######## grid_scan_addr_gen ########
## src/rtl/grid_scan_addr_gen.sv

```systemverilog
// Row-major grid walker: emits (x, y, y*sizeX+x) for every cell of a latched sizeX x sizeY grid
// over a valid/ready stream, then pulses done.
module grid_scan_addr_gen #(
    parameter int unsigned COORD_W = 7,
    parameter int unsigned ADDR_W  = 14
) (
    input  logic                   clk_i,
    input  logic                   rst_i,
    input  logic                   start_i,
    input  logic [2*COORD_W-1:0]   size_string_i,
    output logic                   busy_o,
    output logic                   done_o,
    output logic                   out_valid_o,
    input  logic                   out_ready_i,
    output logic [COORD_W-1:0]     out_x_o,
    output logic [COORD_W-1:0]     out_y_o,
    output logic [ADDR_W-1:0]      out_addr_o,
    output logic                   out_last_o
);

    localparam logic [1:0] StIdle = 2'd0;
    localparam logic [1:0] StScan = 2'd1;
    localparam logic [1:0] StDone = 2'd2;

    localparam logic [COORD_W-1:0] CoordOne = COORD_W'(1);

    logic [1:0]         state_q, state_d;
    logic [COORD_W-1:0] size_x_q, size_x_d;
    logic [COORD_W-1:0] size_y_q, size_y_d;
    logic [COORD_W-1:0] x_q, x_d;
    logic [COORD_W-1:0] y_q, y_d;
    logic [ADDR_W-1:0]  addr_q, addr_d;
    logic               last_q, last_d;

    logic [COORD_W-1:0] in_size_x, in_size_y;
    logic [COORD_W-1:0] x_max, y_max;
    logic               x_at_end;

    assign in_size_x = size_string_i[COORD_W-1:0];
    assign in_size_y = size_string_i[2*COORD_W-1:COORD_W];
    // Only meaningful in StScan, where both latched sizes are known to be nonzero.
    assign x_max     = size_x_q - CoordOne;
    assign y_max     = size_y_q - CoordOne;
    assign x_at_end  = (x_q == x_max);

    always_comb begin
        state_d  = state_q;
        size_x_d = size_x_q;
        size_y_d = size_y_q;
        x_d      = x_q;
        y_d      = y_q;
        addr_d   = addr_q;
        last_d   = last_q;

        case (state_q)
            StIdle: begin
                if (start_i) begin
                    size_x_d = in_size_x;
                    size_y_d = in_size_y;
                    if (in_size_x != '0 && in_size_y != '0) begin
                        state_d = StScan;
                        x_d     = '0;
                        y_d     = '0;
                        addr_d  = '0;
                        last_d  = (in_size_x == CoordOne) && (in_size_y == CoordOne);
                    end else begin
                        state_d = StDone;
                    end
                end
            end
            StScan: begin
                if (out_ready_i) begin
                    if (last_q) begin
                        state_d = StDone;
                    end else begin
                        // Row-major order keeps the linear address contiguous.
                        addr_d = addr_q + ADDR_W'(1);
                        if (x_at_end) begin
                            x_d    = '0;
                            y_d    = y_q + CoordOne;
                            last_d = (x_max == '0) && ((y_q + CoordOne) == y_max);
                        end else begin
                            x_d    = x_q + CoordOne;
                            last_d = ((x_q + CoordOne) == x_max) && (y_q == y_max);
                        end
                    end
                end
            end
            StDone: begin
                state_d = StIdle;
            end
            default: begin
                state_d = StIdle;
            end
        endcase
    end

    always_ff @(posedge clk_i) begin
        if (rst_i) begin
            state_q  <= StIdle;
            size_x_q <= '0;
            size_y_q <= '0;
            x_q      <= '0;
            y_q      <= '0;
            addr_q   <= '0;
            last_q   <= 1'b0;
        end else begin
            state_q  <= state_d;
            size_x_q <= size_x_d;
            size_y_q <= size_y_d;
            x_q      <= x_d;
            y_q      <= y_d;
            addr_q   <= addr_d;
            last_q   <= last_d;
        end
    end

    assign busy_o      = (state_q != StIdle);
    assign done_o      = (state_q == StDone);
    assign out_valid_o = (state_q == StScan);
    assign out_x_o     = x_q;
    assign out_y_o     = y_q;
    assign out_addr_o  = addr_q;
    assign out_last_o  = last_q;

endmodule

```

## config.mk

```make
export PLATFORM = sky130hd
export DESIGN_NAME = grid_scan_addr_gen
export DESIGN_NICKNAME = d
export VERILOG_FILES = /design/src/rtl/grid_scan_addr_gen.sv
export SDC_FILE = /design/constraint.sdc
export NUM_CORES = 1
export LEC_CHECK = 0
export CAP_MARGIN = 20
export CORE_MARGIN = 2
export CORE_UTILIZATION = 40
export DETAILED_ROUTE_END_ITERATION = 8
export GPL_ROUTABILITY_DRIVEN = 0
export SYNTH_ARGS = -nofsm -noshare
export SYNTH_HDL_FRONTEND = slang
export SYNTH_SLANG_ARGS = --single-unit
```

## constraint.sdc

```tcl
create_clock -name clk_i -period 4.58 [get_ports clk_i]
set_input_delay 0.916 -clock clk_i [delete_from_list [all_inputs] [get_ports clk_i]]
set_output_delay 0.916 -clock clk_i [all_outputs]
set_load 0.01 [all_outputs]
```

######## reg_fib_seq ########
==> src/rtl/reg_pkg.sv <==
// reg_pkg: shared widths and sequencer state encoding for the register-file slice.
package reg_pkg;
  localparam int DATA_W_DEF = 32;
  localparam int ADDR_W_DEF = 5;
  typedef enum logic [2:0] {IDLE, SEED0, SEED1, STEP, FIN} state_t;
endpackage

==> src/rtl/add_w.sv <==
// add_w: W-bit adder returning {carry, sum}.
module add_w #(
  parameter int W = 32
) (
  input  logic [W-1:0] x,
  input  logic [W-1:0] y,
  output logic [W:0]   s
);
  assign s = {1'b0, x} + {1'b0, y};
endmodule

==> src/rtl/reg_fib_seq.sv <==
// reg_fib_seq: seeds reg[0..1] then fills the register file with reg[k] = reg[k-2] + reg[k-1].
module reg_fib_seq
  import reg_pkg::*;
#(
  parameter int DATA_W = DATA_W_DEF,
  parameter int ADDR_W = ADDR_W_DEF
) (
  input  logic              clk,
  input  logic              rst,
  input  logic              start,
  input  logic [DATA_W-1:0] seed0,
  input  logic [DATA_W-1:0] seed1,
  output logic [ADDR_W-1:0] ra0,
  output logic [ADDR_W-1:0] ra1,
  input  logic [DATA_W-1:0] rd0,
  input  logic [DATA_W-1:0] rd1,
  output logic [ADDR_W-1:0] wa,
  output logic [DATA_W-1:0] wd,
  output logic              we,
  output logic [DATA_W-1:0] a,
  output logic [DATA_W-1:0] b,
  output logic [DATA_W-1:0] c,
  output logic              valid,
  output logic              busy,
  output logic              done,
  output logic              ovf
);
  localparam logic [ADDR_W-1:0] LAST = {ADDR_W{1'b1}};
  state_t state, state_n;
  logic [ADDR_W-1:0] i, i2;
  logic [DATA_W-1:0] s0, s1;
  logic [DATA_W:0] sum;
  add_w #(.W(DATA_W)) u_add (.x(rd0), .y(rd1), .s(sum));
  assign i2 = i + ADDR_W'(2);
  always_ff @(posedge clk or posedge rst) begin
    if (rst) state <= IDLE;
    else     state <= state_n;
  end
  always_comb begin
    state_n = state == IDLE  ? (start ? SEED0 : IDLE) :
              state == SEED0 ? SEED1 :
              state == SEED1 ? STEP :
              state == STEP  ? (i2 == LAST ? FIN : STEP) : IDLE;
  end
  always_comb begin
    ra0  = state == STEP ? i : '0;
    ra1  = state == STEP ? i + ADDR_W'(1) : ADDR_W'(1);
    we   = state inside {SEED0, SEED1, STEP};
    busy = we;
    done = state == FIN;
    wa   = state == SEED1 ? ADDR_W'(1) : state == STEP ? i2 : '0;
    wd   = state == SEED0 ? s0 : state == SEED1 ? s1 : state == STEP ? sum[DATA_W-1:0] : '0;
  end
  // Operands are captured from the combinational read, so a/b/c trail the STEP cycle by one edge.
  always_ff @(posedge clk or posedge rst) begin
    if (rst) begin
      a     <= '0;
      b     <= '0;
      c     <= '0;
      valid <= 1'b0;
      ovf   <= 1'b0;
      i     <= '0;
      s0    <= '0;
      s1    <= '0;
    end else begin
      valid <= state == STEP;
      if (state == IDLE && start) begin
        s0  <= seed0;
        s1  <= seed1;
        ovf <= 1'b0;
        i   <= '0;
      end
      if (state == STEP) begin
        a   <= rd0;
        b   <= rd1;
        c   <= sum[DATA_W-1:0];
        ovf <= ovf | sum[DATA_W];
        if (i2 != LAST) i <= i + ADDR_W'(1);
      end
    end
  end
endmodule

==> config.mk <==
export PLATFORM = sky130hd
export DESIGN_NAME = reg_fib_seq
export DESIGN_NICKNAME = d
export VERILOG_FILES = /design/src/rtl/reg_pkg.sv /design/src/rtl/add_w.sv /design/src/rtl/reg_fib_seq.sv
export SDC_FILE = /design/constraint.sdc
export NUM_CORES = 1
export LEC_CHECK = 0
export CAP_MARGIN = 20
export CORE_ASPECT_RATIO = 1.2
export CORE_MARGIN = 10
export CORE_UTILIZATION = 45
export DETAILED_ROUTE_END_ITERATION = 6
export GPL_TIMING_DRIVEN = 0
export PLACE_DENSITY = 0.77
export SLEW_MARGIN = 20
export SYNTH_ARGS = -nofsm -noshare
export SYNTH_HDL_FRONTEND = slang
export SYNTH_SLANG_ARGS = --single-unit
export TNS_END_PERCENT = 100
==> constraint.sdc <==
create_clock -name clk -period 6.37 [get_ports clk]
set_input_delay 0.637 -clock clk [delete_from_list [all_inputs] [get_ports clk]]
set_output_delay 0.637 -clock clk [all_outputs]
set_load 0.03 [all_outputs]

==> layout pictures side by side <==
Track usage over the die.
(a)
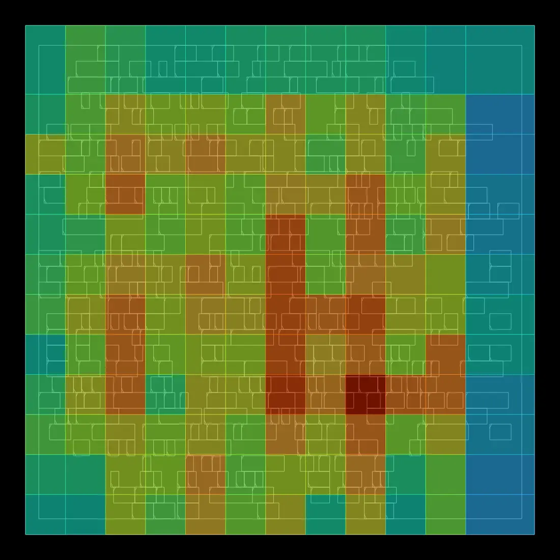
(b)
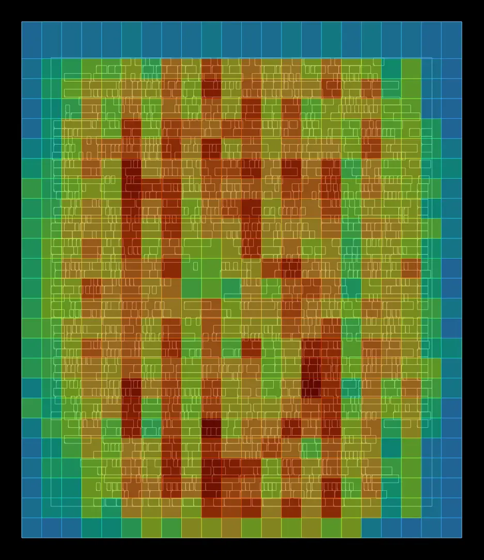
The one with the highest utilization is (b).
(a) comes from grid_scan_addr_gen.
(b) comes from reg_fib_seq.

### Wiring by layer, reg_fib_seq

Scale bar: 50 µm.
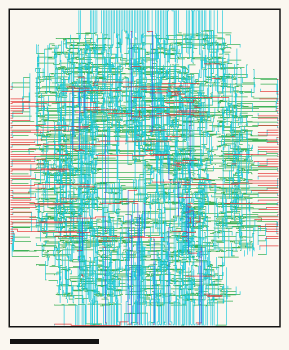
| colour | layer | wire length |
|---|---|---|
| blue | met4 | 932 µm |
| red | met3 | 2210 µm |
| green | met1 | 13800 µm |
| cyan | met2 | 16500 µm |

==> out/metrics.cfg, reg_fib_seq <==
[power_and_ir_drop]
intPower_mw = 3.83
powerDensity_mw_per_mm2 = 557
ir_drop_uv = 287
p_comb_share_pct = 59.2

[worst_setup_path]
cpPeakStageDelay_ns = 0.73
cp.depth = 12
timing.rr.end = a[30]$_DFFE_PP0P_
critPathTopFamily = AND-OR/OR-AND gates

[final_layout]
final_cells = 1724
regArea_mm2 = 0.00425
fillers = 1790
lay_top_count = nand2_1

[placed_design]
numPortBuffers = 278
place.gp.congestion = 0.899
dp.cells = 1692

[floorplanning]
dieArea_mm2 = 0.0271
taps = 265
fp_util_pct = 46.1

[routing]
met3_wirelength_um = 2210

[synthesis]
ys_chip_area_mm2 = 0.00941
yosysUniqueCellTypes = 73

[cts]
root_buffer = clkbuf_16
clockBufferDepth = 2
worstSkewPairLatency_ns = 0.44
hold_buffers = 0

[global_routing]
met2_usage_pct = 40.9
grt_usage_pct = 23.7

[final_timing]
fin_setup_tns_ns = 0

[run_status]
status = finished clean

[reg_fib_seq: cell families (layout without fill, tap and decap cells)]
| logic type | Yosys count | in the layout | synth area share, % |
|---|---|---|---|
| mux | 19 | 19 | 2.26 |
| xor+xnor | 28 | 28 | 2.61 |
| buf+inv | 84 | 395 | 3.92 |
| compound gates | 197 | 197 | 14.3 |
| flops | 170 | 170 | 45.2 |
| fa+ha+maj | 36 | 36 | 4.87 |
| simple gates | 614 | 614 | 26.8 |
[reg_fib_seq: worst max-delay path by stage]
| stage | to | slack (ns) |
|---|---|---|
| 6_report | wd[16] | 1.54 |
| 5_1_grt | wd[20] | 1.39 |
| 4_1_cts | wd[16] | 1.59 |
| 3_5_place_dp | wd[16] | 1.61 |
| 3_3_place_gp | a[26]$_DFFE_PP0P_ | -1.14 |
| 2_1_floorplan | a[0]$_DFFE_PP0P_ | 1.13 |
[reg_fib_seq: stage by stage]
stage          util, %  worst slack (ns)
6_report          64.5              1.54
5_1_grt           64.5              1.39
4_1_cts           64.5              1.59
3_5_place_dp      61.6              1.61
3_3_place_gp      61.4             -1.14
2_1_floorplan        -              1.13
### Wiring by layer, grid_scan_addr_gen

Scale bar: 20 µm.
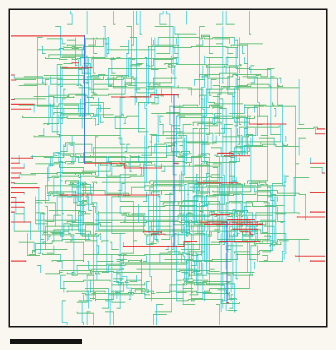
| colour | layer | wire length |
|---|---|---|
| cyan | met2 | 3090 µm |
| red | met3 | 325 µm |
| blue | met4 | 100 µm |
| green | met1 | 3510 µm |

### Clock distribution, grid_scan_addr_gen

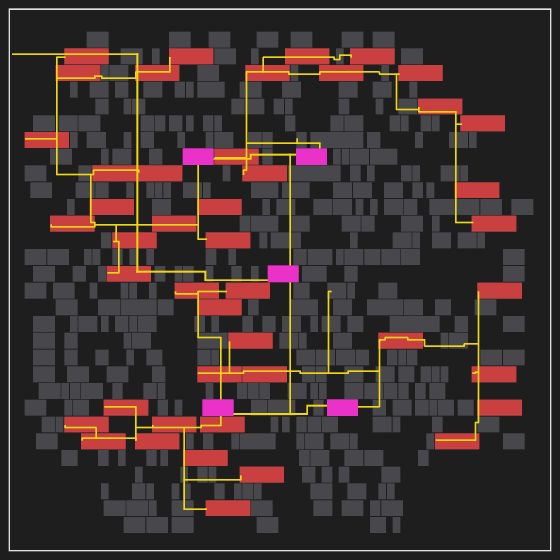
[magenta] cells driving clock nets | count: 5
[yellow] clock wires | length: 626 µm
[red] flip-flops | count: 45
flops lie: spread over the die
routed clock nets: 6

==> out/metrics.cfg, grid_scan_addr_gen <==
[synthesis]
synth_stat.cells = 348
edf_count = 0
yosysUniqueCellTypes = 59
mux_share_pct = 1.07
ys_chip_area_mm2 = 0.00281
synthFlopType = dfxtp_1
netlist_instances = 348
synth_area_leader_cell = dfxtp_1

[worst_setup_path]
crit_required_ns = 4.74

[floorplanning]
core_mm2 = 0.00679
fp_util_pct = 41.3

[routing]
wl_per_cell_um = 14.3
drc_errors = 0

[cts]
cts_tree = yes
root_buffer = clkbuf_8
worstSkewPairLatency_ns = 0.30

[final_timing]
final-setup-viol-count = 0

[final_layout]
nets = 417

[run_status]
status = finished clean

[grid_scan_addr_gen: per-stage QoR]
stage               hold WS, ns  std cells  cell area (µm²)  setup slack, ns
CTS                       0.496        490             3470             1.42
detailed placement        0.484        482             3370             1.10
finish                    0.494        490             3470             1.41
global placement          0.481        482             3370             1.18
floorplan                 0.462        348             2810             2.15
global route              0.514        490             3470             1.21
[grid_scan_addr_gen: power breakdown]
group	leakage, nW	internal (mW)	total [mW]	switching (mW)
Sequential	0.365	0.405	0.432	0.0269
Combinational	0.779	0.110	0.230	0.119
Clock	0.0512	0.122	0.264	0.142
Total	1.20	0.637	0.925	0.288
[grid_scan_addr_gen: final timing paths]
| path | start | end | slack [ns] | cells past startpoint |
|---|---|---|---|---|
| setup / recovery | size_string_i[0] | out_addr_o[12]$_SDFFE_PP0P_ | 1.41 | 7 |
| hold / removal | size_y_q[6]$_SDFFE_PP0P_ | size_y_q[6]$_SDFFE_PP0P_ | 0.49 | 2 |
| setup reg to reg | state_q[0]$_SDFFE_PP0P_ | out_addr_o[12]$_SDFFE_PP0P_ | 1.87 | 6 |
| hold reg to reg | size_y_q[6]$_SDFFE_PP0P_ | size_y_q[6]$_SDFFE_PP0P_ | 0.49 | 2 |

######## imem_loader ########
### Placement by cell class, imem_loader

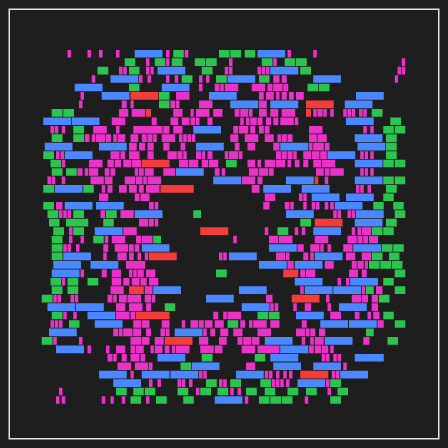

`src/rtl/imem_loader_pkg.sv`:
```
// imem_loader_pkg
//   Shared constants for the instruction-memory program loader:
//   instruction word width, instruction memory depth/address width,
//   and the loader state encoding.
package imem_loader_pkg;

    localparam int IMEM_ISIZE = 32;
    localparam int IMEM_DEPTH = 256;
    localparam int IMEM_AW    = 8;

    typedef enum logic [1:0] {
        ST_IDLE = 2'd0,
        ST_LOAD = 2'd1,
        ST_DONE = 2'd2,
        ST_ERR  = 2'd3
    } load_state_t;

endpackage

```
`src/rtl/imem_loader.sv`:
```
// imem_loader
//   Program-load front end for the instruction memory. Accepts instruction
//   words over a valid/ready handshake and writes them to consecutive word
//   addresses through the memory write port, holding the core in reset
//   until the last word has been committed.
//
//   State table
//   state   | meaning
//   IDLE    | after reset, waiting for load_start, core held in reset
//   LOAD    | accepting words, one write per handshake
//   DONE    | last word written; core released one cycle after entry
//   ERR     | program overran DEPTH; waits for load_start or rst
//
//   Ports
//   clk, rst          clock, async active-high reset
//   load_start        begin (re)load; ignored while loading
//   in_valid/in_data/in_last/in_ready   word stream handshake
//   mem_wen/mem_addr/mem_data           instruction-memory write port
//   cpu_rst           hold-reset for the core
//   done, error       load outcome
//   word_count        words written in the current/last load
//   checksum          modulo-2^ISIZE sum of the words written
module imem_loader
    import imem_loader_pkg::*;
#(
    parameter int ISIZE = IMEM_ISIZE,
    parameter int DEPTH = IMEM_DEPTH,
    parameter int AW    = IMEM_AW
) (
    input  logic             clk,
    input  logic             rst,
    input  logic             load_start,
    input  logic             in_valid,
    input  logic [ISIZE-1:0] in_data,
    input  logic             in_last,
    output logic             in_ready,
    output logic             mem_wen,
    output logic [ISIZE-1:0] mem_addr,
    output logic [ISIZE-1:0] mem_data,
    output logic             cpu_rst,
    output logic             done,
    output logic             error,
    output logic [AW:0]      word_count,
    output logic [ISIZE-1:0] checksum
);

    localparam logic [AW-1:0] LAST_ADDR = AW'(DEPTH - 1);

    load_state_t state, state_nxt;
    logic [AW-1:0] addr_cnt;
    logic          hs;
    logic          start_ok;

    assign in_ready = (state == ST_LOAD);
    assign hs       = in_valid && in_ready;
    assign start_ok = load_start && (state != ST_LOAD);
    assign done     = (state == ST_DONE);
    assign error    = (state == ST_ERR);

    always_ff @(posedge clk or posedge rst) begin
        if (rst) begin
            state <= ST_IDLE;
        end else begin
            state <= state_nxt;
        end
    end

    always_comb begin
        state_nxt = state;
        case (state)
            ST_IDLE: if (load_start) state_nxt = ST_LOAD;
            ST_LOAD: begin
                if (hs && in_last) begin
                    state_nxt = ST_DONE;
                end else if (hs && (addr_cnt == LAST_ADDR)) begin
                    state_nxt = ST_ERR;
                end
            end
            ST_DONE: if (load_start) state_nxt = ST_LOAD;
            ST_ERR:  if (load_start) state_nxt = ST_LOAD;
            default: state_nxt = ST_IDLE;
        endcase
    end

    // Write port and running totals. The counter wraps to zero on the
    // overflow word, which is harmless because ERR accepts nothing more.
    always_ff @(posedge clk or posedge rst) begin
        if (rst) begin
            addr_cnt   <= '0;
            mem_wen    <= 1'b0;
            mem_addr   <= '0;
            mem_data   <= '0;
            word_count <= '0;
            checksum   <= '0;
        end else begin
            mem_wen <= hs;
            if (start_ok) begin
                addr_cnt   <= '0;
                word_count <= '0;
                checksum   <= '0;
            end else if (hs) begin
                mem_addr   <= {{(ISIZE-AW){1'b0}}, addr_cnt};
                mem_data   <= in_data;
                addr_cnt   <= addr_cnt + {{(AW-1){1'b0}}, 1'b1};
                word_count <= word_count + {{AW{1'b0}}, 1'b1};
                checksum   <= checksum + in_data;
            end
        end
    end

    // Registered so the core leaves reset one cycle after DONE is entered,
    // i.e. after the final write is in the array. A reload from DONE
    // reasserts it on the same edge that leaves DONE.
    always_ff @(posedge clk or posedge rst) begin
        if (rst) begin
            cpu_rst <= 1'b1;
        end else begin
            cpu_rst <= !((state == ST_DONE) && !load_start);
        end
    end

endmodule

```
`config.mk`:
```
export PLATFORM = sky130hd
export DESIGN_NAME = imem_loader
export DESIGN_NICKNAME = d
export VERILOG_FILES = /design/src/rtl/imem_loader_pkg.sv /design/src/rtl/imem_loader.sv
export SDC_FILE = /design/constraint.sdc
export NUM_CORES = 1
export LEC_CHECK = 0
export CAP_MARGIN = 20
export CORE_MARGIN = 10
export CORE_UTILIZATION = 39
export DETAILED_ROUTE_END_ITERATION = 6
export PLACE_DENSITY = 0.65
export SYNTH_ARGS = -nofsm -noshare
export SYNTH_HDL_FRONTEND = slang
export SYNTH_SLANG_ARGS = --single-unit
```
`constraint.sdc`:
```
create_clock -name clk -period 3.7 [get_ports clk]
set_input_delay 0.37 -clock clk [delete_from_list [all_inputs] [get_ports clk]]
set_output_delay 0.37 -clock clk [all_outputs]
set_load 0.01 [all_outputs]
```
######## vram_arbiter ########
===== src/rtl/vram_arbiter.sv =====
// VRAM port arbiter: the video engine owns non-blit cycles, and blit slots are shared round-robin by host A, host B and the blitter.
// Optional feature VRAM_ARB_HOST_PRIORITY_EN: A/B round-robin between themselves, and the blitter only gets otherwise idle slots.
module vram_arbiter #(
    parameter int ADDR_W = 16,
    parameter int DATA_W = 16
) (
    input  logic              clk,
    input  logic              reset_n_i,
    input  logic              blit_cycle_i,
    input  logic              vid_sel_i,
    input  logic [ADDR_W-1:0] vid_addr_i,
    input  logic              a_req_i,
    input  logic              a_wr_i,
    input  logic [ADDR_W-1:0] a_addr_i,
    input  logic [DATA_W-1:0] a_wdata_i,
    input  logic              b_req_i,
    input  logic              b_wr_i,
    input  logic [ADDR_W-1:0] b_addr_i,
    input  logic [DATA_W-1:0] b_wdata_i,
    input  logic              bl_req_i,
    input  logic              bl_wr_i,
    input  logic [ADDR_W-1:0] bl_addr_i,
    input  logic [DATA_W-1:0] bl_wdata_i,
    output logic              a_ack_o,
    output logic              b_ack_o,
    output logic              bl_ack_o,
    output logic              a_rvalid_o,
    output logic              b_rvalid_o,
    output logic              bl_rvalid_o,
    output logic [DATA_W-1:0] rdata_o,
    output logic              vram_sel_o,
    output logic              vram_wr_o,
    output logic [ADDR_W-1:0] vram_addr_o,
    output logic [DATA_W-1:0] vram_wdata_o,
    input  logic [DATA_W-1:0] vram_rdata_i,
    output logic              vid_conflict_o
);

    localparam logic [1:0] PTR_A  = 2'd0;
    localparam logic [1:0] PTR_B  = 2'd1;
    localparam logic [1:0] PTR_BL = 2'd2;

    logic [2:0]        req;
    logic [2:0]        wr;
    logic [2:0]        elig;
    logic [2:0]        grant;
    logic [2:0]        ack_q;
    logic [2:0]        rd_q;
    logic [2:0]        rvalid_q;
    logic [1:0]        rr_ptr;
    logic [1:0]        rr_next;
    logic [DATA_W-1:0] rdata_q;
    logic              conflict_q;

    assign req  = {bl_req_i, b_req_i, a_req_i};
    assign wr   = {bl_wr_i, b_wr_i, a_wr_i};
    // A request is masked for the cycle its ack is showing, so a held req is not granted twice.
    assign elig = req & ~ack_q;

    always_comb begin
        grant   = 3'b000;
        rr_next = rr_ptr;
        if (blit_cycle_i) begin
`ifdef VRAM_ARB_HOST_PRIORITY_EN
            if (rr_ptr == PTR_B) begin
                if (elig[1])      grant = 3'b010;
                else if (elig[0]) grant = 3'b001;
            end else begin
                if (elig[0])      grant = 3'b001;
                else if (elig[1]) grant = 3'b010;
            end
            if (grant == 3'b000 && elig[2]) grant = 3'b100;
            if (grant[0])      rr_next = PTR_B;
            else if (grant[1]) rr_next = PTR_A;
`else
            case (rr_ptr)
                PTR_B: begin
                    if (elig[1])      grant = 3'b010;
                    else if (elig[2]) grant = 3'b100;
                    else if (elig[0]) grant = 3'b001;
                end
                PTR_BL: begin
                    if (elig[2])      grant = 3'b100;
                    else if (elig[0]) grant = 3'b001;
                    else if (elig[1]) grant = 3'b010;
                end
                default: begin
                    if (elig[0])      grant = 3'b001;
                    else if (elig[1]) grant = 3'b010;
                    else if (elig[2]) grant = 3'b100;
                end
            endcase
            if (grant[0])      rr_next = PTR_B;
            else if (grant[1]) rr_next = PTR_BL;
            else if (grant[2]) rr_next = PTR_A;
`endif
        end
    end

    always_comb begin
        vram_sel_o   = 1'b0;
        vram_wr_o    = 1'b0;
        vram_addr_o  = '0;
        vram_wdata_o = '0;
        if (reset_n_i) begin
            if (!blit_cycle_i) begin
                vram_sel_o  = vid_sel_i;
                vram_addr_o = vid_addr_i;
            end else if (grant[0]) begin
                vram_sel_o   = 1'b1;
                vram_wr_o    = a_wr_i;
                vram_addr_o  = a_addr_i;
                vram_wdata_o = a_wdata_i;
            end else if (grant[1]) begin
                vram_sel_o   = 1'b1;
                vram_wr_o    = b_wr_i;
                vram_addr_o  = b_addr_i;
                vram_wdata_o = b_wdata_i;
            end else if (grant[2]) begin
                vram_sel_o   = 1'b1;
                vram_wr_o    = bl_wr_i;
                vram_addr_o  = bl_addr_i;
                vram_wdata_o = bl_wdata_i;
            end
        end
    end

    // rd_q marks the cycle the BRAM output belongs to the granted read; rdata_q then holds it.
    always_ff @(posedge clk or negedge reset_n_i) begin
        if (!reset_n_i) begin
            rr_ptr     <= PTR_A;
            ack_q      <= 3'b000;
            rd_q       <= 3'b000;
            rvalid_q   <= 3'b000;
            rdata_q    <= '0;
            conflict_q <= 1'b0;
        end else begin
            rr_ptr     <= rr_next;
            ack_q      <= grant;
            rd_q       <= grant & ~wr;
            rvalid_q   <= rd_q;
            conflict_q <= blit_cycle_i & vid_sel_i;
            if (|rd_q) rdata_q <= vram_rdata_i;
        end
    end

    assign a_ack_o        = ack_q[0];
    assign b_ack_o        = ack_q[1];
    assign bl_ack_o       = ack_q[2];
    assign a_rvalid_o     = rvalid_q[0];
    assign b_rvalid_o     = rvalid_q[1];
    assign bl_rvalid_o    = rvalid_q[2];
    assign rdata_o        = rdata_q;
    assign vid_conflict_o = conflict_q;

endmodule


===== config.mk =====
export PLATFORM = sky130hd
export DESIGN_NAME = vram_arbiter
export DESIGN_NICKNAME = d
export VERILOG_FILES = /design/src/rtl/vram_arbiter.sv
export SDC_FILE = /design/constraint.sdc
export NUM_CORES = 1
export LEC_CHECK = 0
export CORE_UTILIZATION = 33
export DETAILED_ROUTE_END_ITERATION = 10
export MAX_ROUTING_LAYER = met4
export PLACE_DENSITY = 0.86
export SLEW_MARGIN = 20
export SYNTH_ARGS = -nofsm -noshare
export SYNTH_HDL_FRONTEND = slang
export SYNTH_SLANG_ARGS = --single-unit
export TNS_END_PERCENT = 100

===== constraint.sdc =====
create_clock -name clk -period 4.04 [get_ports clk]
set_clock_uncertainty 0.1 [all_clocks]
set_input_delay 0.808 -clock clk [delete_from_list [all_inputs] [get_ports clk]]
set_output_delay 0.808 -clock clk [all_outputs]
set_load 0.02 [all_outputs]

######## bram_scan_ctrl ########
===== config.mk =====
export PLATFORM = sky130hd
export DESIGN_NAME = bram_scan_ctrl
export DESIGN_NICKNAME = d
export VERILOG_FILES = /design/src/rtl/bram_scan_ctrl.sv
export SDC_FILE = /design/constraint.sdc
export NUM_CORES = 1
export LEC_CHECK = 0
export ABC_AREA = 1
export CORE_UTILIZATION = 44
export CTS_CLUSTER_DIAMETER = 150
export DETAILED_ROUTE_END_ITERATION = 6
export PLACE_DENSITY = 0.78
export SLEW_MARGIN = 20
export SYNTH_ARGS = -nofsm -noshare
export SYNTH_HDL_FRONTEND = slang
export SYNTH_SLANG_ARGS = --single-unit

===== constraint.sdc =====
create_clock -name CLK -period 1.4 [get_ports CLK]
set_input_delay 0.28 -clock CLK [delete_from_list [all_inputs] [get_ports CLK]]
set_output_delay 0.28 -clock CLK [all_outputs]
set_load 0.05 [all_outputs]

===== src/rtl/bram_scan_ctrl.sv =====
// Scan controller: reads CMD_COUNT words from a memory starting at CMD_BASE and streams them out.
// Optional macro BRAM_SCAN_CSUM_EN adds a CSUM port carrying the XOR of the accepted beats.
module bram_scan_ctrl #(
  parameter int addr_width = 1,
  parameter int data_width = 1
) (
  input  logic                  CLK,
  input  logic                  RST,
  input  logic                  CMD_START,
  input  logic [addr_width-1:0] CMD_BASE,
  input  logic [addr_width:0]   CMD_COUNT,
  output logic                  CMD_RDY,
  output logic [addr_width-1:0] MEM_RD_ADDR,
  output logic                  MEM_RD_EN,
  input  logic                  MEM_RD_RDY,
  input  logic [data_width-1:0] MEM_DOUT,
  input  logic                  MEM_DOUT_RDY,
  output logic                  MEM_DOUT_EN,
  output logic [data_width-1:0] OUT_DATA,
  output logic                  OUT_VALID,
  output logic                  OUT_LAST,
  input  logic                  OUT_EN,
  output logic                  DONE
`ifdef BRAM_SCAN_CSUM_EN
  ,
  output logic [data_width-1:0] CSUM
`endif
);

  typedef enum logic [1:0] {
    IDLE  = 2'd0,
    ISSUE = 2'd1,
    DRAIN = 2'd2
  } state_t;

  localparam logic [addr_width-1:0] A_ONE  = addr_width'(1);
  localparam logic [addr_width:0]   C_ONE  = (addr_width + 1)'(1);
  localparam logic [addr_width:0]   C_ZERO = '0;

  state_t                r_state;
  logic                  r_armed;
  logic [addr_width-1:0] r_addr;
  logic [addr_width:0]   r_iss_left;
  logic [addr_width:0]   r_deq_left;
  logic [addr_width:0]   r_acc_left;
  logic [1:0]            r_outstanding;
  logic [data_width-1:0] r_out_data;
  logic                  r_out_valid;
  logic                  r_out_last;
  logic                  r_done;
`ifdef BRAM_SCAN_CSUM_EN
  logic [data_width-1:0] r_csum;
`endif

  logic w_issue;
  logic w_deq;
  logic w_accept;
  logic w_finish;

  // Handshakes: a read is issued on an edge where MEM_RD_EN=1 (only ever raised with MEM_RD_RDY=1),
  // a response is dequeued on an edge where MEM_DOUT_EN=1, a beat is accepted where OUT_VALID=1 and OUT_EN=1.
  assign w_issue  = (r_state == ISSUE) && r_armed && MEM_RD_RDY && (r_outstanding < 2'd2);
  assign w_deq    = MEM_DOUT_RDY && (!r_out_valid || OUT_EN);
  assign w_accept = r_out_valid && OUT_EN;
  assign w_finish = (r_state == DRAIN) && (r_outstanding == 2'd0) &&
                    ((r_acc_left == C_ZERO) || ((r_acc_left == C_ONE) && w_accept));

  assign CMD_RDY     = RST || (r_state == IDLE);
  assign MEM_RD_ADDR = r_addr;
  assign MEM_RD_EN   = !RST && w_issue;
  assign MEM_DOUT_EN = !RST && w_deq;
  assign OUT_DATA    = r_out_data;
  assign OUT_VALID   = r_out_valid;
  assign OUT_LAST    = r_out_last;
  assign DONE        = r_done;
`ifdef BRAM_SCAN_CSUM_EN
  assign CSUM        = r_csum;
`endif

  always_ff @(posedge CLK) begin
    if (RST) begin
      r_state       <= IDLE;
      r_armed       <= 1'b0;
      r_addr        <= '0;
      r_iss_left    <= '0;
      r_deq_left    <= '0;
      r_acc_left    <= '0;
      r_outstanding <= 2'd0;
      r_out_data    <= '0;
      r_out_valid   <= 1'b0;
      r_out_last    <= 1'b0;
      r_done        <= 1'b0;
`ifdef BRAM_SCAN_CSUM_EN
      r_csum        <= '0;
`endif
    end else begin
      r_done <= 1'b0;

      case ({w_issue, w_deq})
        2'b10:   r_outstanding <= r_outstanding + 2'd1;
        2'b01:   r_outstanding <= r_outstanding - 2'd1;
        default: ;
      endcase

      if (w_deq) begin
        r_out_data  <= MEM_DOUT;
        r_out_valid <= 1'b1;
        r_out_last  <= (r_deq_left == C_ONE);
        r_deq_left  <= r_deq_left - C_ONE;
      end else if (w_accept) begin
        r_out_valid <= 1'b0;
        r_out_last  <= 1'b0;
      end

      if (w_accept) begin
        r_acc_left <= r_acc_left - C_ONE;
`ifdef BRAM_SCAN_CSUM_EN
        r_csum     <= r_csum ^ r_out_data;
`endif
      end

      case (r_state)
        IDLE: begin
          r_armed <= 1'b0;
          if (CMD_START) begin
            r_addr     <= CMD_BASE;
            r_iss_left <= CMD_COUNT;
            r_deq_left <= CMD_COUNT;
            r_acc_left <= CMD_COUNT;
`ifdef BRAM_SCAN_CSUM_EN
            r_csum     <= '0;
`endif
            r_state    <= (CMD_COUNT == C_ZERO) ? DRAIN : ISSUE;
          end
        end
        // The first ISSUE cycle only arms the read port, so the first beat lands three cycles after start.
        ISSUE: begin
          r_armed <= 1'b1;
          if (w_issue) begin
            r_addr     <= r_addr + A_ONE;
            r_iss_left <= r_iss_left - C_ONE;
            if (r_iss_left == C_ONE) r_state <= DRAIN;
          end
        end
        DRAIN: begin
          if (w_finish) begin
            r_done  <= 1'b1;
            r_state <= IDLE;
          end
        end
        default: r_state <= IDLE;
      endcase
    end
  end

endmodule

######## lut_config_loader ########
`config.mk`:
```
export PLATFORM = sky130hd
export DESIGN_NAME = lut_config_loader
export DESIGN_NICKNAME = d
export VERILOG_FILES = /design/src/rtl/lut_cfg_pkg.sv /design/src/rtl/cfg_shift_reg.sv /design/src/rtl/lut_config_loader.sv
export SDC_FILE = /design/constraint.sdc
export NUM_CORES = 1
export LEC_CHECK = 0
export ABC_AREA = 1
export CAP_MARGIN = 20
export CORE_ASPECT_RATIO = 1.5
export CORE_MARGIN = 8
export CORE_UTILIZATION = 48
export DETAILED_ROUTE_END_ITERATION = 6
export PLACE_DENSITY = 0.77
export SKIP_CTS_REPAIR_TIMING = 1
export SLEW_MARGIN = 20
export SYNTH_ARGS = -nofsm -noshare
export SYNTH_HDL_FRONTEND = slang
export SYNTH_SLANG_ARGS = --single-unit
```
`constraint.sdc`:
```
create_clock -name cclk -period 1.5 [get_ports cclk]
set_input_delay 0.375 -clock cclk [delete_from_list [all_inputs] [get_ports cclk]]
set_output_delay 0.375 -clock cclk [all_outputs]
set_load 0.01 [all_outputs]
```
`src/rtl/lut_cfg_pkg.sv`:
```
// Shared types and helpers for the LUT configuration loader.
// Holds the FSM encoding and the width helpers used by the loader and its shift register.
package lut_cfg_pkg;

    typedef enum logic [1:0] {
        IDLE   = 2'd0,
        SHIFT  = 2'd1,
        COMMIT = 2'd2,
        DONE   = 2'd3
    } cfg_state_e;

    // The result is never below 1, so a single-entry range still gets a legal vector width.
    function automatic int clog2_min1(input int n);
        int w;
        w = 0;
        while ((1 << w) < n) begin
            w++;
        end
        return (w < 1) ? 1 : w;
    endfunction

    function automatic int chunks_per_word(input int mem_size, input int chunk);
        return mem_size / chunk;
    endfunction

endpackage

```
`src/rtl/cfg_shift_reg.sv`:
```
// CHUNK-in, MEM_SIZE-wide shift register that assembles one LUT truth table.
// The first chunk shifted in ends up in the MSBs.
module cfg_shift_reg #(
    parameter int MEM_SIZE = 16,
    parameter int CHUNK    = 1
) (
    input  logic                cclk,
    input  logic                crst_n,
    input  logic                clr,
    input  logic                load,
    input  logic [CHUNK-1:0]    din,
    output logic [MEM_SIZE-1:0] shifted
);

    logic [MEM_SIZE-1:0] q;

    // shifted is the value q takes on a load; the top registers it on the final chunk.
    generate
        if (CHUNK == MEM_SIZE) begin : g_whole_word
            assign shifted = din;
        end else begin : g_shift
            assign shifted = {q[MEM_SIZE-CHUNK-1:0], din};
        end
    endgenerate

    // NOTE: sequential state uses non-blocking assignments only, so every flop samples pre-edge values.
    always_ff @(posedge cclk or negedge crst_n) begin
        if (!crst_n) begin
            q <= '0;
        end else if (clr) begin
            q <= '0;
        end else if (load) begin
            q <= shifted;
        end
    end

endmodule

```
`src/rtl/lut_config_loader.sv`:
```
// Assembles a chunked configuration stream into MEM_SIZE-bit words and loads them
// into NUM_LUTS fractured LUTs, one registered one-hot cen pulse per word.
module lut_config_loader
    import lut_cfg_pkg::*;
#(
    parameter int INPUTS   = 4,
    parameter int MEM_SIZE = 2 ** INPUTS,
    parameter int NUM_LUTS = 2,
    parameter int CHUNK    = 1,
    localparam int IDX_W   = clog2_min1(NUM_LUTS)
) (
    input  logic                cclk,
    input  logic                crst_n,
    input  logic                start,
    input  logic                abort,
    input  logic [CHUNK-1:0]    in_data,
    input  logic                in_valid,
    output logic                in_ready,
    output logic [MEM_SIZE-1:0] config_out,
    output logic [NUM_LUTS-1:0] cen_out,
    output logic [IDX_W-1:0]    lut_idx,
    output logic                busy,
    output logic                done
);

    localparam int CHUNKS = chunks_per_word(MEM_SIZE, CHUNK);
    localparam int CNT_W  = clog2_min1(CHUNKS);
    localparam logic [CNT_W-1:0] LAST_CHUNK = CNT_W'(CHUNKS - 1);
    localparam logic [IDX_W-1:0] LAST_LUT   = IDX_W'(NUM_LUTS - 1);

    cfg_state_e          state;
    logic [CNT_W-1:0]    chunk_cnt;
    logic                xfer;
    logic                sr_clr;
    logic [MEM_SIZE-1:0] word_next;

    // NOTE: in_ready decodes state alone; depending on in_valid here would create a valid->ready loop upstream.
    assign in_ready = (state == SHIFT);
    assign xfer     = in_ready && in_valid && !abort;
    assign sr_clr   = (abort && (state != IDLE))
                    || (start && !abort && ((state == IDLE) || (state == DONE)));

    cfg_shift_reg #(
        .MEM_SIZE (MEM_SIZE),
        .CHUNK    (CHUNK)
    ) u_shift_reg (
        .cclk    (cclk),
        .crst_n  (crst_n),
        .clr     (sr_clr),
        .load    (xfer),
        .din     (in_data),
        .shifted (word_next)
    );

    always_ff @(posedge cclk or negedge crst_n) begin
        if (!crst_n) begin
            state      <= IDLE;
            chunk_cnt  <= '0;
            lut_idx    <= '0;
            config_out <= '0;
            cen_out    <= '0;
            busy       <= 1'b0;
            done       <= 1'b0;
        end else begin
            // cen_out is a single-cycle pulse; it is raised only on the edge that enters COMMIT.
            cen_out <= '0;
            if (abort && (state != IDLE)) begin
                state     <= IDLE;
                chunk_cnt <= '0;
                lut_idx   <= '0;
                busy      <= 1'b0;
                done      <= 1'b0;
            end else begin
                case (state)
                    IDLE, DONE: begin
                        if (start && !abort) begin
                            state     <= SHIFT;
                            chunk_cnt <= '0;
                            lut_idx   <= '0;
                            busy      <= 1'b1;
                            done      <= 1'b0;
                        end
                    end
                    SHIFT: begin
                        if (in_valid) begin
                            if (chunk_cnt == LAST_CHUNK) begin
                                chunk_cnt  <= '0;
                                state      <= COMMIT;
                                cen_out    <= NUM_LUTS'(1) << lut_idx;
                                config_out <= word_next;
                            end else begin
                                chunk_cnt <= chunk_cnt + 1'b1;
                            end
                        end
                    end
                    COMMIT: begin
                        if (lut_idx == LAST_LUT) begin
                            state <= DONE;
                            busy  <= 1'b0;
                            done  <= 1'b1;
                        end else begin
                            lut_idx <= lut_idx + 1'b1;
                            state   <= SHIFT;
                        end
                    end
                    default: state <= IDLE;
                endcase
            end
        end
    end

endmodule

```

==> notes/layouts.md <==
Pictures saved along the way, in no particular order.

Wiring by layer.
Plate I
Scale bar: 50 µm.
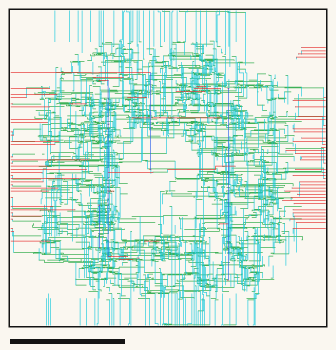
Plate II
Scale bar: 20 µm.
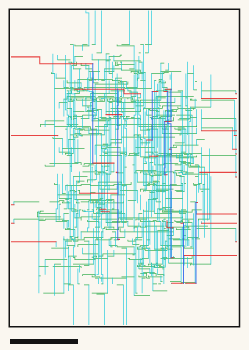
Plate III
Scale bar: 10 µm.
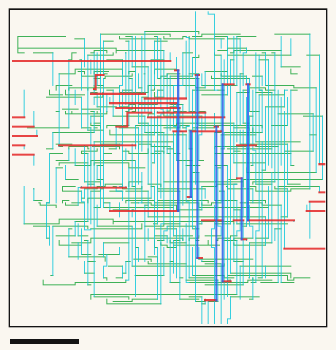
Plate IV
Scale bar: 20 µm.
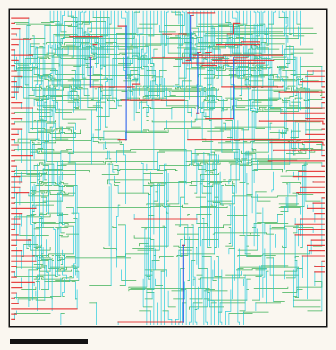
Of these, smallest die: Plate III
Of these, least wire: Plate III
imem_loader -> Plate I
vram_arbiter -> Plate IV
lut_config_loader -> Plate II
bram_scan_ctrl -> Plate III

### Track usage over the die, bram_scan_ctrl

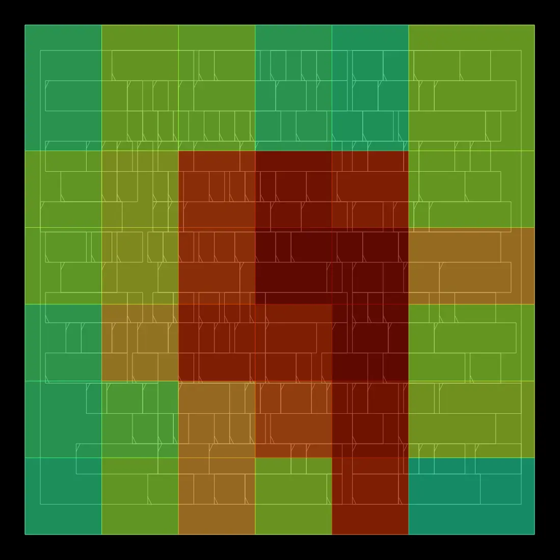
post-layout util: 82.2%
met3 GRT Util: 6.75%
gr busiest metal: met2
met1 usage: 27.9%

==> out/metrics.cfg, bram_scan_ctrl <==
[run_status]
status = finished with violations
violations = setup timing

[worst_setup_path]
crit_required_ns = 1.12
rr_worst_depth = 11
cpMaxStageDelayCell = dfxtp_2
crit_buf_inv = 4

[synthesis]
synthFlopType = dfxtp_1
synth.logic.top_family = simple AND/OR/NAND/NOR gates
synth_nets = 140
ys_sh_simple_pct = 30.7
ys.flops = 16
postSynthSeqShare_pct = 37.9
syn_avg_cell_area_um2 = 6.76

[cts]
clk_pin_slew_ns = 0.10
hold_buffers = 0
clockBufferDepth = 2

[hold_path]
min_to = OUT_VALID$_SDFFE_PP0P_

[final_timing]
whs_ns = 0.437
final-setup-viol-count = 5
timing.final.ws_setup_ns = -0.241
rsz0062_at_grt = true

[routing]
drt-pass1-iter-count = 4

[global_routing]
overflow = 0

[final_layout]
lay_top_count = nand2_1

[flow_run]
tool_warnings = 30

-- bram_scan_ctrl: per-stage QoR --
stage                     TNS [ns]  std cells  util (%)
after floorplan            -0.0843        125         -
after global placement       -1.50        178      69.0
after detailed placement     -1.89        178      69.0
after CTS                   -0.214        190      77.6
after global routing         -1.19        196      82.2
final                       -0.760        196      82.2
-- bram_scan_ctrl: worst max path at each step --
| stage | endpoint | cells after the start | slack, ns | startpoint |
|---|---|---|---|---|
| 5_1_grt | MEM_RD_EN | 7 | -0.32 | r_state[1]$_SDFFE_PP0P_ |
| 2_1_floorplan | r_outstanding[1]$_SDFFE_PP0P_ | 8 | -0.08 | OUT_VALID$_SDFFE_PP0P_ |
| 4_1_cts | MEM_RD_EN | 7 | -0.16 | r_outstanding[1]$_SDFFE_PP0P_ |
| 6_report | MEM_RD_EN | 7 | -0.24 | r_state[1]$_SDFFE_PP0P_ |
| 3_5_place_dp | r_outstanding[1]$_SDFFE_PP0P_ | 9 | -0.50 | MEM_RD_RDY |
| 3_3_place_gp | r_outstanding[1]$_SDFFE_PP0P_ | 9 | -0.35 | MEM_RD_RDY |
### Power grid, imem_loader

Scale bar: 50 µm. Pins as bars on the die edge.
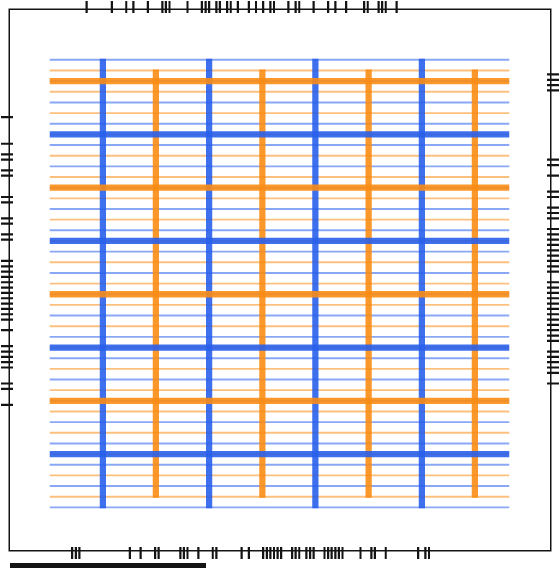
| colour | net |
|---|---|
| blue | VSS |
| orange | VDD |
signal pins: 147
rows: 42
met1 rails: 43

### Clock distribution, imem_loader

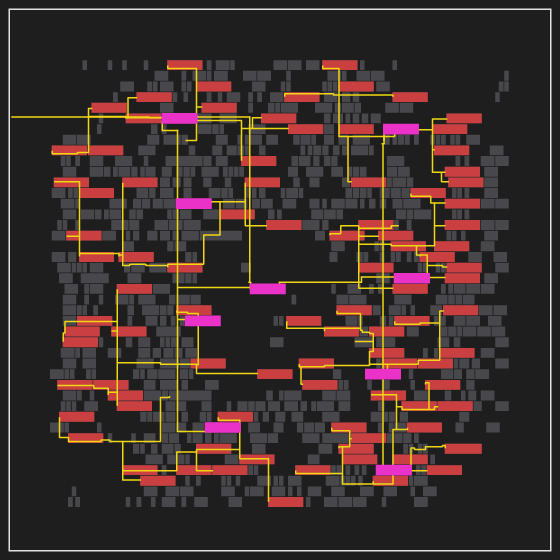
[red] flip-flops | count: 93
[yellow] clock wires | length: 1360 µm
[magenta] cells driving clock nets | count: 9
flops lie: spread over the die

About 'Placement by cell class' of imem_loader:
| colour | class | cells | share of their area |
|---|---|---|---|
| blue | flip-flops | 93 | 34% |
| green | other buffers and delay cells | 127 | 19% |
| magenta | all other logic | 484 | 42% |
| red | clock drivers and dummy loads | 16 | 4.8% |

==> out/metrics.cfg, imem_loader <==
[run_status]
status = finished clean

[synthesis]
synthFlopType = dfrtp_1
ys_warn_count = 0

[routing]
drt-pass1-iter-count = 4
m1WireLength_um = 6510

[cts]
root_buffer = clkbuf_16
hold_buffers = 0

[global_routing]
gr-usage-met3_pct = 4.33

[worst_setup_path]
ff2ff_setup_slack_ns = 0.69
rr_worst_depth = 11

[power_and_ir_drop]
p_sw_mw = 1.97
swShare_pct = 38.3

[final_layout]
largest_cell_class = combinational gates
lay_top_count = nand2_1
seq_share_pct = 33.2
fillers = 1266

[final_timing]
period_minus_slack_ns = 3.08
finalCritPeriodShare_pct = 83.3

[floorplanning]
taps = 176
die_h_um = 138
dieArea_mm2 = 0.0190

[imem_loader: critical path, cell delays in order]
cell	delay (ns)
clkdlybuf4s50_1	0.44
ha_1	0.25
fa_1	0.44
a211oi_1	0.40
o211ai_1	0.19
nand4_1	0.22
o211ai_2	0.15
a21oi_2	0.25
o211ai_1	0.13
a31oi_1	0.21
xor2_1	0.16
o21ai_1	0.07
[imem_loader: per-stage QoR]
step	area [µm²]	setup WS, ns
3_3_place_gp	6700	0.314
3_5_place_dp	6700	0.295
2_1_floorplan	5500	0.911
6_report	7020	0.617
4_1_cts	7020	0.638
5_1_grt	7020	0.453
[imem_loader: synth_stat cells (12+ instances only)]
library cell | number | area share [%]
nand2_1 | 169 | 12
dfrtp_1 | 92 | 43
ha_1 | 33 | 7.6
o21ai_0 | 32 | 3.0
a21oi_1 | 27 | 2.5
buf_4 | 25 | 3.5
nor2_1 | 24 | 1.7
xor2_1 | 24 | 3.9
clkbuf_1 | 22 | 1.5
a21o_1 | 16 | 2.2
nand3_1 | 13 | 1.2
xnor2_1 | 13 | 2.1
o21ai_1 | 12 | 1.1
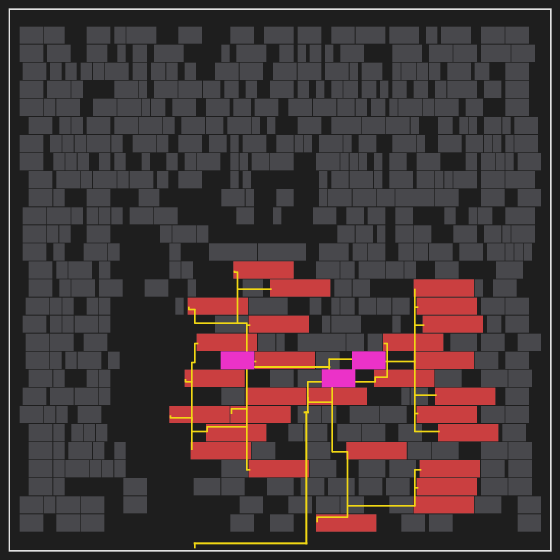
*Clock distribution, vram_arbiter*
[magenta] cells driving clock nets | count: 3
[yellow] clock wires | length: 253 µm
[red] flip-flops | count: 28
routed clock nets: 4

==> out/metrics.cfg, vram_arbiter <==
[placed_design]
place.gp.congestion = 0.793
hpwl_um = 6750

[global_routing]
grt_start_max_net_pins = 35
overflow = 0

[final_timing]
max_slew_margin_pct = 49.7
finalCritPeriodShare_pct = 99.6
worstMarginPinSlew_ns = 0.753
hold_viol_final = 0

[floorplanning]
core_mm2 = 0.00599
fp_util_pct = 34.6
die_h_um = 81.3
die_w_um = 81.3

[worst_setup_path]
crit_buf_inv = 4
cpMaxStageDelayCell = clkdlybuf4s50_1
cp_max_fo = 21
cp.depth = 9
endpoint_kind = primary output

[synthesis]
async_flop_share_pct = 100
synth.cell_area_mm2 = 0.00208
synth.logic.top_family = AND-OR/OR-AND gates
ys.flops = 28
mux_share_pct = 8.68
synth_stat.cells = 268

[final_layout]
area_growth_pct = 104
finalInstanceArea_mm2 = 0.00424

[cts]
clockBufferDepth = 2
h-tree-depth = 1
cts_made_buffers = 3
cts_resized = 7

[power_and_ir_drop]
p_comb_share_pct = 69.2
powerClk_mw = 0.162
p_seq_share_pct = 22.6

[run_status]
status = finished clean

[flow_run]
cap_violations = 0

vram_arbiter: cell usage in the layout (no fill, tap or decap), drive strengths merged:
| cell type | n |
|---|---|
| and2 | 2 |
| a21boi | 1 |
| nand3 | 33 |
| nor3 | 3 |
| inv | 4 |
| o21bai | 2 |
| buf | 18 |
| clkbuf | 4 |
| a31o | 1 |
| or3 | 2 |
| a31oi | 17 |
| nor2 | 36 |
| dlymetal6s2s | 13 |
| nor2b | 1 |
| mux2 | 16 |
| clkdlybuf4s50 | 177 |
| a21oi | 36 |
| o31ai | 16 |
| nand2b | 3 |
| ha | 2 |
| clkinv | 2 |
| o21ai | 17 |
| nand2 | 16 |
| or2 | 3 |
| dfrtp | 28 |
| dlygate4sd2 | 4 |
| a211oi | 2 |
vram_arbiter: registers in the layout (all words and copies together) (netlist names):
name	flops
rdata_o	16
rr_ptr	2
vid_conflict_o	1
rd_q	3
ack_q	3
rvalid_q	3
vram_arbiter: final cells by class:
cell class	instances	area share, %
sequential	28	16.5
timing repair buffer	212	50.5
tap	75	2.21
clock buffer	4	1.30
inverter	6	0.826
multi-input combinational	209	28.6
### Power grid, lut_config_loader

Scale bar: 20 µm. Pins as bars on the die edge.
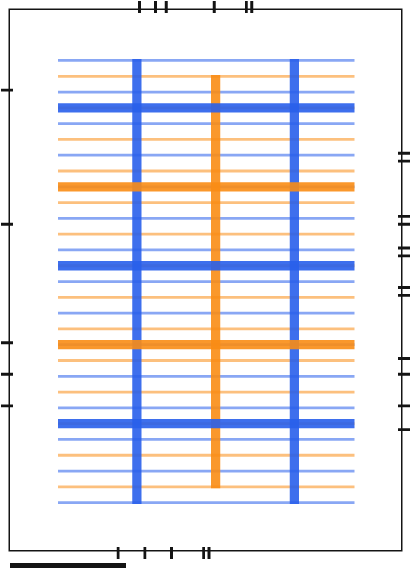
| colour | net |
|---|---|
| orange | VDD |
| blue | VSS |
met4 straps: 3
met1 rails: 29

==> out/metrics.cfg, lut_config_loader <==
[final_layout]
layout.area.comb_um2 = 926
regArea_mm2 = 0.00105

[synthesis]
mux_share_pct = 0
top_cell = nand2_1

[floorplanning]
dieArea_mm2 = 0.00626

[worst_setup_path]
path_class = reg2reg

[final_timing]
fin_setup_tns_ns = 0
worstMarginPinSlew_ns = 0.427

[routing]
m1WireLength_um = 1760
num_vias = 1713

[global_routing]
gr-usage-met1_pct = 15.7
gr-usage-met3_pct = 4.07

[power_and_ir_drop]
intPower_mw = 2.45
swShare_pct = 37.3

[run_status]
status = finished clean

[cts]
worstSkewPairLatency_ns = 0.30

## lut_config_loader: worst max-delay path by stage
| stage | from | to |
|---|---|---|
| 5_1_grt | state[1]$_DFFE_PN0P_ | config_out[15]$_DFFE_PN0P_ |
| 6_report | state[1]$_DFFE_PN0P_ | config_out[6]$_DFFE_PN0P_ |
| 3_5_place_dp | abort | state[0]$_DFFE_PN0P_ |
| 3_3_place_gp | abort | state[1]$_DFFE_PN0P_ |
| 4_1_cts | state[1]$_DFFE_PN0P_ | in_ready |
| 2_1_floorplan | state[1]$_DFFE_PN0P_ | config_out[10]$_DFFE_PN0P_ |
## lut_config_loader: layout by cell type (no fill, tap or decap), types with 2 or more instances in the layout
master	n
nand2_1	98
dfrtp_1	41
dlymetal6s2s_1	22
a21oi_1	14
nand2_2	14
buf_4	11
nand3_1	8
nor2_1	8
inv_1	6
inv_2	5
clkbuf_8	5
nand3_2	4
buf_6	4
nor2_2	3
nand4_1	3
clkdlybuf4s50_1	3
nand2_4	2
nor2_4	2
nand3_4	2
o21ai_0	2
a21oi_2	2
ha_1	2
ha_4	2
clkbuf_16	2
buf_12	2

######## systolic_skew_feeder ########
### Power grid, systolic_skew_feeder

Scale bar: 50 µm. Pins as bars on the die edge.
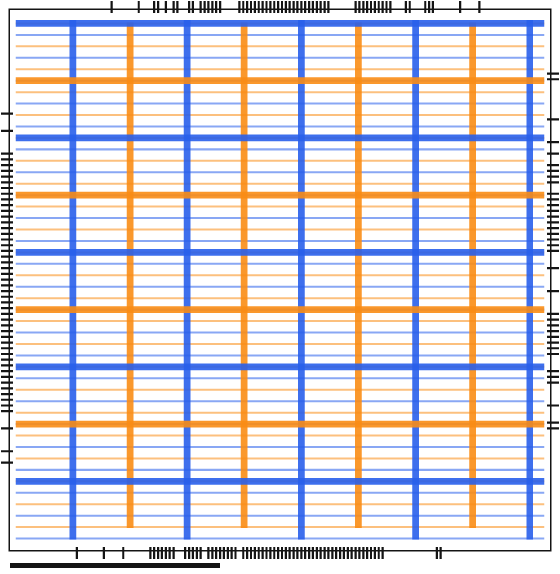

$ cat config.mk
export PLATFORM = sky130hd
export DESIGN_NAME = systolic_skew_feeder
export DESIGN_NICKNAME = d
export VERILOG_FILES = /design/src/rtl/systolic_pkg.sv /design/src/rtl/systolic_skew_feeder_skew_lane.sv /design/src/rtl/systolic_skew_feeder.sv
export SDC_FILE = /design/constraint.sdc
export NUM_CORES = 1
export LEC_CHECK = 0
export CAP_MARGIN = 10
export CORE_UTILIZATION = 49
export DETAILED_ROUTE_END_ITERATION = 6
export GPL_TIMING_DRIVEN = 0
export PLACE_DENSITY = 0.91
export SYNTH_ARGS = -nofsm -noshare
export SYNTH_HDL_FRONTEND = slang
export SYNTH_SLANG_ARGS = --single-unit
$ cat constraint.sdc
create_clock -name clk -period 3.6 [get_ports clk]
set_clock_uncertainty 0.1 [all_clocks]
set_input_delay 0.72 -clock clk [delete_from_list [all_inputs] [get_ports clk]]
set_output_delay 0.72 -clock clk [all_outputs]
set_load 0.1 [all_outputs]
$ cat src/rtl/systolic_pkg.sv
// Shared constants, state encoding and operand-index helpers for the systolic feeder.
package systolic_pkg;
    localparam int N             = 3;
    localparam int DW            = 8;
    localparam int DRAIN_CYC_DEF = 3;
    localparam int TW            = (2*N-1 > 1) ? $clog2(2*N-1) : 1;
    localparam int KW            = (N > 1) ? $clog2(N) : 1;

    typedef logic [DW-1:0] elem_t;
    typedef logic [2:0]    state_t;

    localparam state_t S_IDLE   = 3'd0;
    localparam state_t S_CLEAR  = 3'd1;
    localparam state_t S_STREAM = 3'd2;
    localparam state_t S_DRAIN  = 3'd3;
    localparam state_t S_DONE   = 3'd4;

    // Row-major flat index of element [row][col] within an N x N matrix.
    function automatic int flat_idx(input int row, input int col);
        return row*N + col;
    endfunction

    function automatic int elem_lsb(input int row, input int col);
        return flat_idx(row, col) * DW;
    endfunction
endpackage

$ cat src/rtl/systolic_skew_feeder_skew_lane.sv
// One edge lane of the skew: presents element (t - LANE) of its operand vector, zero outside the band.
// Combinational; the caller registers the result.
module skew_lane
    import systolic_pkg::*;
#(
    parameter int LANE = 0
) (
    input  logic [TW-1:0]   i_t,
    input  logic            i_en,
    input  logic [N*DW-1:0] i_elems,
    output elem_t           o_dat,
    output logic            o_vld
);
    elem_t         w_el [N];
    int            w_k;
    logic [KW-1:0] w_idx;

    for (genvar k = 0; k < N; k++) begin : g_el
        assign w_el[k] = i_elems[k*DW +: DW];
    end

    always_comb begin
        w_k   = int'(i_t) - LANE;
        w_idx = w_k[KW-1:0];
        o_vld = 1'b0;
        o_dat = '0;
        // PEs multiply whatever arrives, so out-of-band slots must carry zero.
        if (i_en && (w_k >= 0) && (w_k < N)) begin
            o_vld = 1'b1;
            o_dat = w_el[w_idx];
        end
    end
endmodule

$ cat src/rtl/systolic_skew_feeder.sv
// Captures one A/B pair, then clears the array, streams A rows west and B columns north
// with a diagonal skew, drains, and flags C final. One job in flight; ready only when idle.
module systolic_skew_feeder
    import systolic_pkg::*;
#(
    parameter int DRAIN_CYC = DRAIN_CYC_DEF
) (
    input  logic              clk,
    input  logic              rst,
    input  logic              in_valid,
    output logic              in_ready,
    input  logic [N*N*DW-1:0] a_in,
    input  logic [N*N*DW-1:0] b_in,
    output logic [N*DW-1:0]   a_west,
    output logic [N-1:0]      a_west_vld,
    output logic [N*DW-1:0]   b_north,
    output logic [N-1:0]      b_north_vld,
    output logic              acc_clr,
    output logic              busy,
    output logic              result_valid
);
    localparam int            DCW    = (DRAIN_CYC > 1) ? $clog2(DRAIN_CYC+1) : 1;
    localparam logic [TW-1:0] T_LAST = TW'(2*N-2);

    state_t            r_state, w_state_nxt;
    logic [TW-1:0]     r_t, w_t_nxt;
    logic [DCW-1:0]    r_d, w_d_nxt;
    logic [N*N*DW-1:0] r_a, r_b;
    logic [N*DW-1:0]   r_a_west, r_b_north, w_a_dat, w_b_dat;
    logic [N-1:0]      r_a_vld, r_b_vld, w_a_vld, w_b_vld;
    logic              r_acc_clr, r_busy, r_result_valid;
    logic              w_stream_en;

    always_comb begin
        w_state_nxt = r_state;
        w_t_nxt     = r_t;
        w_d_nxt     = r_d;
        case (r_state)
            S_IDLE:   if (in_valid) w_state_nxt = S_CLEAR;
            S_CLEAR: begin
                w_state_nxt = S_STREAM;
                w_t_nxt     = '0;
            end
            S_STREAM: begin
                if (r_t == T_LAST) begin
                    w_state_nxt = S_DRAIN;
                    w_d_nxt     = '0;
                end else begin
                    w_t_nxt = r_t + 1'b1;
                end
            end
            S_DRAIN: begin
                if (r_d == DCW'(DRAIN_CYC-1)) w_state_nxt = S_DONE;
                else                          w_d_nxt     = r_d + 1'b1;
            end
            S_DONE:   w_state_nxt = S_IDLE;
            default:  w_state_nxt = S_IDLE;
        endcase
    end

    // Lanes look at next-cycle state/t so the registered outputs line up with the state.
    assign w_stream_en = (w_state_nxt == S_STREAM);

    for (genvar g = 0; g < N; g++) begin : g_lane
        logic [N*DW-1:0] w_a_elems, w_b_elems;
        for (genvar k = 0; k < N; k++) begin : g_el
            assign w_a_elems[k*DW +: DW] = r_a[elem_lsb(g, k) +: DW];
            assign w_b_elems[k*DW +: DW] = r_b[elem_lsb(k, g) +: DW];
        end
        skew_lane #(.LANE(g)) u_a_lane (
            .i_t     (w_t_nxt),
            .i_en    (w_stream_en),
            .i_elems (w_a_elems),
            .o_dat   (w_a_dat[g*DW +: DW]),
            .o_vld   (w_a_vld[g])
        );
        skew_lane #(.LANE(g)) u_b_lane (
            .i_t     (w_t_nxt),
            .i_en    (w_stream_en),
            .i_elems (w_b_elems),
            .o_dat   (w_b_dat[g*DW +: DW]),
            .o_vld   (w_b_vld[g])
        );
    end

    always_ff @(posedge clk) begin
        if (rst) begin
            r_state        <= S_IDLE;
            r_t            <= '0;
            r_d            <= '0;
            r_a            <= '0;
            r_b            <= '0;
            r_a_west       <= '0;
            r_b_north      <= '0;
            r_a_vld        <= '0;
            r_b_vld        <= '0;
            r_acc_clr      <= 1'b0;
            r_busy         <= 1'b0;
            r_result_valid <= 1'b0;
        end else begin
            r_state <= w_state_nxt;
            r_t     <= w_t_nxt;
            r_d     <= w_d_nxt;
            if ((r_state == S_IDLE) && in_valid) begin
                r_a <= a_in;
                r_b <= b_in;
            end
            r_a_west       <= w_a_dat;
            r_b_north      <= w_b_dat;
            r_a_vld        <= w_a_vld;
            r_b_vld        <= w_b_vld;
            r_acc_clr      <= (w_state_nxt == S_CLEAR);
            r_busy         <= (w_state_nxt != S_IDLE);
            r_result_valid <= (w_state_nxt == S_DONE);
        end
    end

    assign in_ready     = (r_state == S_IDLE);
    assign a_west       = r_a_west;
    assign a_west_vld   = r_a_vld;
    assign b_north      = r_b_north;
    assign b_north_vld  = r_b_vld;
    assign acc_clr      = r_acc_clr;
    assign busy         = r_busy;
    assign result_valid = r_result_valid;
endmodule

######## mux_nto1_stream ########
`src/rtl/mux_nto1_stream.sv`:
```
// N-to-1 valid/ready stream mux with one registered output beat, explicit-select or round-robin grant.
// Optional MUX_NTO1_STREAM_COUNT_EN adds a 16-bit xfer_count of output transfers.
module mux_nto1_stream #(
  parameter int WIDTH    = 4,
  parameter int CHANNELS = 4,
  parameter int SEL_W    = 2,
  parameter int MODE     = 0
) (
  input  logic                      clk,
  input  logic                      rst,
  input  logic [CHANNELS*WIDTH-1:0] in_data,
  input  logic [CHANNELS-1:0]       in_valid,
  output logic [CHANNELS-1:0]       in_ready,
  input  logic [SEL_W-1:0]          sel,
  output logic [WIDTH-1:0]          out_data,
  output logic                      out_valid,
  input  logic                      out_ready,
`ifdef MUX_NTO1_STREAM_COUNT_EN
  output logic [15:0]               xfer_count,
`endif
  output logic [SEL_W-1:0]          out_chan
);

  logic [WIDTH-1:0] r_out_data;
  logic             r_out_valid;
  logic [SEL_W-1:0] r_out_chan;
  logic [SEL_W-1:0] r_ptr;

  logic             w_space;
  logic             w_gnt_vld;
  logic [SEL_W-1:0] w_gnt;
  logic [WIDTH-1:0] w_gnt_data;
  logic             w_load;

  assign w_space = !r_out_valid || out_ready;

  // Downward scan so the channel closest to r_ptr is assigned last and wins.
  always_comb begin
    w_gnt_vld = 1'b0;
    w_gnt     = '0;
    if (MODE == 0) begin
      if (32'(sel) < CHANNELS) begin
        w_gnt_vld = 1'b1;
        w_gnt     = sel;
      end
    end else begin
      for (int k = CHANNELS - 1; k >= 0; k--) begin
        int idx;
        idx = int'(r_ptr) + k;
        if (idx >= CHANNELS) idx = idx - CHANNELS;
        if (in_valid[idx]) begin
          w_gnt_vld = 1'b1;
          w_gnt     = SEL_W'(idx);
        end
      end
    end
  end

  always_comb begin
    in_ready   = '0;
    w_gnt_data = '0;
    for (int i = 0; i < CHANNELS; i++) begin
      if (32'(w_gnt) == i) begin
        in_ready[i] = w_gnt_vld && w_space && !rst;
        w_gnt_data  = in_data[i*WIDTH +: WIDTH];
      end
    end
  end

  assign w_load = |(in_ready & in_valid);

  always_ff @(posedge clk or posedge rst) begin
    if (rst) begin
      r_out_data  <= '0;
      r_out_valid <= 1'b0;
      r_out_chan  <= '0;
      r_ptr       <= '0;
    end else if (w_load) begin
      r_out_data  <= w_gnt_data;
      r_out_chan  <= w_gnt;
      r_out_valid <= 1'b1;
      if (MODE == 1) r_ptr <= (32'(w_gnt) == CHANNELS - 1) ? '0 : w_gnt + SEL_W'(1);
    end else if (r_out_valid && out_ready) begin
      r_out_valid <= 1'b0;
    end
  end

`ifdef MUX_NTO1_STREAM_COUNT_EN
  logic [15:0] r_xfer_count;
  always_ff @(posedge clk or posedge rst) begin
    if (rst)                           r_xfer_count <= '0;
    else if (r_out_valid && out_ready) r_xfer_count <= r_xfer_count + 16'd1;
  end
  assign xfer_count = r_xfer_count;
`endif

  assign out_data  = r_out_data;
  assign out_valid = r_out_valid;
  assign out_chan  = r_out_chan;

endmodule

```
`config.mk`:
```
export PLATFORM = sky130hd
export DESIGN_NAME = mux_nto1_stream
export DESIGN_NICKNAME = d
export VERILOG_FILES = /design/src/rtl/mux_nto1_stream.sv
export SDC_FILE = /design/constraint.sdc
export NUM_CORES = 1
export LEC_CHECK = 0
export CELL_PAD_IN_SITES_DETAIL_PLACEMENT = 1
export CELL_PAD_IN_SITES_GLOBAL_PLACEMENT = 2
export CORE_MARGIN = 5
export CORE_UTILIZATION = 18
export DETAILED_ROUTE_END_ITERATION = 8
export GPL_ROUTABILITY_DRIVEN = 0
export PLACE_DENSITY = 0.83
export SETUP_SLACK_MARGIN = 0.3
export SLEW_MARGIN = 20
export SYNTH_ARGS = -nofsm -noshare
export SYNTH_HDL_FRONTEND = slang
export SYNTH_SLANG_ARGS = --single-unit
```
`constraint.sdc`:
```
create_clock -name clk -period 1.6 [get_ports clk]
set_clock_uncertainty 0.15 [all_clocks]
set_input_delay 0.32 -clock clk [delete_from_list [all_inputs] [get_ports clk]]
set_output_delay 0.32 -clock clk [all_outputs]
set_load 0.02 [all_outputs]
```
######## countdown_bcd_flat ########
[src/rtl/countdown_bcd_if.sv]
// Control and display bundle between the phase controller and the
// two-digit BCD countdown timer.
interface countdown_bcd_if;
  logic       load;
  logic [3:0] load_tens;
  logic [3:0] load_ones;
  logic       pause;
  logic       clear;
  logic [3:0] tens;
  logic [3:0] ones;
  logic       running;
  logic       expired;

  modport master (
    output load, load_tens, load_ones, pause, clear,
    input  tens, ones, running, expired
  );

  modport slave (
    input  load, load_tens, load_ones, pause, clear,
    output tens, ones, running, expired
  );
endinterface

[src/rtl/countdown_bcd.sv]
// Two-digit BCD phase countdown: loads 00-99, steps down once per prescaled
// tick, blanks the display (4'hF) when idle and pulses expired on reaching 00.
module countdown_bcd #(
  parameter int unsigned TICK_DIV = 100_000_000
) (
  input  logic          clk,
  input  logic          rst_n,
  countdown_bcd_if.slave io_cd
);
  localparam int unsigned PW = (TICK_DIV > 1) ? $clog2(TICK_DIV) : 1;
  localparam logic [PW-1:0] PRESC_LAST = PW'(TICK_DIV - 1);

  typedef enum logic [1:0] {
    S_IDLE = 2'd0,
    S_RUN  = 2'd1,
    S_HOLD = 2'd2,
    S_DONE = 2'd3
  } state_t;

  state_t        r_state, w_state_nxt;
  logic [PW-1:0] r_presc, w_presc_nxt;
  logic [3:0]    r_tens, w_tens_nxt;
  logic [3:0]    r_ones, w_ones_nxt;
  logic          r_running;
  logic          r_expired, w_expired_nxt;
  logic [3:0]    w_ld_tens, w_ld_ones;
  logic          w_tick;
  logic          w_dec_zero;

  function automatic logic [3:0] clamp_bcd(input logic [3:0] d);
    clamp_bcd = (d > 4'd9) ? 4'd9 : d;
  endfunction

  assign w_ld_tens  = clamp_bcd(io_cd.load_tens);
  assign w_ld_ones  = clamp_bcd(io_cd.load_ones);
  assign w_tick     = (r_presc == PRESC_LAST);
  assign w_dec_zero = (r_tens == 4'd0) && (r_ones == 4'd1);

  // State, prescaler and all display/status outputs are registered here.
  always_ff @(posedge clk or negedge rst_n) begin
    if (!rst_n) begin
      r_state   <= S_IDLE;
      r_presc   <= '0;
      r_tens    <= 4'hF;
      r_ones    <= 4'hF;
      r_running <= 1'b0;
      r_expired <= 1'b0;
    end else begin
      r_state   <= w_state_nxt;
      r_presc   <= w_presc_nxt;
      r_tens    <= w_tens_nxt;
      r_ones    <= w_ones_nxt;
      r_running <= (w_state_nxt == S_RUN) || (w_state_nxt == S_HOLD);
      r_expired <= w_expired_nxt;
    end
  end

  // Next-state logic: clear beats load; pause freezes both digits and prescaler.
  always_comb begin
    w_state_nxt   = r_state;
    w_presc_nxt   = r_presc;
    w_tens_nxt    = r_tens;
    w_ones_nxt    = r_ones;
    w_expired_nxt = 1'b0;
    if (io_cd.clear) begin
      w_state_nxt = S_IDLE;
      w_presc_nxt = '0;
      w_tens_nxt  = 4'hF;
      w_ones_nxt  = 4'hF;
    end else if (io_cd.load) begin
      w_presc_nxt = '0;
      w_tens_nxt  = w_ld_tens;
      w_ones_nxt  = w_ld_ones;
      if ((w_ld_tens == 4'd0) && (w_ld_ones == 4'd0)) begin
        w_state_nxt   = S_DONE;
        w_expired_nxt = 1'b1;
      end else begin
        w_state_nxt = S_RUN;
      end
    end else begin
      case (r_state)
        S_IDLE: begin
          w_tens_nxt = 4'hF;
          w_ones_nxt = 4'hF;
        end
        S_RUN: begin
          if (io_cd.pause) begin
            w_state_nxt = S_HOLD;
          end else if (w_tick) begin
            w_presc_nxt = '0;
            if (r_ones != 4'd0) begin
              w_ones_nxt = r_ones - 4'd1;
            end else begin
              w_ones_nxt = 4'd9;
              w_tens_nxt = r_tens - 4'd1;
            end
            if (w_dec_zero) begin
              w_state_nxt   = S_DONE;
              w_expired_nxt = 1'b1;
            end else begin
              w_state_nxt = S_RUN;
            end
          end else begin
            w_presc_nxt = r_presc + PW'(1);
          end
        end
        S_HOLD: begin
          if (!io_cd.pause) begin
            w_state_nxt = S_RUN;
          end else begin
            w_state_nxt = S_HOLD;
          end
        end
        S_DONE: begin
          w_tens_nxt = 4'd0;
          w_ones_nxt = 4'd0;
        end
        default: begin
          w_state_nxt = S_IDLE;
          w_presc_nxt = '0;
          w_tens_nxt  = 4'hF;
          w_ones_nxt  = 4'hF;
        end
      endcase
    end
  end

  assign io_cd.tens    = r_tens;
  assign io_cd.ones    = r_ones;
  assign io_cd.running = r_running;
  assign io_cd.expired = r_expired;
endmodule
[src/flat_wrapper.sv]
// flat-port wrapper written by rule: the top's interface ports become plain ports
module countdown_bcd_flat 
#(
  parameter int unsigned TICK_DIV = 100_000_000
)
  (clk, rst_n, io_cd_load, io_cd_load_tens, io_cd_load_ones, io_cd_pause, io_cd_clear, io_cd_tens, io_cd_ones, io_cd_running, io_cd_expired);
  countdown_bcd_if io_cd_i ();
  input  logic clk;
  input  logic rst_n;
  input wire logic [$bits(io_cd_i.load)-1:0] io_cd_load;
  input wire logic [$bits(io_cd_i.load_tens)-1:0] io_cd_load_tens;
  input wire logic [$bits(io_cd_i.load_ones)-1:0] io_cd_load_ones;
  input wire logic [$bits(io_cd_i.pause)-1:0] io_cd_pause;
  input wire logic [$bits(io_cd_i.clear)-1:0] io_cd_clear;
  output wire logic [$bits(io_cd_i.tens)-1:0] io_cd_tens;
  output wire logic [$bits(io_cd_i.ones)-1:0] io_cd_ones;
  output wire logic [$bits(io_cd_i.running)-1:0] io_cd_running;
  output wire logic [$bits(io_cd_i.expired)-1:0] io_cd_expired;
  assign io_cd_i.load = io_cd_load;
  assign io_cd_i.load_tens = io_cd_load_tens;
  assign io_cd_i.load_ones = io_cd_load_ones;
  assign io_cd_i.pause = io_cd_pause;
  assign io_cd_i.clear = io_cd_clear;
  assign io_cd_tens = io_cd_i.tens;
  assign io_cd_ones = io_cd_i.ones;
  assign io_cd_running = io_cd_i.running;
  assign io_cd_expired = io_cd_i.expired;
  countdown_bcd #(.TICK_DIV(TICK_DIV)) u_core (.clk(clk), .rst_n(rst_n), .io_cd(io_cd_i));
endmodule
[config.mk]
export PLATFORM = sky130hd
export DESIGN_NAME = countdown_bcd_flat
export DESIGN_NICKNAME = d
export VERILOG_FILES = /design/src/rtl/countdown_bcd_if.sv /design/src/rtl/countdown_bcd.sv /design/src/flat_wrapper.sv
export SDC_FILE = /design/constraint.sdc
export NUM_CORES = 1
export LEC_CHECK = 0
export CAP_MARGIN = 40
export CORE_MARGIN = 2
export CORE_UTILIZATION = 35
export CTS_CLUSTER_DIAMETER = 60
export DETAILED_ROUTE_END_ITERATION = 10
export GPL_TIMING_DRIVEN = 0
export PLACE_DENSITY = 0.59
export SYNTH_ARGS = -nofsm -noshare
export SYNTH_HDL_FRONTEND = slang
export SYNTH_SLANG_ARGS = --single-unit
[constraint.sdc]
create_clock -name clk -period 3 [get_ports clk]
set_clock_uncertainty 0.05 [all_clocks]
set_input_delay 0.6 -clock clk [delete_from_list [all_inputs] [get_ports clk]]
set_output_delay 0.6 -clock clk [all_outputs]
set_load 0.1 [all_outputs]
######## spi_xfer_sequencer ########
### config.mk
export PLATFORM = sky130hd
export DESIGN_NAME = spi_xfer_sequencer
export DESIGN_NICKNAME = d
export VERILOG_FILES = /design/src/rtl/spi_xfer_sequencer.sv
export SDC_FILE = /design/constraint.sdc
export NUM_CORES = 1
export LEC_CHECK = 0
export ABC_CLOCK_PERIOD_IN_PS = 3700
export CORE_UTILIZATION = 30
export DETAILED_ROUTE_END_ITERATION = 6
export SLEW_MARGIN = 10
export SYNTH_ARGS = -nofsm -noshare
export SYNTH_HDL_FRONTEND = slang
export SYNTH_SLANG_ARGS = --single-unit
### constraint.sdc
create_clock -name clk -period 3.7 [get_ports clk]
set_input_delay 0.74 -clock clk [delete_from_list [all_inputs] [get_ports clk]]
set_output_delay 0.74 -clock clk [all_outputs]
set_load 0.05 [all_outputs]
### src/rtl/spi_xfer_sequencer.sv
// spi_xfer_sequencer
// Drives an SPI master's register interface on behalf of the host. Host words
// queue in a TX FIFO. For each word the sequencer writes the master's TX
// register, polls READY every POLL_GAP idle cycles, then reads the RX register
// and queues the received word in an RX FIFO for the host. If READY does not
// rise within TIMEOUT polls, the word is dropped and a sticky error is raised.
//
// Ports
//   clk, rst_int             clock, asynchronous active-high reset
//   tx_data/tx_valid/tx_ready host push side of the TX FIFO
//   rx_data/rx_valid/rx_ready host pop side of the RX FIFO
//   tx_level, rx_level        FIFO occupancies
//   busy                      transfer in progress or TX words pending
//   err_timeout, err_clr      sticky poll-timeout flag and its clear
//   m_*                       registered master register-bus strobes/data;
//                             m_data_out is the master's combinational read data
module spi_xfer_sequencer #(
    parameter int                DATA_W     = 32,
    parameter int                ADDR_W     = 3,
    parameter int                FIFO_LOG2  = 3,
    parameter logic [ADDR_W-1:0] TX_ADDR    = 3'd2,
    parameter logic [ADDR_W-1:0] RX_ADDR    = 3'd3,
    parameter logic [ADDR_W-1:0] READY_ADDR = 3'd1,
    parameter int                POLL_GAP   = 8,
    parameter int                TIMEOUT    = 4096
) (
    input  logic                 clk,
    input  logic                 rst_int,
    input  logic [DATA_W-1:0]    tx_data,
    input  logic                 tx_valid,
    output logic                 tx_ready,
    output logic [DATA_W-1:0]    rx_data,
    output logic                 rx_valid,
    input  logic                 rx_ready,
    output logic [FIFO_LOG2:0]   tx_level,
    output logic [FIFO_LOG2:0]   rx_level,
    output logic                 busy,
    output logic                 err_timeout,
    input  logic                 err_clr,
    output logic [DATA_W-1:0]    m_data_in,
    input  logic [DATA_W-1:0]    m_data_out,
    output logic [ADDR_W-1:0]    m_address,
    output logic                 m_sel,
    output logic                 m_read,
    output logic                 m_write
);
    localparam int DEPTH  = 1 << FIFO_LOG2;
    localparam int LVL_W  = FIFO_LOG2 + 1;
    localparam int GAP_W  = (POLL_GAP > 1) ? $clog2(POLL_GAP) : 1;
    localparam int PCNT_W = $clog2(TIMEOUT + 1);
    localparam logic [LVL_W-1:0] FULL_LVL = LVL_W'(DEPTH);

    typedef enum logic [2:0] {
        S_IDLE  = 3'd0,
        S_SEND  = 3'd1,
        S_GAP   = 3'd2,
        S_POLL  = 3'd3,
        S_FETCH = 3'd4
    } state_t;

    state_t              state_q, state_d;
    logic [GAP_W-1:0]    gap_q, gap_d;
    logic [PCNT_W-1:0]   poll_q, poll_d;
    logic [PCNT_W-1:0]   poll_inc_s;
    logic                err_q, err_d, err_set_s;
    logic [DATA_W-1:0]   m_data_q, m_data_d;
    logic [ADDR_W-1:0]   m_addr_q, m_addr_d;
    logic                m_sel_q, m_sel_d, m_read_q, m_read_d, m_write_q, m_write_d;

    // ---------------- TX FIFO ----------------
    logic [DATA_W-1:0]    tx_mem_q [DEPTH];
    logic [FIFO_LOG2-1:0] tx_wr_q, tx_rd_q;
    logic [LVL_W-1:0]     tx_cnt_q;
    logic                 tx_push_s, tx_pop_s, tx_empty_s;

    assign tx_ready   = (tx_cnt_q != FULL_LVL);
    assign tx_empty_s = (tx_cnt_q == LVL_W'(0));
    assign tx_push_s  = tx_valid & tx_ready;
    assign tx_pop_s   = (state_q == S_SEND);
    assign tx_level   = tx_cnt_q;

    // TX storage; emptiness is tracked by the pointers, so no reset is needed
    always_ff @(posedge clk) begin
        if (tx_push_s) begin
            tx_mem_q[tx_wr_q] <= tx_data;
        end
    end

    // TX pointers and occupancy
    always_ff @(posedge clk or posedge rst_int) begin
        if (rst_int) begin
            tx_wr_q  <= '0;
            tx_rd_q  <= '0;
            tx_cnt_q <= '0;
        end else begin
            if (tx_push_s) tx_wr_q <= tx_wr_q + FIFO_LOG2'(1);
            if (tx_pop_s)  tx_rd_q <= tx_rd_q + FIFO_LOG2'(1);
            tx_cnt_q <= tx_cnt_q + LVL_W'(tx_push_s) - LVL_W'(tx_pop_s);
        end
    end

    // ---------------- RX FIFO ----------------
    logic [DATA_W-1:0]    rx_mem_q [DEPTH];
    logic [FIFO_LOG2-1:0] rx_wr_q, rx_rd_q;
    logic [LVL_W-1:0]     rx_cnt_q;
    logic                 rx_fetch_s, rx_push_s, rx_pop_s, rx_full_s;

    assign rx_full_s = (rx_cnt_q == FULL_LVL);
    assign rx_valid  = (rx_cnt_q != LVL_W'(0));
    assign rx_push_s = rx_fetch_s & ~rx_full_s;
    assign rx_pop_s  = rx_valid & rx_ready;
    assign rx_data   = rx_mem_q[rx_rd_q];
    assign rx_level  = rx_cnt_q;

    // RX storage; written with the master's read data during FETCH
    always_ff @(posedge clk) begin
        if (rx_push_s) begin
            rx_mem_q[rx_wr_q] <= m_data_out;
        end
    end

    // RX pointers and occupancy
    always_ff @(posedge clk or posedge rst_int) begin
        if (rst_int) begin
            rx_wr_q  <= '0;
            rx_rd_q  <= '0;
            rx_cnt_q <= '0;
        end else begin
            if (rx_push_s) rx_wr_q <= rx_wr_q + FIFO_LOG2'(1);
            if (rx_pop_s)  rx_rd_q <= rx_rd_q + FIFO_LOG2'(1);
            rx_cnt_q <= rx_cnt_q + LVL_W'(rx_push_s) - LVL_W'(rx_pop_s);
        end
    end

    // ---------------- Sequencer FSM ----------------
    assign poll_inc_s = poll_q + PCNT_W'(1);

    // Next-state logic; READY is sampled from the master in the POLL cycle itself
    always_comb begin
        state_d    = state_q;
        gap_d      = gap_q;
        poll_d     = poll_q;
        err_set_s  = 1'b0;
        rx_fetch_s = 1'b0;
        case (state_q)
            S_IDLE: begin
                // Requiring RX space here guarantees FETCH always has room
                if (!tx_empty_s && !rx_full_s) begin
                    state_d = S_SEND;
                end else begin
                    state_d = S_IDLE;
                end
            end
            S_SEND: begin
                poll_d  = '0;
                gap_d   = '0;
                state_d = S_GAP;
            end
            S_GAP: begin
                if (gap_q == GAP_W'(POLL_GAP - 1)) begin
                    gap_d   = '0;
                    state_d = S_POLL;
                end else begin
                    gap_d   = gap_q + GAP_W'(1);
                    state_d = S_GAP;
                end
            end
            S_POLL: begin
                if (m_data_out[0]) begin
                    state_d = S_FETCH;
                end else if (poll_inc_s == PCNT_W'(TIMEOUT)) begin
                    err_set_s = 1'b1;
                    state_d   = S_IDLE;
                end else begin
                    poll_d  = poll_inc_s;
                    state_d = S_GAP;
                end
            end
            S_FETCH: begin
                rx_fetch_s = 1'b1;
                state_d    = S_IDLE;
            end
            default: begin
                state_d = S_IDLE;
            end
        endcase
    end

    // Bus outputs are decoded from the upcoming state so the registered strobes
    // line up exactly with the SEND/POLL/FETCH cycles
    always_comb begin
        m_data_d  = '0;
        m_addr_d  = '0;
        m_sel_d   = 1'b0;
        m_read_d  = 1'b0;
        m_write_d = 1'b0;
        case (state_d)
            S_SEND: begin
                m_data_d  = tx_mem_q[tx_rd_q];
                m_addr_d  = TX_ADDR;
                m_sel_d   = 1'b1;
                m_write_d = 1'b1;
            end
            S_POLL: begin
                m_addr_d = READY_ADDR;
                m_sel_d  = 1'b1;
                m_read_d = 1'b1;
            end
            S_FETCH: begin
                m_addr_d = RX_ADDR;
                m_sel_d  = 1'b1;
                m_read_d = 1'b1;
            end
            default: begin
                m_addr_d = '0;
            end
        endcase
    end

    // Sticky timeout flag: a new timeout wins over a simultaneous clear
    always_comb begin
        if (err_set_s) begin
            err_d = 1'b1;
        end else if (err_clr) begin
            err_d = 1'b0;
        end else begin
            err_d = err_q;
        end
    end

    // FSM, counters, error flag and registered bus outputs
    always_ff @(posedge clk or posedge rst_int) begin
        if (rst_int) begin
            state_q   <= S_IDLE;
            gap_q     <= '0;
            poll_q    <= '0;
            err_q     <= 1'b0;
            m_data_q  <= '0;
            m_addr_q  <= '0;
            m_sel_q   <= 1'b0;
            m_read_q  <= 1'b0;
            m_write_q <= 1'b0;
        end else begin
            state_q   <= state_d;
            gap_q     <= gap_d;
            poll_q    <= poll_d;
            err_q     <= err_d;
            m_data_q  <= m_data_d;
            m_addr_q  <= m_addr_d;
            m_sel_q   <= m_sel_d;
            m_read_q  <= m_read_d;
            m_write_q <= m_write_d;
        end
    end

    assign m_data_in   = m_data_q;
    assign m_address   = m_addr_q;
    assign m_sel       = m_sel_q;
    assign m_read      = m_read_q;
    assign m_write     = m_write_q;
    assign err_timeout = err_q;
    assign busy        = (state_q != S_IDLE) | ~tx_empty_s;

endmodule

### Power grid, spi_xfer_sequencer

Scale bar: 100 µm. Pins as bars on the die edge.
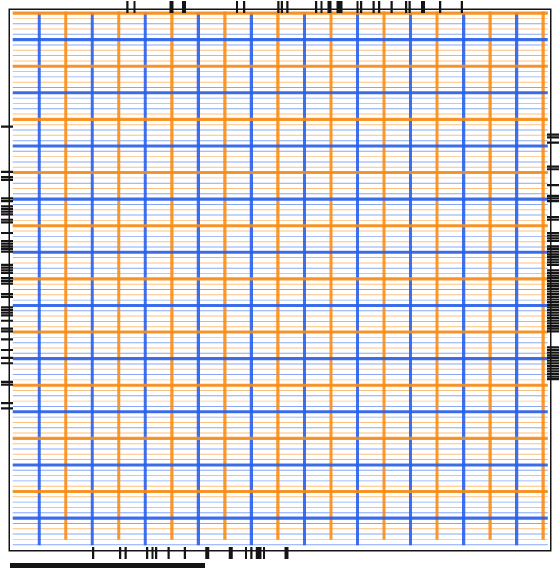
| colour | net |
|---|---|
| blue | VSS |
| orange | VDD |
rows: 100
met1 rails: 101
met4 straps: 20
signal pins: 151
met5 straps: 20

==> out/metrics.cfg, spi_xfer_sequencer <==
[run_status]
status = finished clean

[final_layout]
multi_input_comb_cells = 418

[global_routing]
antenna_found_initial = 4
grt_start_max_net_pins = 46

[cts]
h-tree-depth = 2

[routing]
vias_per_cell = 4.68

[worst_setup_path]
crit_arrival_ns = 2.87
crit_buf_inv = 2

[synthesis]
aoi_share_pct = 1.28
mux_share_pct = 16.0
ys.flops = 589
syn_avg_cell_area_um2 = 21.0

[power_and_ir_drop]
powerClk_mw = 6.09

[floorplanning]
num_rows = 100
fp_util_pct = 30.3

## spi_xfer_sequencer: worst paths after layout
check	start	to	slack (ns)
worst min-delay path	err_timeout$_DFFE_PP0P_	err_timeout$_DFFE_PP0P_	0.54
worst max register to register	poll_q[0]$_DFFE_PP0P_	poll_q[10]$_DFFE_PP0P_	1.12
min in group asynchronous	rst_int	tx_rd_q[0]$_DFFE_PP0N_	0.60
max in group asynchronous	rst_int	tx_rd_q[2]$_DFFE_PP0N_	2.44
worst max-delay path	rx_rd_q[0]$_DFFE_PP0P_	rx_data[9]	0.09
worst min register to register	err_timeout$_DFFE_PP0P_	err_timeout$_DFFE_PP0P_	0.54
## spi_xfer_sequencer: per-layer routing
layer / share of wire [%] / wire length (µm)
met4: 1.4 / 677
met5: 0.12 / 59
met3: 5.6 / 2670
met2: 48 / 22900
met1: 45 / 21600
## spi_xfer_sequencer: registers in the layout, summed over array words and instances (netlist names)
register / flops
rx_level: 4
tx_wr_q: 3
rx_mem_q: 256
err_timeout: 1
tx_rd_q: 3
tx_level: 4
state_q: 3
rx_rd_q: 3
m_data_in: 32
m_read: 1
poll_q: 13
rx_wr_q: 3
m_sel: 1
m_address: 2
gap_q: 3
tx_mem_q: 256
m_write: 1
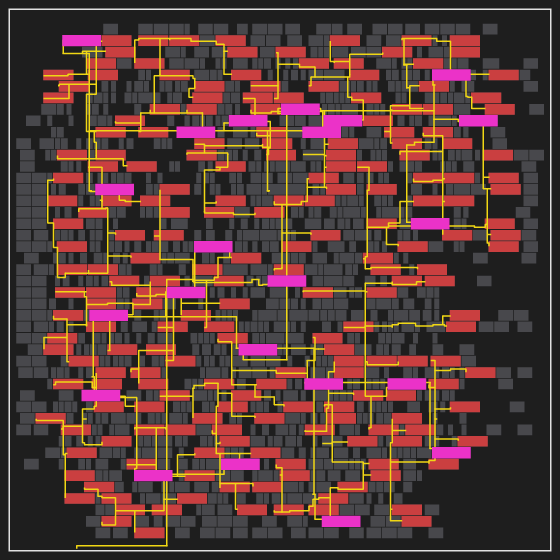
*Clock distribution, systolic_skew_feeder*
[yellow] clock wires | length: 2340 µm
[magenta] cells driving clock nets | count: 22
[red] flip-flops | count: 206
routed clock nets: 23
flops lie: spread over the die

Notes on 'Power grid' of systolic_skew_feeder above:
| colour | net |
|---|---|
| orange | VDD |
| blue | VSS |
met1 rails: 46
signal pins: 205
met5 straps: 9

==> out/metrics.cfg, systolic_skew_feeder <==
[power_and_ir_drop]
p_seq_share_pct = 45.5
power.group.top = sequential cells
p_comb_share_pct = 14.7
powerDensity_mw_per_mm2 = 502
power_mw = 5.43
powerClk_mw = 2.16

[routing]
num_vias = 7654
wl_per_cell_um = 17.1

[worst_setup_path]
crit_arrival_ns = 3.70
worstSetupEndpoint = a_west[9]$_SDFF_PP0_

[final_layout]
largest_cell_class = sequential cells
nClkBuffers = 34
seq_share_pct = 38.1

[global_routing]
antenna_found_initial = 1

[hold_path]
min_to = r_a[19]$_SDFFE_PP0P_

[synthesis]
synth_top_area_share_pct = 52.7

[run_status]
status = finished clean

[systolic_skew_feeder: worst max-delay path: stages (launching register included)]
cell and delay, ns:
dfxtp_1 0.39, inv_1 0.08, ha_1 0.28, nor4bb_1 0.12
a211o_1 0.27, buf_2 0.19, inv_1 0.09, buf_4 0.22
buf_4 0.28, ha_1 0.28, buf_1 0.20, a21oi_4 0.28
buf_2 0.31, nand2_1 0.08, a31oi_1 0.14
[systolic_skew_feeder: cell usage in the layout (no fill, tap or decap), types with 2 or more instances in the layout]
cell	netlist	layout
a31oi_1	17	17
or3_1	2	2
buf_6	2	2
clkbuf_1	57	56
clkdlybuf4s50_1	0	203
a21oi_1	149	148
nor2_1	22	22
nor3b_1	3	3
dfxtp_1	206	206
mux2_2	16	16
nand3b_1	3	3
nand2_1	309	309
buf_2	12	13
mux2i_1	18	18
o21ai_0	3	3
o2bb2ai_1	16	16
clkbuf_16	0	23
clkbuf_2	0	5
ha_1	8	8
a22oi_1	16	16
inv_1	8	8
buf_4	5	5
and2_1	19	19
nand3_1	34	34
clkbuf_8	0	5
nor3_1	3	2
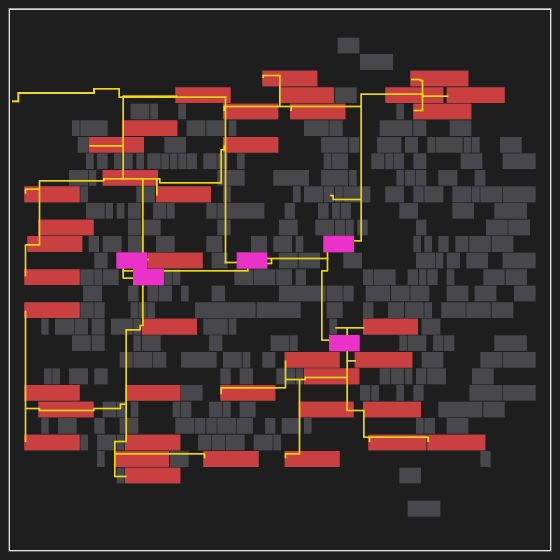
*Clock distribution, countdown_bcd_flat*
[magenta] cells driving clock nets | count: 5
[yellow] clock wires | length: 498 µm
[red] flip-flops | count: 39
flops lie: spread over the die
routed clock nets: 6

### Wiring by layer, countdown_bcd_flat

Scale bar: 20 µm.
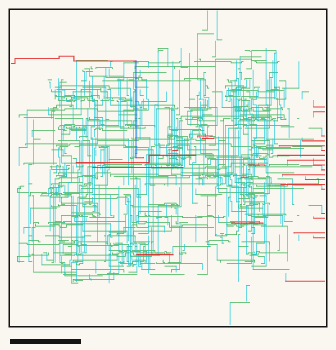
| colour | layer | wire length |
|---|---|---|
| green | met1 | 2780 µm |
| blue | met4 | 27.2 µm |
| cyan | met2 | 2850 µm |
| red | met3 | 246 µm |

==> out/metrics.cfg, countdown_bcd_flat <==
[run_status]
status = finished clean

[cts]
h-tree-depth = 2
clockBufferDepth = 2

[final_layout]
clkCellAreaFrac_pct = 2.62
diodes = 0
nets = 326
sh_comb_area_pct = 46.0

[final_timing]
fin_setup_tns_ns = 0
rsz0062_at_grt = false
timing.final.ws_setup_ns = 0.626
period_minus_slack_ns = 2.37

[worst_setup_path]
path_class = in2reg

[floorplanning]
num_rows = 30
fp_util_pct = 36.6

[synthesis]
ys_chip_area_mm2 = 0.00252

[routing]
met2_length_um = 2850
drt_iter0_drc = 129

-- countdown_bcd_flat: per-stage QoR --
step	hold slack [ns]	total power, mW	std cells
after floorplan	0.254	0.770	268
after global placement	0.426	0.853	386
after detailed placement	0.424	0.898	397
after CTS	0.180	1.24	405
after global routing	0.185	1.28	405
final	0.180	1.22	405
-- countdown_bcd_flat: cell usage in the layout, fill, tap and decap left out, drive strengths merged, types with 13 or more instances in the layout --
master / instances
buf: 17
clkdlybuf4s50: 21
dfrtp: 31
inv: 14
nand2: 17
nand3: 17
nor2: 37
o21ai: 13
xor2: 16
-- countdown_bcd_flat: cell families after synthesis --
family                     count (synthesis)  synth area share [%]
buffers and inverters                     21                  4.08
DFF                                       39                  39.2
AOI/OAI and AO/OA                         58                  18.1
muxes                                      3                  1.19
adders and majority gates                  5                  2.49
and+or+nand+nor                          121                  27.6
xor gates and xnor gates                  21                  7.31
-- countdown_bcd_flat: sequential cells by signal (all words and copies together), names as in the netlist --
| signal | count |
|---|---|
| u_core.r_state | 2 |
| u_core.io_cd.running | 1 |
| u_core.r_presc | 27 |
| u_core.io_cd.tens | 4 |
| u_core.io_cd.expired | 1 |
| u_core.io_cd.ones | 4 |
### Track usage over the die, mux_nto1_stream

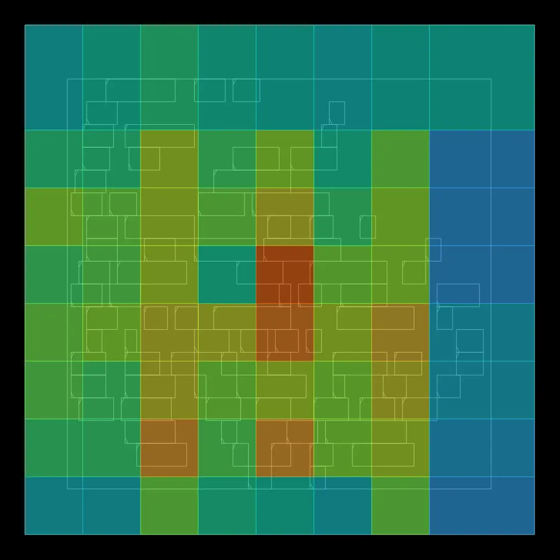
met3 GRT Util: 3.62%
DR WL/cell: 13.6 µm
gr busiest metal: met2
met2 GRT Util: 14.2%

==> out/metrics.cfg, mux_nto1_stream <==
[run_status]
status = finished clean

[final_layout]
nNonClkInverters = 3
layout-drive-gt1-share_pct = 61.2
nClkBuffers = 4
layout.area.comb_um2 = 350
flop-count = 7
sh_comb_area_pct = 34.1
fillers = 282

[synthesis]
syn_avg_cell_area_um2 = 13.3
yosysUniqueCellTypes = 14
mux_share_pct = 41.1
ys_chip_area_um2 = 465

[final_timing]
hold_viol_final = 0
finalCritPeriodShare_pct = 99.4
whs_ns = 0.150
rsz0062_at_grt = true
max_slew_margin_pct = 86.2
final-setup-viol-count = 0

[worst_setup_path]
critPathLaunchType = flop
cp_max_fo = 4
crit_chain = nand2b_4, nand2_8, nor3_4, buf_6
timing.rr.end = out_data[3]$_DFFE_PP0P_
rr_worst_depth = 6
ff2ff_setup_slack_ns = 0.05
cpPeakStageDelay_ns = 0.42
timing.rr.start = out_valid$_DFFE_PP0P_

[routing]
wirelength_um = 1560
drc_errors = 0

[global_routing]
antenna_found_initial = 0
grt_pass1_vias = 573
gr-usage-met1_pct = 11.9

[floorplanning]
die_w_um = 60.9

[placed_design]
hpwl_um = 1350
pre_cts_slack_ns = -0.749

[power_and_ir_drop]
powerDensity_mw_per_mm2 = 752
power_mw = 0.772

[cts]
cts_tree = yes
worstSkewPairLatency_ns = 0.25

-- mux_nto1_stream: sequential cells by signal, indices dropped and copies added, names as in the netlist --
signal	count
out_chan	2
out_data	4
out_valid	1
-- mux_nto1_stream: cells in the final DEF, fill, tap and decap left out --
cell type	n
mux4_2	5
buf_4	9
buf_2	9
dfrtp_2	1
dfrtp_1	6
buf_6	8
nand2b_4	1
clkbuf_1	1
nand3_1	1
dlygate4sd2_1	6
buf_12	1
o2bb2ai_1	1
clkdlybuf4s50_1	13
nand2_8	1
inv_1	2
clkdlybuf4s15_1	1
nor3_4	4
clkinvlp_4	1
nand2_1	1
clkbuf_4	3
nand3_4	1
mux2_4	5
clkbuf_2	1
mux2_2	2
a31oi_1	1
-- mux_nto1_stream: power by group --
part / switching, mW / internal [mW]
registers: 0.0276 / 0.221
logic: 0.161 / 0.204
clock network: 0.0625 / 0.0950
-- mux_nto1_stream: repair_timing --
item / 4_1_cts / 5_1_grt
hold buffers: 0 / 0
resized: 78 / 2
endpoints found under the setup margin: 18 / 11
buffers inserted: 2 / 3
pin swaps: 4 / 3
cloned: 0 / 0


==> layout pictures side by side <==
Wiring by layer.
panel A
Scale bar: 50 µm.
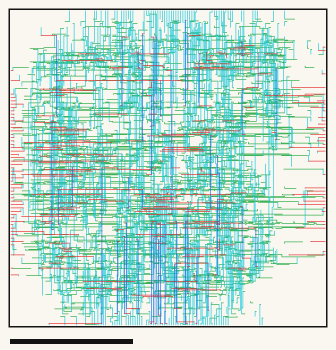
panel B
Scale bar: 20 µm.
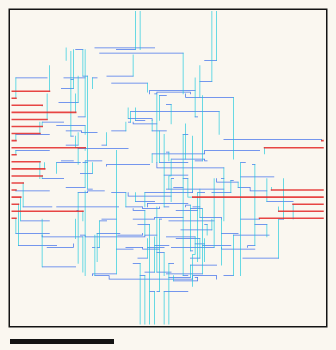
panel C
Scale bar: 100 µm.
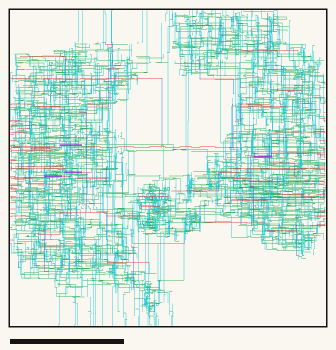
panel C: spi_xfer_sequencer
panel B: mux_nto1_stream
panel A: systolic_skew_feeder


==> screenshots <==
Placement by cell class.
picture 1
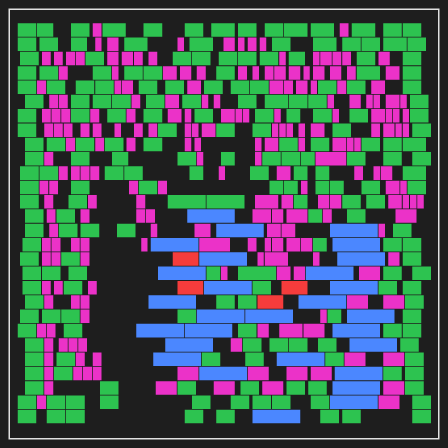
picture 2
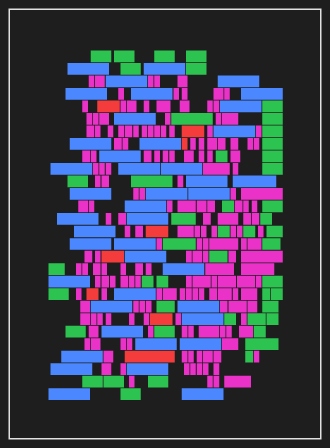
picture 3
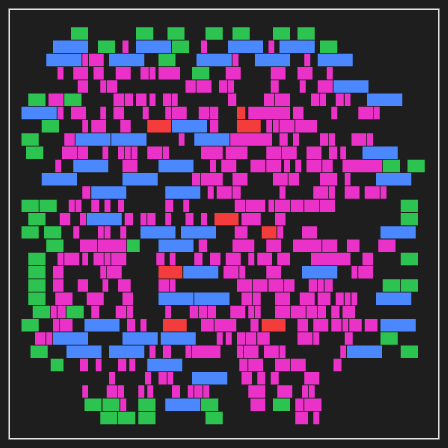
picture 4
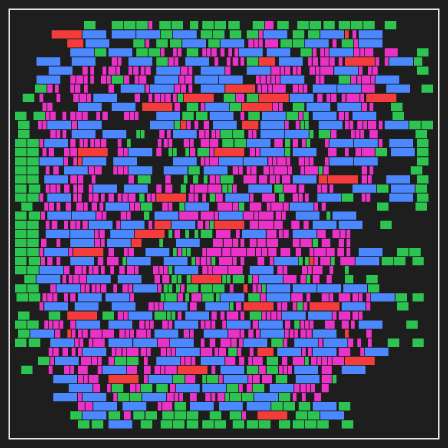
picture 5
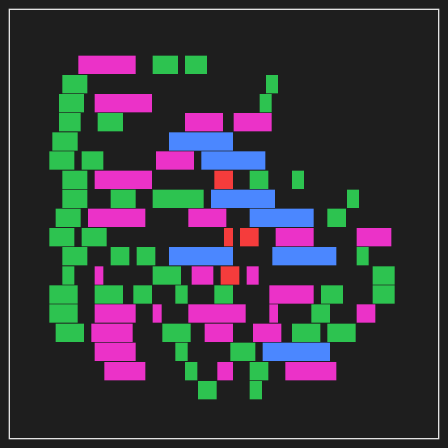
picture 6
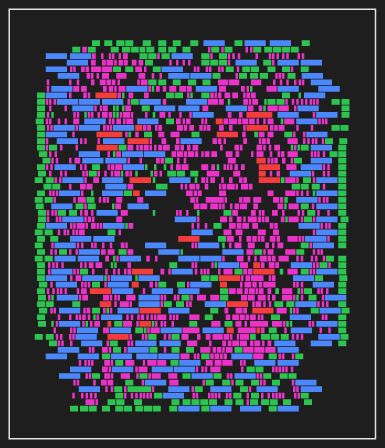
For reg_fib_seq, see picture 6.
For vram_arbiter, see picture 1.
For systolic_skew_feeder, see picture 4.
For mux_nto1_stream, see picture 5.
For grid_scan_addr_gen, see picture 3.
For lut_config_loader, see picture 2.
- most sequential cells: picture 4
- most cells: picture 6

Key to picture 4:
| colour | class | cells | share of their area |
|---|---|---|---|
| magenta | all other logic | 662 | 32% |
| green | other buffers and delay cells | 279 | 22% |
| blue | flip-flops | 206 | 39% |
| red | clock drivers and dummy loads | 37 | 6.5% |

Power is estimated from default activity; no workload was simulated.
